######## ok_wire_decoupled_bridge ########
Fig. 1: ok_wire_decoupled_bridge, routing congestion map
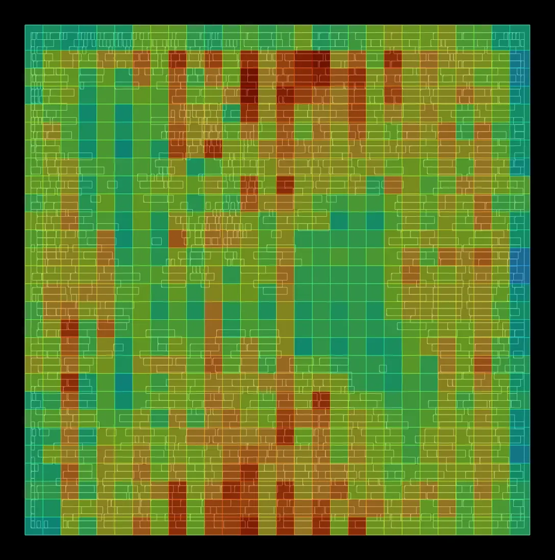

**config.mk**
```make
export PLATFORM = sky130hd
export DESIGN_NAME = ok_wire_decoupled_bridge
export DESIGN_NICKNAME = d
export VERILOG_FILES = /design/src/rtl/bridge_pkg.sv /design/src/rtl/bridge_fifo.sv /design/src/rtl/ok_wire_decoupled_bridge.sv
export SDC_FILE = /design/constraint.sdc
export NUM_CORES = 1
export LEC_CHECK = 0
export CORE_AREA = 2 2 192 194
export DETAILED_ROUTE_END_ITERATION = 16
export DIE_AREA = 0 0 194 196
export PLACE_DENSITY = 0.78
export SLEW_MARGIN = 20
export SYNTH_ARGS = -nofsm -noshare
export SYNTH_HDL_FRONTEND = slang
export SYNTH_SLANG_ARGS = --single-unit
```
**constraint.sdc**
```tcl
create_clock -name clock -period 9 [get_ports clock]
set_clock_uncertainty 0.2 [all_clocks]
set_input_delay 2.25 -clock clock [delete_from_list [all_inputs] [get_ports clock]]
set_output_delay 2.25 -clock clock [all_outputs]
set_load 0.02 [all_outputs]
```
**src/rtl/bridge_pkg.sv**
```systemverilog
`default_nettype none
// ============================================================================
// Module      : bridge_pkg
// Description : Endpoint addresses and shared types for the host wire bridge.
// Revision    : 1.0 - initial release
// ============================================================================
package bridge_pkg;

  localparam int WIRE_W = 32;

  // Opal Kelly wire endpoint addresses
  localparam logic [7:0] EP_CTRL      = 8'h00;
  localparam logic [7:0] EP_INSN_VLD  = 8'h03;
  localparam logic [7:0] EP_INSN_B0   = 8'h04;
  localparam logic [7:0] EP_INSN_B1   = 8'h05;
  localparam logic [7:0] EP_IN_VLD    = 8'h06;
  localparam logic [7:0] EP_IN_BITS   = 8'h07;
  localparam logic [7:0] EP_OUT_RDY   = 8'h08;
  localparam logic [7:0] EP_INSN_RDY  = 8'h20;
  localparam logic [7:0] EP_IN_RDY    = 8'h21;
  localparam logic [7:0] EP_OUT_VLD   = 8'h22;
  localparam logic [7:0] EP_OUT_BITS  = 8'h23;
  localparam logic [7:0] EP_STAT_INSN = 8'h24;
  localparam logic [7:0] EP_STAT_IN   = 8'h25;
  localparam logic [7:0] EP_STAT_OUT  = 8'h26;

  typedef struct packed {
    logic [WIRE_W-1:0] b1;
    logic [WIRE_W-1:0] b0;
  } insn_t;

endpackage
`default_nettype wire

```
**src/rtl/bridge_fifo.sv**
```systemverilog
`default_nettype none
// ============================================================================
// Module      : bridge_fifo
// Description : Synchronous FIFO with push/pop/flush; a push on a full FIFO
//               is accepted only when a pop happens in the same cycle.
// Revision    : 1.0 - initial release
// ============================================================================
module bridge_fifo #(
  parameter int W     = 32,
  parameter int DEPTH = 4
) (
  input  logic                     clock,
  input  logic                     reset_n,
  input  logic                     flush,
  input  logic                     push,
  input  logic [W-1:0]             push_data,
  input  logic                     pop,
  output logic [W-1:0]             pop_data,
  output logic                     full,
  output logic                     empty,
  output logic [$clog2(DEPTH):0]   count
);

  localparam int c_aw = $clog2(DEPTH);

  logic [W-1:0]    r_mem [DEPTH];
  logic [c_aw-1:0] r_wr_ptr;
  logic [c_aw-1:0] r_rd_ptr;
  logic [c_aw:0]   r_count;
  logic            w_do_pop;
  logic            w_do_push;

  assign full      = (r_count == (c_aw+1)'(DEPTH));
  assign empty     = (r_count == '0);
  assign count     = r_count;
  assign pop_data  = r_mem[r_rd_ptr];
  assign w_do_pop  = pop & ~empty;
  assign w_do_push = push & (~full | w_do_pop);

  always_ff @(posedge clock or negedge reset_n) begin
    if (!reset_n) begin
      r_wr_ptr <= '0;
      r_rd_ptr <= '0;
      r_count  <= '0;
    end else if (flush) begin
      r_wr_ptr <= '0;
      r_rd_ptr <= '0;
      r_count  <= '0;
    end else begin
      if (w_do_push) r_wr_ptr <= r_wr_ptr + 1'b1;
      if (w_do_pop)  r_rd_ptr <= r_rd_ptr + 1'b1;
      if (w_do_push && !w_do_pop)      r_count <= r_count + 1'b1;
      else if (!w_do_push && w_do_pop) r_count <= r_count - 1'b1;
    end
  end

  // Storage carries no reset; occupancy is tracked solely by r_count.
  always_ff @(posedge clock) begin
    if (w_do_push && !flush) r_mem[r_wr_ptr] <= push_data;
  end

endmodule
`default_nettype wire

```
**src/rtl/ok_wire_decoupled_bridge.sv**
```systemverilog
`default_nettype none
// ============================================================================
// Module      : ok_wire_decoupled_bridge
// Description : Converts host-toggled Opal Kelly wires into core ready/valid
//               streams. Optional counters with macro BRIDGE_STATS_EN.
// Revision    : 1.0 - initial release
// ============================================================================
module ok_wire_decoupled_bridge
  import bridge_pkg::*;
#(
  parameter int INSN_DEPTH = 4,
  parameter int IN_DEPTH   = 4,
  parameter int IO_W       = 32
) (
  input  logic              clock,
  input  logic              reset_n,
  input  logic [WIRE_W-1:0] wi_ctrl,
  input  logic [WIRE_W-1:0] wi_insn_vld,
  input  logic [WIRE_W-1:0] wi_insn_b0,
  input  logic [WIRE_W-1:0] wi_insn_b1,
  input  logic [WIRE_W-1:0] wi_in_vld,
  input  logic [WIRE_W-1:0] wi_in_bits,
  input  logic [WIRE_W-1:0] wi_out_rdy,
  output logic [WIRE_W-1:0] wo_insn_rdy,
  output logic [WIRE_W-1:0] wo_in_rdy,
  output logic [WIRE_W-1:0] wo_out_vld,
  output logic [WIRE_W-1:0] wo_out_bits,
  output logic              insn_valid,
  input  logic              insn_ready,
  output logic [63:0]       insn_bits,
  output logic              in_valid,
  input  logic              in_ready,
  output logic [IO_W-1:0]   in_bits,
  input  logic              out_valid,
  output logic              out_ready,
  input  logic [IO_W-1:0]   out_bits
`ifdef BRIDGE_STATS_EN
  ,
  output logic [WIRE_W-1:0] wo_stat_insn,
  output logic [WIRE_W-1:0] wo_stat_in,
  output logic [WIRE_W-1:0] wo_stat_out
`endif
);

  logic                          w_clr;
  logic                          r_insn_prev, r_in_prev, r_out_prev;
  logic                          w_insn_evt, w_in_evt, w_out_evt;
  insn_t                         w_insn_word;
  logic                          w_insn_full, w_insn_empty, w_insn_pop, w_insn_accept;
  logic                          w_in_full, w_in_empty, w_in_pop, w_in_accept;
  logic [$clog2(INSN_DEPTH):0]   w_insn_count;
  logic [$clog2(IN_DEPTH):0]     w_in_count;
  logic                          r_insn_ovf, r_in_ovf;
  logic                          r_hold_full;
  logic [IO_W-1:0]               r_hold_data;
  logic                          w_out_load, w_out_clear;
  logic [WIRE_W-1:0]             w_out_word;
  logic                          w_unused_bits;

  assign w_clr = wi_ctrl[0];

  // Edge registers track the wires even during soft clear so a level held
  // across the clear does not fire afterwards.
  always_ff @(posedge clock or negedge reset_n) begin
    if (!reset_n) begin
      r_insn_prev <= 1'b0;
      r_in_prev   <= 1'b0;
      r_out_prev  <= 1'b0;
    end else begin
      r_insn_prev <= wi_insn_vld[0];
      r_in_prev   <= wi_in_vld[0];
      r_out_prev  <= wi_out_rdy[0];
    end
  end

  assign w_insn_evt = wi_insn_vld[0] & ~r_insn_prev & ~w_clr;
  assign w_in_evt   = wi_in_vld[0]   & ~r_in_prev   & ~w_clr;
  assign w_out_evt  = wi_out_rdy[0]  & ~r_out_prev  & ~w_clr;

  assign w_insn_word   = '{b1: wi_insn_b1, b0: wi_insn_b0};
  assign insn_valid    = ~w_insn_empty;
  assign w_insn_pop    = insn_valid & insn_ready;
  assign w_insn_accept = w_insn_evt & (~w_insn_full | w_insn_pop);

  bridge_fifo #(.W($bits(insn_t)), .DEPTH(INSN_DEPTH)) u_insn_fifo (
    .clock     (clock),
    .reset_n   (reset_n),
    .flush     (w_clr),
    .push      (w_insn_evt),
    .push_data (w_insn_word),
    .pop       (w_insn_pop),
    .pop_data  (insn_bits),
    .full      (w_insn_full),
    .empty     (w_insn_empty),
    .count     (w_insn_count)
  );

  assign in_valid    = ~w_in_empty;
  assign w_in_pop    = in_valid & in_ready;
  assign w_in_accept = w_in_evt & (~w_in_full | w_in_pop);

  bridge_fifo #(.W(IO_W), .DEPTH(IN_DEPTH)) u_in_fifo (
    .clock     (clock),
    .reset_n   (reset_n),
    .flush     (w_clr),
    .push      (w_in_evt),
    .push_data (wi_in_bits[IO_W-1:0]),
    .pop       (w_in_pop),
    .pop_data  (in_bits),
    .full      (w_in_full),
    .empty     (w_in_empty),
    .count     (w_in_count)
  );

  always_ff @(posedge clock or negedge reset_n) begin
    if (!reset_n) begin
      r_insn_ovf <= 1'b0;
      r_in_ovf   <= 1'b0;
    end else if (w_clr) begin
      r_insn_ovf <= 1'b0;
      r_in_ovf   <= 1'b0;
    end else begin
      if (w_insn_evt && !w_insn_accept) r_insn_ovf <= 1'b1;
      if (w_in_evt && !w_in_accept)     r_in_ovf   <= 1'b1;
    end
  end

  // out_ready is low while full, so load and clear are mutually exclusive.
  assign out_ready   = ~r_hold_full;
  assign w_out_load  = out_valid & out_ready;
  assign w_out_clear = w_out_evt & r_hold_full;

  always_ff @(posedge clock or negedge reset_n) begin
    if (!reset_n) begin
      r_hold_full <= 1'b0;
      r_hold_data <= '0;
    end else if (w_clr || w_out_clear) begin
      r_hold_full <= 1'b0;
      r_hold_data <= '0;
    end else if (w_out_load) begin
      r_hold_full <= 1'b1;
      r_hold_data <= out_bits;
    end
  end

  always_comb begin
    w_out_word             = '0;
    w_out_word[IO_W-1:0]   = r_hold_data;
  end

  assign wo_insn_rdy = {{(WIRE_W-2){1'b0}}, r_insn_ovf, ~w_insn_full};
  assign wo_in_rdy   = {{(WIRE_W-2){1'b0}}, r_in_ovf,   ~w_in_full};
  assign wo_out_vld  = {{(WIRE_W-1){1'b0}}, r_hold_full};
  assign wo_out_bits = w_out_word;

`ifdef BRIDGE_STATS_EN
  logic [WIRE_W-1:0] r_stat_insn, r_stat_in, r_stat_out;

  always_ff @(posedge clock or negedge reset_n) begin
    if (!reset_n) begin
      r_stat_insn <= '0;
      r_stat_in   <= '0;
      r_stat_out  <= '0;
    end else if (w_clr) begin
      r_stat_insn <= '0;
      r_stat_in   <= '0;
      r_stat_out  <= '0;
    end else begin
      if (w_insn_accept) r_stat_insn <= r_stat_insn + 1'b1;
      if (w_in_accept)   r_stat_in   <= r_stat_in + 1'b1;
      if (w_out_clear)   r_stat_out  <= r_stat_out + 1'b1;
    end
  end

  assign wo_stat_insn = r_stat_insn;
  assign wo_stat_in   = r_stat_in;
  assign wo_stat_out  = r_stat_out;
`endif

  assign w_unused_bits = ^{wi_ctrl[WIRE_W-1:1], wi_insn_vld[WIRE_W-1:1],
                           wi_in_vld[WIRE_W-1:1], wi_out_rdy[WIRE_W-1:1],
                           wi_in_bits, w_insn_count, w_in_count};

endmodule
`default_nettype wire

```
######## counter_run_controller ########
## src/rtl/counter_ctrl_pkg.sv

```systemverilog
// Shared definitions for the counter run controller.
//   - run_state_e    : STOP / RUN state encoding
//   - DEF_*          : default divider, debounce and counter-width values
//   - presc_width()  : prescaler register width needed for the larger divider
package counter_ctrl_pkg;

  typedef enum logic {
    ST_STOP = 1'b0,
    ST_RUN  = 1'b1
  } run_state_e;

  localparam int DEF_CNT_W      = 4;
  localparam int DEF_FAST_DIV   = 200000;
  localparam int DEF_SLOW_DIV   = 20000000;
  localparam int DEF_DEB_CYCLES = 500000;

  // The prescaler only ever holds 0 .. DIV-1, so clog2 of the larger divider
  // is enough. Both dividers are at least 2, so the result is at least 1.
  function automatic int presc_width(input int fast_div, input int slow_div);
    int m;
    m = (fast_div > slow_div) ? fast_div : slow_div;
    return $clog2(m);
  endfunction

endpackage

```

## src/rtl/button_conditioner.sv

```systemverilog
// Push-button conditioner: 2-FF synchroniser, stability counter, accepted
// level and a one-cycle press pulse on an accepted 0->1 transition.
// Ports:
//   clk        system clock
//   reset      asynchronous, active-high
//   btn_raw_i  raw asynchronous button level, high = pressed
//   press_o    one-cycle pulse per accepted press (release gives no pulse)
module button_conditioner #(
  parameter int DEB_CYCLES = 500000
) (
  input  logic clk,
  input  logic reset,
  input  logic btn_raw_i,
  output logic press_o
);

  localparam int CW = (DEB_CYCLES > 1) ? $clog2(DEB_CYCLES) : 1;

  logic          sync1_q, sync2_q;
  logic          level_q, level_d;
  logic          level_prev_q;
  logic [CW-1:0] cnt_q, cnt_d;
  logic          press_q;

  // The counter holds the number of consecutive mismatch cycles already seen;
  // the DEB_CYCLES-th mismatch flips the accepted level. A matching cycle
  // clears the count, so any gap restarts the qualification.
  always_comb begin
    level_d = level_q;
    cnt_d   = '0;
    if (sync2_q != level_q) begin
      if (cnt_q == CW'(DEB_CYCLES - 1)) begin
        level_d = sync2_q;
      end else begin
        cnt_d = cnt_q + 1'b1;
      end
    end
  end

  always_ff @(posedge clk or posedge reset) begin
    if (reset) begin
      sync1_q      <= 1'b0;
      sync2_q      <= 1'b0;
      level_q      <= 1'b0;
      level_prev_q <= 1'b0;
      cnt_q        <= '0;
      press_q      <= 1'b0;
    end else begin
      sync1_q      <= btn_raw_i;
      sync2_q      <= sync1_q;
      level_q      <= level_d;
      cnt_q        <= cnt_d;
      level_prev_q <= level_q;
      // Edge detect on the registered level keeps the pulse fully registered;
      // the press reaches the FSM DEB_CYCLES+3 edges after the pin rises.
      press_q      <= level_q & ~level_prev_q;
    end
  end

  assign press_o = press_q;

endmodule

```

## src/rtl/counter_run_controller.sv

```systemverilog
// Run/step controller for the up/down display counter, using clock enables.
// Ports:
//   clk          system clock
//   reset        asynchronous, active-high
//   btn_run_raw  raw start/stop button (high = pressed)
//   btn_dir_raw  raw direction button (high = pressed)
//   speed_fast   1 = step every FAST_DIV cycles, 0 = every SLOW_DIV cycles
//   bounce_en    1 = reverse direction at the count limits
//   count_in     current counter value from the datapath
//   step         one-cycle pulse: counter moves one position
//   step_up      direction of the step (1 = increment), valid with step
//   running      1 while in RUN
//   dir_up       current direction state
module counter_run_controller
  import counter_ctrl_pkg::*;
#(
  parameter int CNT_W      = DEF_CNT_W,
  parameter int FAST_DIV   = DEF_FAST_DIV,
  parameter int SLOW_DIV   = DEF_SLOW_DIV,
  parameter int DEB_CYCLES = DEF_DEB_CYCLES
) (
  input  logic             clk,
  input  logic             reset,
  input  logic             btn_run_raw,
  input  logic             btn_dir_raw,
  input  logic             speed_fast,
  input  logic             bounce_en,
  input  logic [CNT_W-1:0] count_in,
  output logic             step,
  output logic             step_up,
  output logic             running,
  output logic             dir_up
);

  localparam int PW      = presc_width(FAST_DIV, SLOW_DIV);
  localparam int BTN_RUN = 0;
  localparam int BTN_DIR = 1;

  logic [1:0] btn_raw;
  logic [1:0] btn_press;

  assign btn_raw = {btn_dir_raw, btn_run_raw};

  genvar gi;
  generate
    for (gi = 0; gi < 2; gi++) begin : g_btn
      button_conditioner #(
        .DEB_CYCLES(DEB_CYCLES)
      ) u_btn (
        .clk      (clk),
        .reset    (reset),
        .btn_raw_i(btn_raw[gi]),
        .press_o  (btn_press[gi])
      );
    end
  endgenerate

  logic spd_s1_q, spd_s2_q;
  logic bnc_s1_q, bnc_s2_q;

  run_state_e    state_q, state_d;
  logic [PW-1:0] presc_q, presc_d;
  logic          dir_q, dir_d;
  logic          step_q, step_d;
  logic          step_up_q, step_up_d;

  logic          run_press, dir_press;
  logic          speed_chg;
  logic [PW-1:0] term_val;
  logic          tick;
  logic          eff_dir;

  assign run_press = btn_press[BTN_RUN];
  assign dir_press = btn_press[BTN_DIR];

  // The value about to enter the second stage differs from the one in use:
  // the synchronised speed changes on this edge, so the prescaler restarts
  // together with the new divider.
  assign speed_chg = spd_s1_q ^ spd_s2_q;
  assign term_val  = spd_s2_q ? PW'(FAST_DIV - 1) : PW'(SLOW_DIV - 1);

  always_comb begin
    state_d   = state_q;
    presc_d   = presc_q;
    dir_d     = dir_q;
    step_d    = 1'b0;
    step_up_d = step_up_q;
    tick      = 1'b0;
    eff_dir   = dir_q;

    case (state_q)
      ST_STOP: begin
        presc_d = '0;
        if (run_press) begin
          state_d = ST_RUN;
        end
      end
      ST_RUN: begin
        // Stop has priority over a terminal tick, so no step is issued.
        if (run_press) begin
          state_d = ST_STOP;
          presc_d = '0;
        end else if (speed_chg) begin
          presc_d = '0;
        end else if (presc_q == term_val) begin
          presc_d = '0;
          tick    = 1'b1;
        end else begin
          presc_d = presc_q + 1'b1;
        end
      end
      default: begin
        state_d = ST_STOP;
        presc_d = '0;
      end
    endcase

    // Bounce reversal first, then a direction press toggles the result, so a
    // coincident press and reversal cancel out.
    if (tick && bnc_s2_q) begin
      if (dir_q && (count_in == '1)) begin
        eff_dir = 1'b0;
      end else if (!dir_q && (count_in == '0)) begin
        eff_dir = 1'b1;
      end
    end
    if (dir_press) begin
      eff_dir = ~eff_dir;
    end
    dir_d = eff_dir;

    if (tick) begin
      step_d    = 1'b1;
      step_up_d = eff_dir;
    end
  end

  always_ff @(posedge clk or posedge reset) begin
    if (reset) begin
      spd_s1_q  <= 1'b0;
      spd_s2_q  <= 1'b0;
      bnc_s1_q  <= 1'b0;
      bnc_s2_q  <= 1'b0;
      state_q   <= ST_STOP;
      presc_q   <= '0;
      dir_q     <= 1'b1;
      step_q    <= 1'b0;
      step_up_q <= 1'b1;
    end else begin
      spd_s1_q  <= speed_fast;
      spd_s2_q  <= spd_s1_q;
      bnc_s1_q  <= bounce_en;
      bnc_s2_q  <= bnc_s1_q;
      state_q   <= state_d;
      presc_q   <= presc_d;
      dir_q     <= dir_d;
      step_q    <= step_d;
      step_up_q <= step_up_d;
    end
  end

  assign step    = step_q;
  assign step_up = step_up_q;
  assign running = (state_q == ST_RUN);
  assign dir_up  = dir_q;

endmodule
```

## config.mk

```make
export PLATFORM = sky130hd
export DESIGN_NAME = counter_run_controller
export DESIGN_NICKNAME = d
export VERILOG_FILES = /design/src/rtl/counter_ctrl_pkg.sv /design/src/rtl/button_conditioner.sv /design/src/rtl/counter_run_controller.sv
export SDC_FILE = /design/constraint.sdc
export NUM_CORES = 1
export LEC_CHECK = 0
export ABC_AREA = 1
export CAP_MARGIN = 0
export CORE_ASPECT_RATIO = 1.5
export CORE_MARGIN = 10
export CORE_UTILIZATION = 60
export DETAILED_ROUTE_END_ITERATION = 8
export PLACE_DENSITY = 0.78
export SLEW_MARGIN = 25
export SYNTH_ARGS = -nofsm -noshare
export SYNTH_HDL_FRONTEND = slang
export SYNTH_SLANG_ARGS = --single-unit
```

## constraint.sdc

```tcl
create_clock -name clk -period 3.3 [get_ports clk]
set_clock_uncertainty 0.15 [all_clocks]
set_input_delay 0.33 -clock clk [delete_from_list [all_inputs] [get_ports clk]]
set_output_delay 0.33 -clock clk [all_outputs]
set_load 0.02 [all_outputs]
```

######## serial_adder_flat ########
[src/rtl/serial_adder_if.sv]
// Handshake and operand/result bundle for the bit-serial adder.
interface serial_adder_if #(
  parameter int WIDTH = 4
);
  logic             start;
  logic [WIDTH-1:0] a;
  logic [WIDTH-1:0] b;
  logic             cin;
  logic             busy;
  logic             done;
  logic [WIDTH-1:0] sum;
  logic             cout;

  modport master (output start, a, b, cin, input busy, done, sum, cout);
  modport slave  (input start, a, b, cin, output busy, done, sum, cout);
endinterface

[src/rtl/serial_adder.sv]
// Bit-serial adder: feeds one operand bit pair per clock (LSB first) into a
// single full-adder cell, recirculates its carry and assembles the sum word.

// One-bit full-adder cell.
module full_adder (
  input  logic a,
  input  logic b,
  input  logic cy_in,
  output logic s,
  output logic cy_out
);
  assign s      = a ^ b ^ cy_in;
  assign cy_out = (a & b) | (cy_in & (a ^ b));
endmodule

module serial_adder #(
  parameter int WIDTH = 4
) (
  input  logic           clk,
  input  logic           rst_n,
  serial_adder_if.slave  bus
);
  localparam int CW = (WIDTH > 1) ? $clog2(WIDTH) : 1;
  localparam logic [CW-1:0] LAST = CW'(WIDTH - 1);

  typedef enum logic [1:0] {IDLE, RUN, DONE} state_t;

  state_t           state_q, state_d;
  logic [WIDTH-1:0] sa, sb, ps, sum_q;
  logic             cy, cout_q;
  logic [CW-1:0]    cnt;
  logic             fs, fc;
  logic             accept, last;

  full_adder u_fa (
    .a      (sa[0]),
    .b      (sb[0]),
    .cy_in  (cy),
    .s      (fs),
    .cy_out (fc)
  );

  // start is only honoured outside RUN; the final bit is processed when cnt hits WIDTH-1.
  assign accept = bus.start && (state_q != RUN);
  assign last   = (state_q == RUN) && (cnt == LAST);

  // State register.
  always_ff @(posedge clk or negedge rst_n) begin
    if (!rst_n) state_q <= IDLE;
    else        state_q <= state_d;
  end

  // Next-state logic; IDLE and DONE both accept a new request.
  always_comb begin
    state_d = state_q;
    case (state_q)
      IDLE:    if (bus.start) state_d = RUN;
      RUN:     if (cnt == LAST) state_d = DONE;
      DONE:    state_d = bus.start ? RUN : IDLE;
      default: state_d = IDLE;
    endcase
  end

  // Operand load, per-bit shift/carry update, and result capture on the last bit.
  always_ff @(posedge clk or negedge rst_n) begin
    if (!rst_n) begin
      sa     <= '0;
      sb     <= '0;
      ps     <= '0;
      cy     <= 1'b0;
      cnt    <= '0;
      sum_q  <= '0;
      cout_q <= 1'b0;
    end else if (accept) begin
      sa  <= bus.a;
      sb  <= bus.b;
      cy  <= bus.cin;
      cnt <= '0;
    end else if (state_q == RUN) begin
      sa  <= sa >> 1;
      sb  <= sb >> 1;
      cy  <= fc;
      ps  <= {fs, ps[WIDTH-1:1]};
      cnt <= cnt + 1'b1;
      if (last) begin
        sum_q  <= {fs, ps[WIDTH-1:1]};
        cout_q <= fc;
      end
    end
  end

  // Status decodes straight off the state flops, so no input reaches an output combinationally.
  assign bus.busy = (state_q == RUN);
  assign bus.done = (state_q == DONE);
  assign bus.sum  = sum_q;
  assign bus.cout = cout_q;
endmodule

[src/flat_wrapper.sv]
// flat-port wrapper written by rule: the top's interface ports become plain ports
module serial_adder_flat 
#(
  parameter int WIDTH = 4
)
  (clk, rst_n, bus_start, bus_a, bus_b, bus_cin, bus_busy, bus_done, bus_sum, bus_cout);
  serial_adder_if #(.WIDTH(WIDTH)) bus_i ();
  input  logic clk;
  input  logic rst_n;
  input wire logic [$bits(bus_i.start)-1:0] bus_start;
  input wire logic [$bits(bus_i.a)-1:0] bus_a;
  input wire logic [$bits(bus_i.b)-1:0] bus_b;
  input wire logic [$bits(bus_i.cin)-1:0] bus_cin;
  output wire logic [$bits(bus_i.busy)-1:0] bus_busy;
  output wire logic [$bits(bus_i.done)-1:0] bus_done;
  output wire logic [$bits(bus_i.sum)-1:0] bus_sum;
  output wire logic [$bits(bus_i.cout)-1:0] bus_cout;
  assign bus_i.start = bus_start;
  assign bus_i.a = bus_a;
  assign bus_i.b = bus_b;
  assign bus_i.cin = bus_cin;
  assign bus_busy = bus_i.busy;
  assign bus_done = bus_i.done;
  assign bus_sum = bus_i.sum;
  assign bus_cout = bus_i.cout;
  serial_adder #(.WIDTH(WIDTH)) u_core (.clk(clk), .rst_n(rst_n), .bus(bus_i));
endmodule
[config.mk]
export PLATFORM = sky130hd
export DESIGN_NAME = serial_adder_flat
export DESIGN_NICKNAME = d
export VERILOG_FILES = /design/src/rtl/serial_adder_if.sv /design/src/rtl/serial_adder.sv /design/src/flat_wrapper.sv
export SDC_FILE = /design/constraint.sdc
export NUM_CORES = 1
export LEC_CHECK = 0
export CAP_MARGIN = 40
export CORE_UTILIZATION = 49
export DETAILED_ROUTE_END_ITERATION = 10
export PLACE_DENSITY = 0.76
export SYNTH_ARGS = -nofsm -noshare
export SYNTH_HDL_FRONTEND = slang
export SYNTH_HIERARCHICAL = 1
export SYNTH_SLANG_ARGS = --single-unit
[constraint.sdc]
create_clock -name clk -period 1.43 [get_ports clk]
set_clock_uncertainty 0.05 [all_clocks]
set_input_delay 0.143 -clock clk [delete_from_list [all_inputs] [get_ports clk]]
set_output_delay 0.143 -clock clk [all_outputs]
set_load 0.1 [all_outputs]
Fig. 2: serial_adder_flat, metal 2
Scale: 6 px per micron.
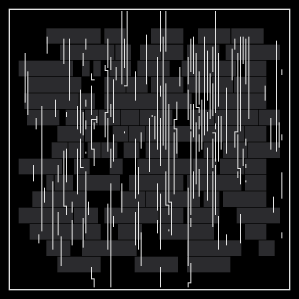
share of all routed wire: 49%
nets with wire on the layer: 97
met2 Usage GRT: 29.44%
DR vias: 595

==> impl_metrics.json, serial_adder_flat <==
{
  "yosys.area_share.simple_pct": 4.645,
  "largest_cell_class": "registers",
  "port_buffers": 18,
  "finalMaxSlewViolations": 0,
  "layout_top_cells": "dfrtp_1 (21), mux2_4 (13), clkdlybuf4s50_1 (11)",
  "wl_met3_microns": 93,
  "cp-endpoint": "u_core/bus.sum[3]",
  "synthXorXnorAreaFrac_pct": 0,
  "reg2reg_to": "u_core/bus.sum[3]",
  "busiest_layer": "met2",
  "flops": 21,
  "wl_met2_microns": 855,
  "synthCells": 62,
  "comb_area_sq_um": 424.2,
  "status": "finished clean",
  "area_leaders": "dfrtp_1 (54%), mux2_4 (17%), mux2_1 (12%), mux2i_1 (3.1%), mux2_2 (2.3%)",
  "regArea_sq_um": 525.5,
  "yosys_area_sq_um": 969.7,
  "cts_tree": "done",
  "post_cts_resized": 0,
  "gr-usage-met3_pct": 7.059,
  "clock_path_buffers": 2,
  "grt.met1_usage_pct": 23.60,
  "fp_util_pct": 54.39,
  "postCtsSetupRepairBufs": 0,
  "post-route-util_pct": 75.86,
  "slew_headroom_pct": 82.45
}
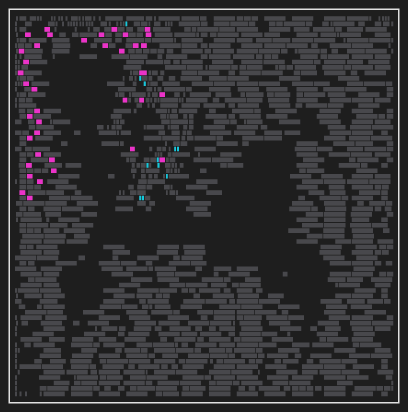
Fig. 3. Gate-type map (ok_wire_decoupled_bridge).
Scale: 2 px per micron.
[inv cells] cyan | cells: 11 | most used: inv_1
[non-inverting ao/oa cells] magenta | cells: 38 | most used: a22o_1 | where: upper left
logic share of the area: 16.84%
Finished Layout Cells: 1,615
most frequent logic cell in the layout: edfxtp_1

About Fig. 1:
met1 Usage GRT: 22.07%
per-cell routed wire length: 20.41 microns
layer with the highest usage: met2
Total GRT Usage: 17.17%
Core Util, Final: 59.21%

==> impl_metrics.json, ok_wire_decoupled_bridge <==
{
  "cp-end-kind": "primary output",
  "final_antenna_net_count": 0,
  "top_area_share_pct": 67.69,
  "synth_seq_share_pct": 75.33,
  "edf_count": 384,
  "yosys.area.top_type": "edfxtp_1",
  "rsz0062_at_grt": "false",
  "clk_share_pct": 6.969,
  "cts_tree": "done",
  "synth-adder-area-share_pct": 0.8226,
  "reg2reg_slack_ns": 6.09,
  "area_leaders": "edfxtp_1 (68%), mux4_2 (13%), dfrtp_1 (7.6%), buf_4 (4.5%), a22o_1 (1.6%)",
  "cp.depth": 3,
  "status": "finished clean",
  "crit_arrival_ns": 3.34,
  "ys.flop_type": "edfxtp_1",
  "cts_buffers": 44,
  "largest_register": "u_insn_fifo.r_mem",
  "crit_chain": "buf_4 -> mux4_2 -> clkdlybuf4s50_1",
  "regArea_sq_mm": 0.01284,
  "period_used_pct": 64.35,
  "tap_cells": 468,
  "wl_microns": 32960,
  "crit_start": "u_insn_fifo.r_rd_ptr[0]",
  "crit_path_top_delay_cell": "dfrtp_4",
  "grt_start_max_net_pins": 65,
  "synthAoiAreaFrac_pct": 2.806,
  "cts.sinks": 436,
  "synthXorXnorAreaFrac_pct": 0.4113,
  "io_pins": 488,
  "layout-drive-gt1-share_pct": 16.40,
  "fmax_ghz": 0.1727,
  "die_area_sq_mm": 0.03802,
  "yosys.area_share.simple_pct": 2.159,
  "holdCritPathClass": "register to register",
  "crit_path_max_fanout": 37,
  "route.detailed.drc": 0
}
Fig. 4: counter_run_controller, gate-type map
Scale: 4 px per micron.
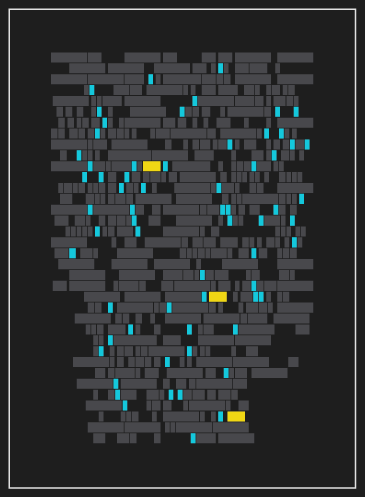
[fa/ha/maj cells] yellow | cells: 3 | most used: ha_1
[inv cells] cyan | cells: 64 | most used: inv_1
most frequent logic cell in the layout: nor2_1
Finished Layout Cells: 566
logic share of the area: 37.65%

==> impl_metrics.json, counter_run_controller <==
{
  "area_leaders": "dfrtp_1 (50%), nor2_1 (7.9%), nand2_1 (6.4%), inv_1 (5.9%), xor2_1 (4.0%)",
  "synth-adder-area-share_pct": 0.9518,
  "synth_area_per_cell_sq_um": 8.573,
  "clkTransAtPathRegs_ns": 0.07,
  "die_area_sq_mm": 0.01028,
  "vias_per_cell": 5.406,
  "ff2ff_path_depth": 9,
  "slew_headroom_pct": 45.16,
  "dp_hpwl_microns": 5750,
  "path_delay_family": "simple AND/OR/NAND/NOR gates",
  "mux_area_share_pct": 0.2855,
  "largest_cell_class": "registers",
  "post_cts_resized": 0,
  "flops": 81,
  "firstDrtPassIters": 5,
  "crit_path_max_fanout": 25,
  "top_area_share_pct": 50.13,
  "clk_latency_ns": 0.35,
  "dr.first_iter.drc_count": 221,
  "port_buffers": 13,
  "die_h_microns": 119.3,
  "comb_area_sq_mm": 0.001659,
  "tightest_slew_ns": 0.8216,
  "status": "finished clean",
  "critPathLaunchType": "register",
  "route.detailed.drc": 0,
  "wl_met3_microns": 215,
  "crit_start": "presc_q[0]",
  "tns_ns": 0,
  "min_period_ns": 2.162,
  "io_pins": 14,
  "grt_pass1_vias": 3129,
  "tap_cells": 76,
  "preCtsSetupSlack_ns": 1.125
}

==> screenshots <==
Cells by drive strength.
picture 1
Scale: 4 px per micron.
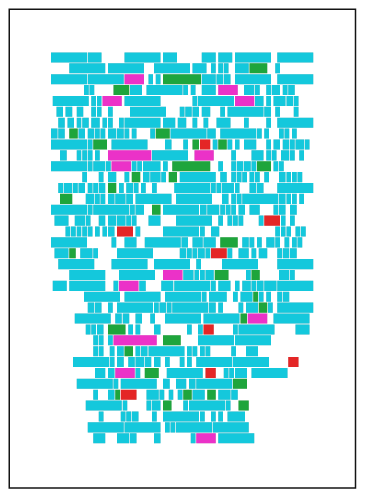
picture 2
Scale: 2 px per micron.
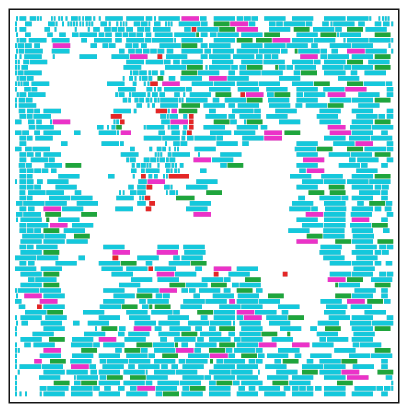
picture 3
Scale: 10 px per micron.
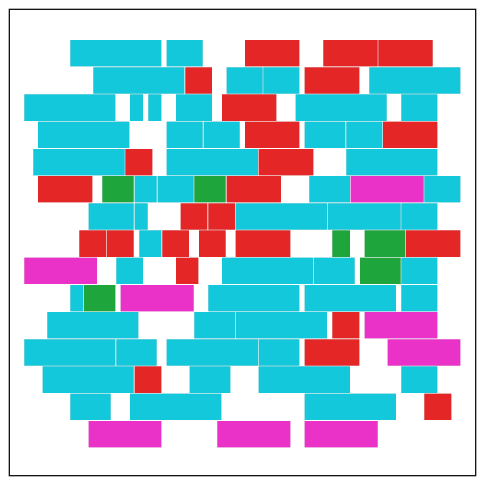
picture 2: ok_wire_decoupled_bridge
picture 1: counter_run_controller
picture 3: serial_adder_flat


######## run_ctrl ########
Fig. 5: run_ctrl, routing congestion map
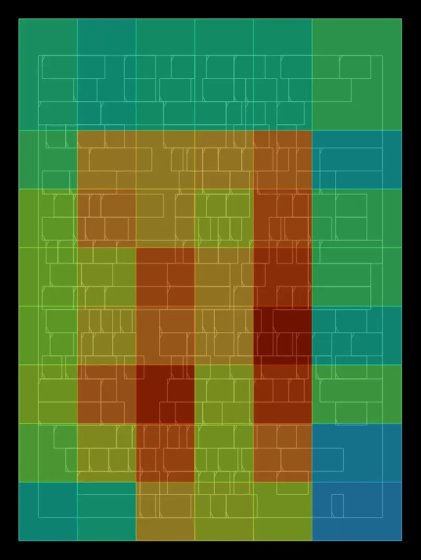

File: config.mk
export PLATFORM = sky130hd
export DESIGN_NAME = run_ctrl
export DESIGN_NICKNAME = d
export VERILOG_FILES = /design/src/rtl/run_ctrl.sv
export SDC_FILE = /design/constraint.sdc
export NUM_CORES = 1
export LEC_CHECK = 0
export CAP_MARGIN = 5
export CORE_ASPECT_RATIO = 1.4
export CORE_MARGIN = 2
export CORE_UTILIZATION = 54
export DETAILED_ROUTE_END_ITERATION = 8
export GPL_ROUTABILITY_DRIVEN = 1
export PLACE_DENSITY = 0.83
export REMOVE_ABC_BUFFERS = 1
export SYNTH_ARGS = -nofsm -noshare
export SYNTH_HDL_FRONTEND = slang
export SYNTH_SLANG_ARGS = --single-unit
File: constraint.sdc
create_clock -name clk -period 2.7 [get_ports clk]
set_input_delay 0.675 -clock clk [delete_from_list [all_inputs] [get_ports clk]]
set_output_delay 0.675 -clock clk [all_outputs]
set_load 0.05 [all_outputs]
File: src/rtl/run_ctrl.sv
// Run controller: holds the core in reset while idle, releases it on start, counts RUN cycles
// and stops on core_done. Define RUN_CTRL_WDOG_EN to enable the RUN-cycle watchdog (FAULT state).
module run_ctrl #(
   parameter int RST_CYCLES = 2,
   parameter int CW         = 16,
   parameter int MAX_CYCLES = 4000
) (
   input  logic          clk,
   input  logic          reset,
   input  logic          start,
   input  logic          abort,
   input  logic          core_done,
   output logic          core_rst,
   output logic          busy,
   output logic          done,
   output logic          timeout,
   output logic [CW-1:0] cycles
);

   localparam int            RW        = (RST_CYCLES > 1) ? $clog2(RST_CYCLES) : 1;
   localparam logic [RW-1:0] RST_LAST  = RW'(RST_CYCLES - 1);
   localparam logic [CW-1:0] CYC_LIMIT = CW'(MAX_CYCLES);

`ifdef RUN_CTRL_WDOG_EN
   localparam bit WDOG_EN = 1'b1;
`else
   localparam bit WDOG_EN = 1'b0;
`endif

   typedef enum logic [2:0] {
      S_IDLE,
      S_RESET,
      S_RUN,
      S_DONE,
      S_FAULT
   } state_t;

   state_t        state_q, state_d;
   logic [RW-1:0] rst_cnt_q, rst_cnt_d;
   logic [CW-1:0] cycles_q, cycles_d;
   logic [CW-1:0] cycles_inc;
   logic          wdog_hit;
   logic          core_rst_q, core_rst_d;
   logic          busy_q, busy_d;
   logic          done_q, done_d;
`ifdef RUN_CTRL_WDOG_EN
   logic          timeout_q, timeout_d;
`endif

   // Outputs are computed from the next state so they change on the same edge as the state.
   always_comb begin
      state_d    = state_q;
      rst_cnt_d  = rst_cnt_q;
      cycles_d   = cycles_q;
      cycles_inc = (cycles_q == '1) ? cycles_q : cycles_q + CW'(1);
      wdog_hit   = WDOG_EN && (cycles_inc == CYC_LIMIT);

      case (state_q)
         S_IDLE, S_DONE, S_FAULT: begin
            if (start) begin
               state_d   = S_RESET;
               rst_cnt_d = '0;
               cycles_d  = '0;
            end
         end
         S_RESET: begin
            if (abort) begin
               state_d = S_IDLE;
            end else if (rst_cnt_q == RST_LAST) begin
               state_d = S_RUN;
            end else begin
               rst_cnt_d = rst_cnt_q + RW'(1);
            end
         end
         S_RUN: begin
            // The cycle in which completion or abort is seen still counts as a RUN cycle.
            cycles_d = cycles_inc;
            if (abort) begin
               state_d = S_IDLE;
            end else if (core_done) begin
               state_d = S_DONE;
            end else if (wdog_hit) begin
               state_d = S_FAULT;
            end
         end
         default: state_d = S_IDLE;
      endcase

      core_rst_d = (state_d != S_RUN);
      busy_d     = (state_d == S_RESET) || (state_d == S_RUN);
      done_d     = (state_d == S_DONE);
`ifdef RUN_CTRL_WDOG_EN
      timeout_d  = (state_d == S_FAULT);
`endif
   end

   always_ff @(posedge clk) begin
      if (!reset) begin
         state_q    <= S_IDLE;
         rst_cnt_q  <= '0;
         cycles_q   <= '0;
         core_rst_q <= 1'b1;
         busy_q     <= 1'b0;
         done_q     <= 1'b0;
`ifdef RUN_CTRL_WDOG_EN
         timeout_q  <= 1'b0;
`endif
      end else begin
         state_q    <= state_d;
         rst_cnt_q  <= rst_cnt_d;
         cycles_q   <= cycles_d;
         core_rst_q <= core_rst_d;
         busy_q     <= busy_d;
         done_q     <= done_d;
`ifdef RUN_CTRL_WDOG_EN
         timeout_q  <= timeout_d;
`endif
      end
   end

   assign core_rst = core_rst_q;
   assign busy     = busy_q;
   assign done     = done_q;
   assign cycles   = cycles_q;
`ifdef RUN_CTRL_WDOG_EN
   assign timeout  = timeout_q;
`else
   assign timeout  = 1'b0;
`endif

endmodule

######## ebrick_umi_arbiter ########
===== src/rtl/ebrick_arb_pkg.sv =====
// Shared types and mode constants for the ebrick UMI port arbiter.
package ebrick_arb_pkg;

  typedef enum logic {
    IDLE = 1'b0,
    LOCK = 1'b1
  } arb_state_e;

  localparam logic [1:0] ARB_PRIO = 2'b00;
  localparam logic [1:0] ARB_RR   = 2'b10;

  // Every non-priority encoding collapses onto round-robin.
  function automatic logic [1:0] arb_mode_norm(input logic [1:0] mode);
    return (mode == ARB_PRIO) ? ARB_PRIO : ARB_RR;
  endfunction

endpackage


===== src/rtl/ebrick_arb_rr_pick.sv =====
// Combinational picker: first set bit of elig at or above ptr, wrapping to the
// lowest set bit when nothing at or above ptr is set. ptr=0 gives fixed priority.
module ebrick_arb_rr_pick #(
  parameter int N = 4
) (
  input  logic [N-1:0]         elig,
  input  logic [$clog2(N)-1:0] ptr,
  output logic [N-1:0]         grant
);

  localparam int PW = $clog2(N);

  logic [N-1:0] hi_mask;
  logic [N-1:0] hi_elig;
  logic [N-1:0] cand;

  for (genvar gi = 0; gi < N; gi++) begin : g_hi_mask
    assign hi_mask[gi] = (PW'(gi) >= ptr);
  end

  assign hi_elig = elig & hi_mask;
  assign cand    = (|hi_elig) ? hi_elig : elig;
  // Isolate the lowest set bit of the candidate vector.
  assign grant   = cand & (~cand + N'(1));

endmodule


===== src/rtl/ebrick_umi_arbiter.sv =====
// Packet-aware N-to-1 arbiter for one ebrick UMI host port; holds the grant until eom.
// Optional request aging is enabled by defining EBRICK_ARB_AGE_EN.
module ebrick_umi_arbiter
  import ebrick_arb_pkg::*;
#(
  parameter int N         = 4,
  parameter int AGE_LIMIT = 15
) (
  input  logic                 clk,
  input  logic                 nreset,
  input  logic [1:0]           mode,
  input  logic [N-1:0]         mask,
  input  logic [N-1:0]         in_request,
  input  logic [N-1:0]         in_eom,
  input  logic                 out_ready,
  output logic [N-1:0]         in_ready,
  output logic [N-1:0]         grant,
  output logic [$clog2(N)-1:0] sel,
  output logic                 out_valid,
  output logic                 locked
);

  localparam int PW = $clog2(N);

`ifdef EBRICK_ARB_AGE_EN
  localparam bit AGE_EN = 1'b1;
`else
  localparam bit AGE_EN = 1'b0;
`endif

  arb_state_e    state_reg, state_next;
  logic [N-1:0]  grant_reg, grant_next;
  logic [PW-1:0] ptr_reg, ptr_next;

  logic [N-1:0]  elig;
  logic [N-1:0]  rr_grant;
  logic [N-1:0]  prio_grant;
  logic [N-1:0]  aged_grant;
  logic [N-1:0]  arb_grant;
  logic [N-1:0]  grant_int;
  logic [PW-1:0] sel_int;
  logic          any_aged;
  logic          use_rr;
  logic          accept;
  logic          eom_sel;

  assign elig   = in_request & ~mask;
  assign use_rr = (arb_mode_norm(mode) == ARB_RR);

  ebrick_arb_rr_pick #(.N(N)) u_rr_pick (
    .elig  (elig),
    .ptr   (ptr_reg),
    .grant (rr_grant)
  );

  ebrick_arb_rr_pick #(.N(N)) u_prio_pick (
    .elig  (elig),
    .ptr   ('0),
    .grant (prio_grant)
  );

  if (AGE_EN && AGE_LIMIT > 0) begin : g_age
    localparam int AW = $clog2(AGE_LIMIT + 1);
    localparam logic [AW-1:0] AGE_MAX = AW'(AGE_LIMIT);

    logic [N-1:0] aged;

    for (genvar gi = 0; gi < N; gi++) begin : g_cnt
      logic [AW-1:0] wait_reg;

      // A granted-but-stalled requester holds its count rather than clearing it.
      always_ff @(posedge clk or negedge nreset) begin
        if (!nreset) begin
          wait_reg <= '0;
        end else if (!elig[gi] || (accept && grant_int[gi])) begin
          wait_reg <= '0;
        end else if (!grant_int[gi] && (wait_reg != AGE_MAX)) begin
          wait_reg <= wait_reg + AW'(1);
        end
      end

      assign aged[gi] = elig[gi] && (wait_reg == AGE_MAX);
    end

    ebrick_arb_rr_pick #(.N(N)) u_aged_pick (
      .elig  (aged),
      .ptr   ('0),
      .grant (aged_grant)
    );

    assign any_aged = |aged;
  end else begin : g_no_age
    assign aged_grant = '0;
    assign any_aged   = 1'b0;
  end

  always_comb begin
    arb_grant = use_rr ? rr_grant : prio_grant;
    if (any_aged) begin
      arb_grant = aged_grant;
    end
  end

  // Outputs are forced quiet while reset is held, even with requests present.
  always_comb begin
    grant_int = '0;
    if (nreset) begin
      grant_int = (state_reg == LOCK) ? grant_reg : arb_grant;
    end
  end

  always_comb begin
    sel_int = '0;
    for (int i = 0; i < N; i++) begin
      if (grant_int[i]) begin
        sel_int = sel_int | PW'(i);
      end
    end
  end

  assign eom_sel = in_eom[sel_int];
  assign accept  = out_valid & out_ready;

  always_comb begin
    state_next = state_reg;
    grant_next = grant_reg;
    ptr_next   = ptr_reg;
    if (accept) begin
      if (eom_sel) begin
        state_next = IDLE;
        ptr_next   = (sel_int == PW'(N - 1)) ? '0 : sel_int + PW'(1);
      end else if (state_reg == IDLE) begin
        state_next = LOCK;
        grant_next = grant_int;
      end
    end
  end

  always_ff @(posedge clk or negedge nreset) begin
    if (!nreset) begin
      state_reg <= IDLE;
      grant_reg <= '0;
      ptr_reg   <= '0;
    end else begin
      state_reg <= state_next;
      grant_reg <= grant_next;
      ptr_reg   <= ptr_next;
    end
  end

  assign grant     = grant_int;
  assign sel       = sel_int;
  assign in_ready  = grant_int & {N{out_ready}};
  assign out_valid = |(grant_int & in_request);
  assign locked    = (state_reg == LOCK);

endmodule


===== config.mk =====
export PLATFORM = sky130hd
export DESIGN_NAME = ebrick_umi_arbiter
export DESIGN_NICKNAME = d
export VERILOG_FILES = /design/src/rtl/ebrick_arb_pkg.sv /design/src/rtl/ebrick_arb_rr_pick.sv /design/src/rtl/ebrick_umi_arbiter.sv
export SDC_FILE = /design/constraint.sdc
export NUM_CORES = 1
export LEC_CHECK = 0
export ABC_CLOCK_PERIOD_IN_PS = 3050
export CAP_MARGIN = 20
export CORE_MARGIN = 10
export CORE_UTILIZATION = 44
export DETAILED_ROUTE_END_ITERATION = 12
export PLACE_DENSITY = 0.81
export SLEW_MARGIN = 0
export SYNTH_ARGS = -nofsm -noshare
export SYNTH_HDL_FRONTEND = slang
export SYNTH_HIERARCHICAL = 1
export SYNTH_SLANG_ARGS = --single-unit

===== constraint.sdc =====
create_clock -name clk -period 3.05 [get_ports clk]
set_input_delay 0.305 -clock clk [delete_from_list [all_inputs] [get_ports clk]]
set_output_delay 0.305 -clock clk [all_outputs]
set_load 0.005 [all_outputs]

######## exe_unit_pipelined ########
$ cat src/rtl/exe_unit_pipelined.sv
// rtl/exe_unit_pipelined.sv - RV32I execute stage with optional serial shifter and memory-side FIFO
module exe_unit_pipelined #(
  parameter int XLEN           = 32,
  parameter int REG_ADDR_WIDTH = 5,
  parameter int OUT_DEPTH      = 2,
  parameter int SERIAL_SHIFT   = 0
) (
  input  logic                      clk,
  input  logic                      rst_n,
  input  logic                      i_stall,
  input  logic                      i_flush,
  input  logic                      i_in_valid,
  output logic                      o_in_ready,
  input  logic [XLEN-1:0]           i_in_pc,
  input  logic [6:0]                i_in_opcode,
  input  logic [2:0]                i_in_funct3,
  input  logic                      i_in_funct7b5,
  input  logic [XLEN-1:0]           i_in_rs1,
  input  logic [XLEN-1:0]           i_in_rs2,
  input  logic [XLEN-1:0]           i_in_imm,
  input  logic [REG_ADDR_WIDTH-1:0] i_in_rd,
  output logic                      o_mem_valid,
  input  logic                      i_mem_ready,
  output logic [6:0]                o_mem_opcode,
  output logic [2:0]                o_mem_funct3,
  output logic [XLEN-1:0]           o_mem_addr,
  output logic [XLEN-1:0]           o_mem_rs2,
  output logic [REG_ADDR_WIDTH-1:0] o_mem_rd,
  output logic                      o_fwd_valid,
  output logic [REG_ADDR_WIDTH-1:0] o_fwd_rd,
  output logic [XLEN-1:0]           o_fwd_data,
  output logic                      o_redir_valid,
  output logic [XLEN-1:0]           o_redir_pc
);
  localparam int SHW = $clog2(XLEN);
  localparam int PW  = $clog2(OUT_DEPTH);
  localparam logic [6:0] OP_R = 7'b0110011, OP_I = 7'b0010011, OP_LOAD = 7'b0000011,
                         OP_STORE = 7'b0100011, OP_BRANCH = 7'b1100011, OP_LUI = 7'b0110111,
                         OP_AUIPC = 7'b0010111, OP_JAL = 7'b1101111, OP_JALR = 7'b1100111;

  typedef enum logic {S_IDLE, S_EXEC} state_t;
  state_t r_state, w_state_nxt;

  logic [XLEN-1:0] r_pc, r_rs1, r_rs2, r_imm, r_work;
  logic [6:0] r_opcode;
  logic [2:0] r_funct3;
  logic r_f7b5;
  logic [REG_ADDR_WIDTH-1:0] r_rd;
  logic [SHW-1:0] r_cnt;

  logic [6:0] r_fifo_op [OUT_DEPTH];
  logic [2:0] r_fifo_f3 [OUT_DEPTH];
  logic [XLEN-1:0] r_fifo_addr [OUT_DEPTH];
  logic [XLEN-1:0] r_fifo_rs2 [OUT_DEPTH];
  logic [REG_ADDR_WIDTH-1:0] r_fifo_rd [OUT_DEPTH];
  logic [PW-1:0] r_wptr, r_rptr;
  logic [PW:0] r_count;

  logic w_is_r, w_is_i, w_is_mem, w_writes, w_full, w_push, w_pop;
  logic w_done, w_complete, w_accept, w_in_shift, w_taken;
  logic [XLEN-1:0] w_op_b, w_alu, w_result, w_pc_imm, w_rs1_imm;
  logic [SHW-1:0] w_shamt, w_in_shamt;

  assign w_is_r    = (r_opcode == OP_R);
  assign w_is_i    = (r_opcode == OP_I);
  assign w_is_mem  = (r_opcode == OP_LOAD) || (r_opcode == OP_STORE);
  assign w_writes  = w_is_r || w_is_i || (r_opcode == OP_LUI) || (r_opcode == OP_AUIPC) ||
                     (r_opcode == OP_JAL) || (r_opcode == OP_JALR);
  assign w_full    = (r_count == (PW+1)'(OUT_DEPTH));
  assign w_done    = (r_cnt == '0);
  // A same-cycle pop does not make room; only the registered count matters.
  assign w_complete = (r_state == S_EXEC) && !i_stall && !i_flush && w_done && (!w_is_mem || !w_full);
  assign o_in_ready = !i_stall && !i_flush && ((r_state == S_IDLE) || w_complete);
  assign w_accept   = i_in_valid && o_in_ready;
  assign w_push     = w_complete && w_is_mem;
  assign w_pop      = o_mem_valid && i_mem_ready;

  assign w_in_shift = ((i_in_opcode == OP_R) || (i_in_opcode == OP_I)) &&
                      ((i_in_funct3 == 3'b001) || (i_in_funct3 == 3'b101));
  assign w_in_shamt = (i_in_opcode == OP_R) ? i_in_rs2[SHW-1:0] : i_in_imm[SHW-1:0];

  assign w_op_b    = w_is_r ? r_rs2 : r_imm;
  assign w_shamt   = w_op_b[SHW-1:0];
  assign w_pc_imm  = r_pc + r_imm;
  assign w_rs1_imm = r_rs1 + r_imm;

  always_comb begin
    w_alu = '0;
    case (r_funct3)
      3'b000: w_alu = (w_is_r && r_f7b5) ? r_rs1 - w_op_b : r_rs1 + w_op_b;
      3'b001: w_alu = (SERIAL_SHIFT != 0) ? r_work : (r_rs1 << w_shamt);
      3'b010: w_alu = {{(XLEN-1){1'b0}}, $signed(r_rs1) < $signed(w_op_b)};
      3'b011: w_alu = {{(XLEN-1){1'b0}}, r_rs1 < w_op_b};
      3'b100: w_alu = r_rs1 ^ w_op_b;
      3'b101: w_alu = (SERIAL_SHIFT != 0) ? r_work :
                      r_f7b5 ? $unsigned($signed(r_rs1) >>> w_shamt) : (r_rs1 >> w_shamt);
      3'b110: w_alu = r_rs1 | w_op_b;
      default: w_alu = r_rs1 & w_op_b;
    endcase
  end

  always_comb begin
    w_result = w_alu;
    case (r_opcode)
      OP_LUI:           w_result = r_imm;
      OP_AUIPC:         w_result = w_pc_imm;
      OP_JAL, OP_JALR:  w_result = r_pc + XLEN'(4);
      default:          w_result = w_alu;
    endcase
  end

  always_comb begin
    w_taken = 1'b0;
    case (r_funct3)
      3'b000: w_taken = (r_rs1 == r_rs2);
      3'b001: w_taken = (r_rs1 != r_rs2);
      3'b100: w_taken = ($signed(r_rs1) < $signed(r_rs2));
      3'b101: w_taken = ($signed(r_rs1) >= $signed(r_rs2));
      3'b110: w_taken = (r_rs1 < r_rs2);
      3'b111: w_taken = (r_rs1 >= r_rs2);
      default: w_taken = 1'b0;
    endcase
  end

  always_comb begin
    w_state_nxt = r_state;
    if (i_flush)         w_state_nxt = S_IDLE;
    else if (w_accept)   w_state_nxt = S_EXEC;
    else if (w_complete) w_state_nxt = S_IDLE;
  end

  always_ff @(posedge clk or negedge rst_n) begin
    if (!rst_n) r_state <= S_IDLE;
    else        r_state <= w_state_nxt;
  end

  always_ff @(posedge clk or negedge rst_n) begin
    if (!rst_n) begin
      r_pc <= '0; r_rs1 <= '0; r_rs2 <= '0; r_imm <= '0; r_work <= '0;
      r_opcode <= '0; r_funct3 <= '0; r_f7b5 <= 1'b0; r_rd <= '0; r_cnt <= '0;
    end else if (w_accept) begin
      r_pc <= i_in_pc; r_rs1 <= i_in_rs1; r_rs2 <= i_in_rs2; r_imm <= i_in_imm;
      r_opcode <= i_in_opcode; r_funct3 <= i_in_funct3; r_f7b5 <= i_in_funct7b5; r_rd <= i_in_rd;
      r_work <= i_in_rs1;
      r_cnt  <= ((SERIAL_SHIFT != 0) && w_in_shift) ? w_in_shamt : '0;
    end else if (i_flush) begin
      r_cnt <= '0;
    end else if ((r_state == S_EXEC) && !i_stall && !w_done) begin
      r_cnt  <= r_cnt - SHW'(1);
      r_work <= (r_funct3 == 3'b001) ? {r_work[XLEN-2:0], 1'b0}
                                     : {r_f7b5 & r_work[XLEN-1], r_work[XLEN-1:1]};
    end
  end

  always_ff @(posedge clk or negedge rst_n) begin
    if (!rst_n) begin
      o_fwd_valid <= 1'b0; o_fwd_rd <= '0; o_fwd_data <= '0;
      o_redir_valid <= 1'b0; o_redir_pc <= '0;
    end else begin
      o_fwd_valid   <= w_complete && w_writes && (r_rd != '0);
      o_redir_valid <= w_complete && (((r_opcode == OP_BRANCH) && w_taken) ||
                                      (r_opcode == OP_JAL) || (r_opcode == OP_JALR));
      if (w_complete) begin
        o_fwd_rd   <= r_rd;
        o_fwd_data <= w_result;
        o_redir_pc <= (r_opcode == OP_JALR) ? {w_rs1_imm[XLEN-1:1], 1'b0} : w_pc_imm;
      end
    end
  end

  // Entries are reset so the head reads as zero before anything is queued.
  always_ff @(posedge clk or negedge rst_n) begin
    if (!rst_n) begin
      for (int i = 0; i < OUT_DEPTH; i++) begin
        r_fifo_op[i] <= '0; r_fifo_f3[i] <= '0; r_fifo_addr[i] <= '0;
        r_fifo_rs2[i] <= '0; r_fifo_rd[i] <= '0;
      end
      r_wptr <= '0; r_rptr <= '0; r_count <= '0;
    end else begin
      if (w_push) begin
        r_fifo_op[r_wptr] <= r_opcode; r_fifo_f3[r_wptr] <= r_funct3;
        r_fifo_addr[r_wptr] <= w_rs1_imm; r_fifo_rs2[r_wptr] <= r_rs2; r_fifo_rd[r_wptr] <= r_rd;
        r_wptr <= r_wptr + PW'(1);
      end
      if (w_pop) r_rptr <= r_rptr + PW'(1);
      if (w_push && !w_pop)      r_count <= r_count + (PW+1)'(1);
      else if (!w_push && w_pop) r_count <= r_count - (PW+1)'(1);
    end
  end

  assign o_mem_valid  = (r_count != '0);
  assign o_mem_opcode = r_fifo_op[r_rptr];
  assign o_mem_funct3 = r_fifo_f3[r_rptr];
  assign o_mem_addr   = r_fifo_addr[r_rptr];
  assign o_mem_rs2    = r_fifo_rs2[r_rptr];
  assign o_mem_rd     = r_fifo_rd[r_rptr];
endmodule
$ cat config.mk
export PLATFORM = sky130hd
export DESIGN_NAME = exe_unit_pipelined
export DESIGN_NICKNAME = d
export VERILOG_FILES = /design/src/rtl/exe_unit_pipelined.sv
export SDC_FILE = /design/constraint.sdc
export NUM_CORES = 1
export LEC_CHECK = 0
export CAP_MARGIN = 20
export CORE_UTILIZATION = 38
export CTS_CLUSTER_DIAMETER = 40
export DETAILED_ROUTE_END_ITERATION = 16
export PLACE_DENSITY = 0.59
export SYNTH_ARGS = -nofsm -noshare
export SYNTH_HDL_FRONTEND = slang
export SYNTH_SLANG_ARGS = --single-unit
export TNS_END_PERCENT = 20
$ cat constraint.sdc
create_clock -name clk -period 4.9 [get_ports clk]
set_input_delay 0.735 -clock clk [delete_from_list [all_inputs] [get_ports clk]]
set_output_delay 0.735 -clock clk [all_outputs]
set_load 0.05 [all_outputs]
######## alu_msub ########
### config.mk
export PLATFORM = sky130hd
export DESIGN_NAME = alu_msub
export DESIGN_NICKNAME = d
export VERILOG_FILES = /design/src/rtl/alu_msub_pkg.sv /design/src/rtl/alu_msub_sub8b.sv /design/src/rtl/alu_msub.sv
export SDC_FILE = /design/constraint.sdc
export NUM_CORES = 1
export LEC_CHECK = 0
export ABC_AREA = 0
export CAP_MARGIN = 10
export CORE_MARGIN = 4
export CORE_UTILIZATION = 42
export CTS_CLUSTER_SIZE = 10
export DETAILED_ROUTE_END_ITERATION = 6
export GPL_ROUTABILITY_DRIVEN = 1
export PLACE_DENSITY = 0.71
export SLEW_MARGIN = 10
export SYNTH_ARGS = -nofsm -noshare
export SYNTH_HDL_FRONTEND = slang
export SYNTH_SLANG_ARGS = --single-unit
export TNS_END_PERCENT = 20
### constraint.sdc
create_clock -name clk -period 4.4 [get_ports clk]
set_input_delay 0.88 -clock clk [delete_from_list [all_inputs] [get_ports clk]]
set_output_delay 0.88 -clock clk [all_outputs]
set_load 0.02 [all_outputs]
### src/rtl/alu_msub_pkg.sv
// Shared definitions for the multi-byte subtract sequencer: FSM encodings and
// the 8085 flag layout used by the ALU flag register.
package alu_msub_pkg;

   localparam logic [1:0] ST_IDLE  = 2'd0;
   localparam logic [1:0] ST_RUN   = 2'd1;
   localparam logic [1:0] ST_DRAIN = 2'd2;

   // Bit positions inside the 8085 PSW flag byte
   localparam int FLAG_S  = 7;
   localparam int FLAG_Z  = 6;
   localparam int FLAG_AC = 4;
   localparam int FLAG_P  = 2;
   localparam int FLAG_CY = 0;

   typedef struct packed {
      logic s;
      logic z;
      logic ac;
      logic p;
      logic cy;
   } flags_t;

   function automatic logic [7:0] flags_to_psw(input flags_t f);
      logic [7:0] psw;
      psw          = 8'h02;
      psw[FLAG_S]  = f.s;
      psw[FLAG_Z]  = f.z;
      psw[FLAG_AC] = f.ac;
      psw[FLAG_P]  = f.p;
      psw[FLAG_CY] = f.cy;
      return psw;
   endfunction

endpackage

### src/rtl/alu_msub_sub8b.sv
// Ripple-borrow subtractor: oD = iJ - iK - borrow, exposing the borrow out of
// every bit so callers can pick off carry (MSB) and half-carry (bit 3).
module sub8b #(
   parameter int DATASIZE = 8,
   parameter bit USE_EXTB = 1'b0
) (
   input  logic [DATASIZE-1:0] iJ,
   input  logic [DATASIZE-1:0] iK,
   input  logic [DATASIZE-1:0] iB,
   output logic [DATASIZE-1:0] oD,
   output logic [DATASIZE-1:0] oB
);

   genvar g;
   generate
      for (g = 0; g < DATASIZE; g++) begin : g_bit
         logic b_in;
         logic b_out;
         // With USE_EXTB each bit takes its own external borrow; otherwise only
         // iB[0] enters and the rest ripples from the bit below.
         if (g == 0 || USE_EXTB) begin : g_ext
            assign b_in = iB[g];
         end else begin : g_rip
            assign b_in = g_bit[g-1].b_out;
         end
         assign b_out = (~iJ[g] & iK[g]) | (~(iJ[g] ^ iK[g]) & b_in);
         assign oD[g] = iJ[g] ^ iK[g] ^ b_in;
         assign oB[g] = b_out;
      end

      if (!USE_EXTB && DATASIZE > 1) begin : g_tie
         logic unused_ext;
         assign unused_ext = ^iB[DATASIZE-1:1];
      end
   endgenerate

endmodule

### src/rtl/alu_msub.sv
// Multi-byte subtract sequencer: one byte pair per beat through sub8b, borrow
// chained across beats, registered result bytes and final 8085-style flags.
module alu_msub
   import alu_msub_pkg::*;
#(
   parameter int DATASIZE = 8,
   parameter int CNTSIZE  = 2
) (
   input  logic                clk,
   input  logic                rst_n,
   input  logic                iStart,
   input  logic [CNTSIZE-1:0]  iLen,
   input  logic                iBin,
   input  logic [DATASIZE-1:0] iJ,
   input  logic [DATASIZE-1:0] iK,
   input  logic                iValid,
   output logic                oReady,
   output logic [DATASIZE-1:0] oD,
   output logic                oDValid,
   input  logic                iDReady,
   output logic                oBusy,
   output logic                oDone,
   output logic                oCY,
   output logic                oZ,
   output logic                oS,
   output logic                oP,
   output logic                oAC
);

   logic [1:0]          state_q,  state_d;
   logic [CNTSIZE-1:0]  cnt_q,    cnt_d;
   logic [CNTSIZE-1:0]  len_q,    len_d;
   logic                borrow_q, borrow_d;
   logic                zacc_q,   zacc_d;
   logic [DATASIZE-1:0] od_q,     od_d;
   logic                dvalid_q, dvalid_d;
   logic                done_q,   done_d;
   flags_t              flags_q,  flags_d;

   logic [DATASIZE-1:0] sub_d;
   logic [DATASIZE-1:0] sub_b;
   logic                ready;
   logic                beat;
   logic                diff_zero;

   sub8b #(
      .DATASIZE (DATASIZE),
      .USE_EXTB (1'b0)
   ) u_sub (
      .iJ (iJ),
      .iK (iK),
      .iB ({{(DATASIZE-1){1'b0}}, borrow_q}),
      .oD (sub_d),
      .oB (sub_b)
   );

   assign ready     = (state_q == ST_RUN) && (!dvalid_q || iDReady);
   assign beat      = ready && iValid;
   assign diff_zero = (sub_d == '0);

   // A start arriving while oDone is still high is dropped so the pulse cycle
   // can never open a new operation.
   always_comb begin
      state_d  = state_q;
      cnt_d    = cnt_q;
      len_d    = len_q;
      borrow_d = borrow_q;
      zacc_d   = zacc_q;
      od_d     = od_q;
      dvalid_d = dvalid_q;
      done_d   = 1'b0;
      flags_d  = flags_q;

      case (state_q)
         ST_IDLE: begin
            if (iStart && !done_q) begin
               state_d  = ST_RUN;
               len_d    = iLen;
               borrow_d = iBin;
               cnt_d    = '0;
               zacc_d   = 1'b1;
               flags_d  = '0;
            end
         end

         ST_RUN: begin
            if (dvalid_q && iDReady) begin
               dvalid_d = 1'b0;
            end
            if (beat) begin
               od_d     = sub_d;
               dvalid_d = 1'b1;
               borrow_d = sub_b[DATASIZE-1];
               zacc_d   = zacc_q & diff_zero;
               if (cnt_q == len_q) begin
                  flags_d.cy = sub_b[DATASIZE-1];
                  flags_d.s  = sub_d[DATASIZE-1];
                  flags_d.p  = ~^sub_d;
                  flags_d.ac = sub_b[3];
                  flags_d.z  = zacc_q & diff_zero;
                  state_d    = ST_DRAIN;
               end else begin
                  cnt_d = cnt_q + CNTSIZE'(1);
               end
            end
         end

         ST_DRAIN: begin
            if (dvalid_q && iDReady) begin
               dvalid_d = 1'b0;
               done_d   = 1'b1;
               state_d  = ST_IDLE;
            end
         end

         default: begin
            state_d = ST_IDLE;
         end
      endcase
   end

   always_ff @(posedge clk) begin
      if (!rst_n) begin
         state_q  <= ST_IDLE;
         cnt_q    <= '0;
         len_q    <= '0;
         borrow_q <= 1'b0;
         zacc_q   <= 1'b0;
         od_q     <= '0;
         dvalid_q <= 1'b0;
         done_q   <= 1'b0;
         flags_q  <= '0;
      end else begin
         state_q  <= state_d;
         cnt_q    <= cnt_d;
         len_q    <= len_d;
         borrow_q <= borrow_d;
         zacc_q   <= zacc_d;
         od_q     <= od_d;
         dvalid_q <= dvalid_d;
         done_q   <= done_d;
         flags_q  <= flags_d;
      end
   end

   assign oReady  = ready;
   assign oD      = od_q;
   assign oDValid = dvalid_q;
   assign oBusy   = (state_q != ST_IDLE);
   assign oDone   = done_q;
   assign oCY     = flags_q.cy;
   assign oZ      = flags_q.z;
   assign oS      = flags_q.s;
   assign oP      = flags_q.p;
   assign oAC     = flags_q.ac;

endmodule

Fig. 6: run_ctrl, cells by drive strength
Scale: 8 px per micron.
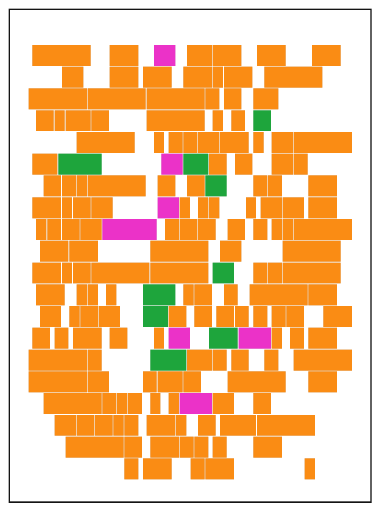
[x2] green | cells: 9 | share: 5.2% | most used: and3_2
[x3 and x4] magenta | cells: 7 | share: 4.0% | most used: clkbuf_4
[x1 and smaller] orange | cells: 158 | share: 91%
Area Overhead vs Synth: 19.37%
Buffers excl. clock: 24
Final Cell Area: 0.001519 sq mm
min setup slack post-route: 0.3761 ns

## Picture notes: Fig. 5
Core Util, Final: 68.98%
per-cell routed wire length: 15.35 microns

==> impl_metrics.json, run_ctrl <==
{
  "synthXorXnorAreaFrac_pct": 0.6883,
  "preCtsSetupSlack_ns": 0.3919,
  "status": "finished clean",
  "rsz0062_at_grt": "false",
  "crit_path_max_fanout": 8,
  "core_sq_mm": 0.002202,
  "port_buffers": 23,
  "power_frac_comb_pct": 17.8,
  "critPathLaunchType": "register",
  "tns_ns": 0,
  "finalNonFillerCells": 196,
  "place_inst": 192,
  "cp-end-kind": "primary output",
  "reg2reg_from": "cycles[0]",
  "tightest_slew_ns": 0.4986,
  "vias": 1246,
  "yosys.area.top_type": "dfxtp_1"
}
Fig. 7: ebrick_umi_arbiter, metal 2
Scale: 4 px per micron.
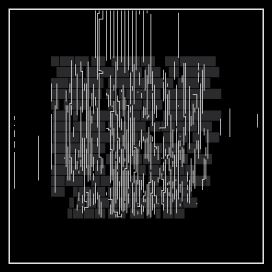
longest straight run: 29.9 microns
main direction: vertical
nets with wire on the layer: 159
wire length on this layer: 1,500 microns
share of all routed wire: 50%
drt total wl: 3005 microns
met2 Usage GRT: 24.24%

==> impl_metrics.json, ebrick_umi_arbiter <==
{
  "p_leak_nw": 0.7645,
  "layout-drive-gt1-share_pct": 31.29,
  "setup_slack_ns": 0.06772,
  "synth_area_per_cell_sq_um": 8.705,
  "grt_start_max_net_pins": 13,
  "largest_cell_class": "logic gates",
  "worstPathRequired_ns": 3.19,
  "reg2reg_from": "ptr_reg[1]",
  "status": "finished clean",
  "wl_met2_microns": 1496,
  "pwr_density_cell_mw_per_mm2": 591.1,
  "logic_family": "AND-OR/OR-AND gates",
  "comb-power_mw": 0.582,
  "layout_top_cell": "buf_4",
  "gp_congestion": 0.8488,
  "crit_arrival_ns": 3.12,
  "tns_ns": 0,
  "clock_path_buffers": 2,
  "syn2layout_area_growth_pct": 77.37,
  "dr.first_iter.drc_count": 62,
  "cp-endpoint": "grant_reg[0]",
  "largest_reg_flops": 4,
  "final_antenna_net_count": 0,
  "dp_hpwl_microns": 2118,
  "die_w_microns": 63.13,
  "ff2ff_path_depth": 9,
  "grt_pass1_vias": 981,
  "clkPwrFrac_pct": 10.2,
  "synth-adder-area-share_pct": 0,
  "synthAoiAreaFrac_pct": 33.03,
  "buffers": 59
}
Fig. 8: alu_msub, gate-type map
Scale: 8 px per micron.
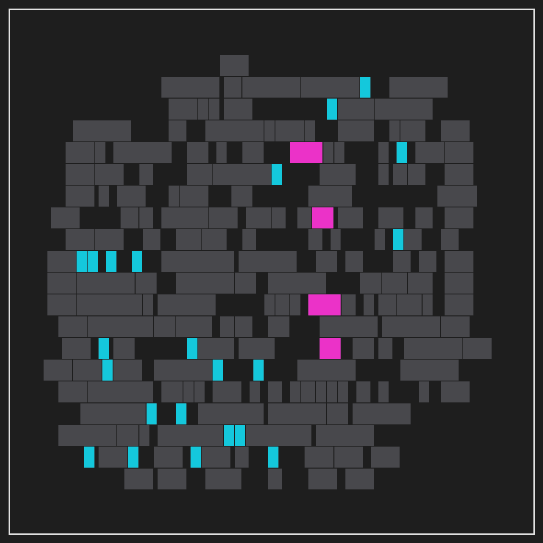
[non-inverting ao/oa cells] magenta | cells: 4 | where: centre
[inv cells] cyan | cells: 22 | most used: inv_1
Finished Layout Cells: 240
most frequent logic cell in the layout: clkdlybuf4s50_1

Fig. 9: alu_msub, cells by drive strength
Scale: 8 px per micron.
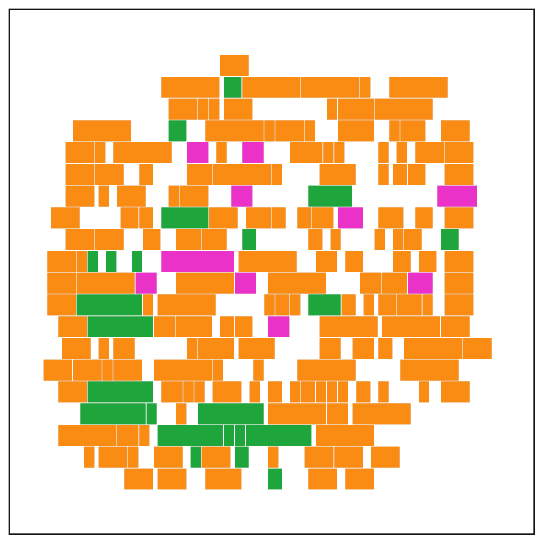
[x2] green | cells: 23 | share: 12%
[x1 and smaller] orange | cells: 163 | share: 83% | most used: clkdlybuf4s50_1
[x3 and x4] magenta | cells: 10 | share: 5.1%
Final Cell Area: 0.001888 sq mm
Area Overhead vs Synth: 36.31%
Buffers excl. clock: 43
min setup slack post-route: 0.1347 ns

==> impl_metrics.json, alu_msub <==
{
  "tap_cells": 44,
  "nets": 236,
  "worstPathRequired_ns": 4.66,
  "synth_seq_share_pct": 33.24,
  "post_cts_resized": 20,
  "reg2reg_from": "borrow_q",
  "synthXorXnorAreaFrac_pct": 3.162,
  "finalSetupViolCount": 0,
  "cts_buffers": 3,
  "status": "finished clean",
  "powerClk_mw": 0.101,
  "comb-power_mw": 0.515,
  "area_leaders": "dfxtp_1 (33%), fa_1 (12%), ha_1 (6.3%), nand2_1 (6.2%), inv_1 (6.0%)",
  "cts.sinks": 23,
  "die_w_microns": 65.43,
  "num_rows": 20
}
Fig. 10: exe_unit_pipelined, cells by drive strength
Scale: 1.5 px per micron.
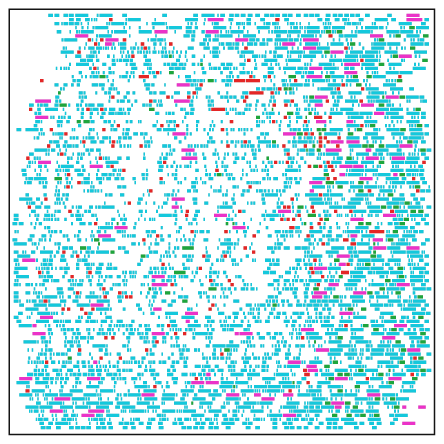
[x2] green | cells: 160 | share: 3.8% | most used: mux2_2
[x3 and x4] red | cells: 203 | share: 4.8% | most used: buf_4
[x6 and larger] magenta | cells: 117 | share: 2.8% | most used: clkbuf_16
[x1 and smaller] cyan | cells: 3,723 | share: 89% | most used: nand2_1
Final Cell Area: 0.03746 sq mm
min setup slack post-route: 0.2642 ns
Buffers excl. clock: 486

==> impl_metrics.json, exe_unit_pipelined <==
{
  "crit_type": "register to register",
  "cts_tree": "done",
  "wl_met3_microns": 14530,
  "largest_cell_class": "logic gates",
  "ir_drop_v": 0.0003270,
  "common_cells": "nand2_1 (723), o21ai_0 (440), dfrtp_1 (383)",
  "cts_root_buf": "clkbuf_16",
  "grt_start_max_net_pins": 143,
  "post-route-util_pct": 48.28,
  "status": "finished clean",
  "globalRouteMet2Util_pct": 55.93,
  "crit_chain": "and4bb_1 -> nand2_4 -> buf_4 -> nor2_1 -> a21o_1 -> inv_1 -> ha_1 -> or3_1 -> nor2_1 -> nand3_1 -> o221ai_1 -> a21oi_1 -> a211oi_4 -> a211oi_1 -> o221ai_1 -> a221o_1 -> o2111ai_1 -> o211ai_1",
  "n_antenna_cell": 2,
  "clk_latency_ns": 0.67,
  "firstDrtPassIters": 8,
  "power_frac_comb_pct": 51.8
}

==> layout pictures side by side <==
M3 wires.
image #1
Scale: 4 px per micron.
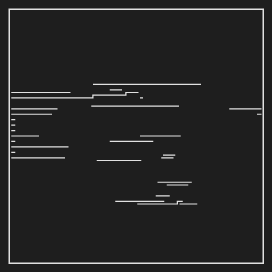
image #2
Scale: 1 px per micron.
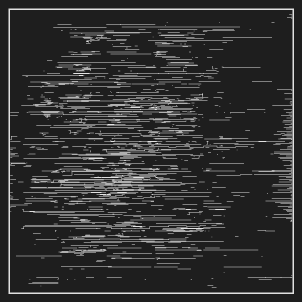
image #3
Scale: 4 px per micron.
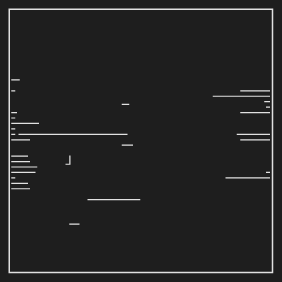
image #4
Scale: 4 px per micron.
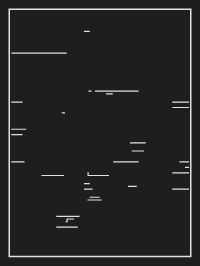
Of these, smallest die: image #4
Of these, largest die: image #2
- alu_msub = image #3
- exe_unit_pipelined = image #2
- ebrick_umi_arbiter = image #1
- run_ctrl = image #4

Key to image #3:
main direction: horizontal
wire length on this layer: 152 microns
nets with wire on the layer: 28
share of all routed wire: 4.9%



==> gallery <==
Gate-type map.
shot_01.png
Scale: 8 px per micron.
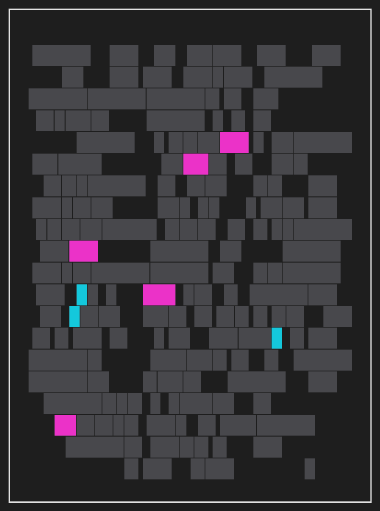
shot_02.png
Scale: 1.5 px per micron.
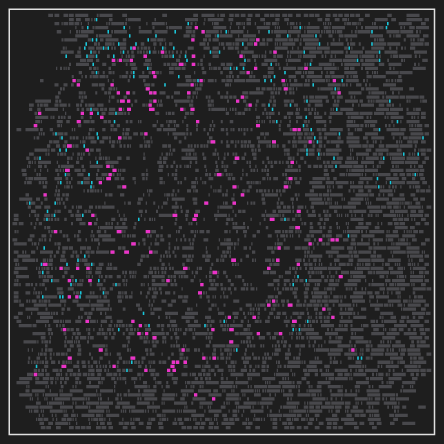
shot_03.png
Scale: 10 px per micron.
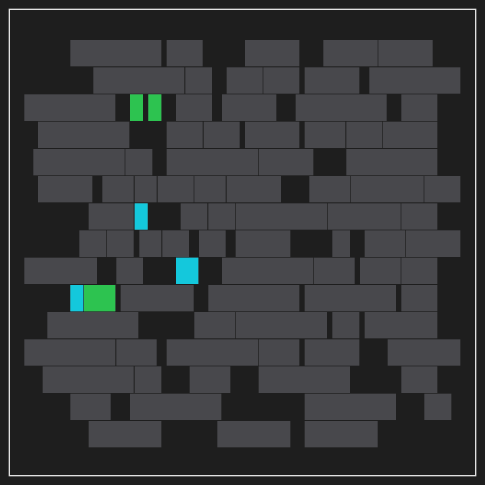
shot_04.png
Scale: 8 px per micron.
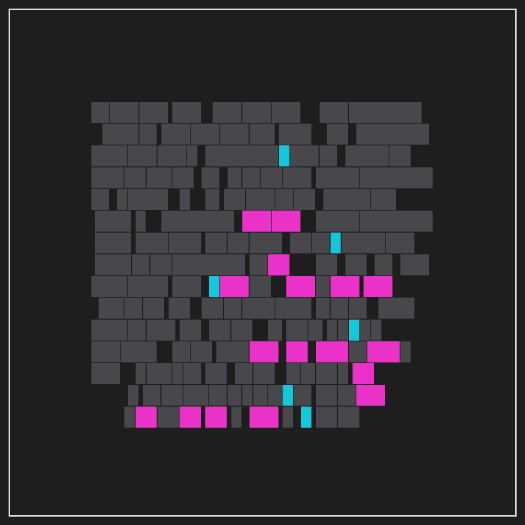
- largest die: shot_02.png
- fewest cells: shot_03.png
exe_unit_pipelined -> shot_02.png
serial_adder_flat -> shot_03.png
ebrick_umi_arbiter -> shot_04.png
run_ctrl -> shot_01.png

Key to shot_04.png:
[inv cells] cyan | cells: 6 | most used: inv_1
[non-inverting ao/oa cells] magenta | cells: 17 | most used: o21a_1


## Gallery

M3 wires.
(a)
Scale: 2 px per micron.
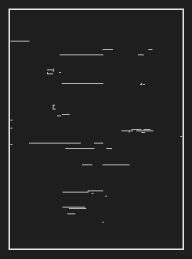
(b)
Scale: 6 px per micron.
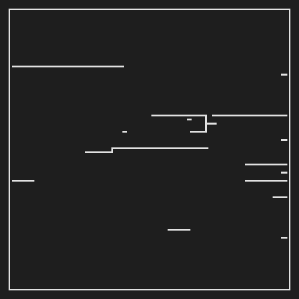
(c)
Scale: 1.5 px per micron.
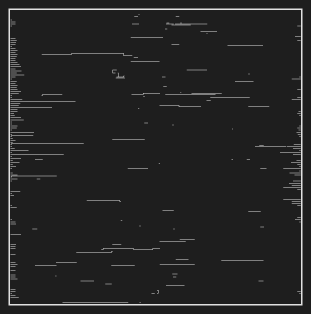
counter_run_controller -> (a)
ok_wire_decoupled_bridge -> (c)
serial_adder_flat -> (b)
The one with the smallest die is (b).
The one with the largest die is (c).

Key to (c):
nets with wire on the layer: 176
longest straight run: 47.8 microns

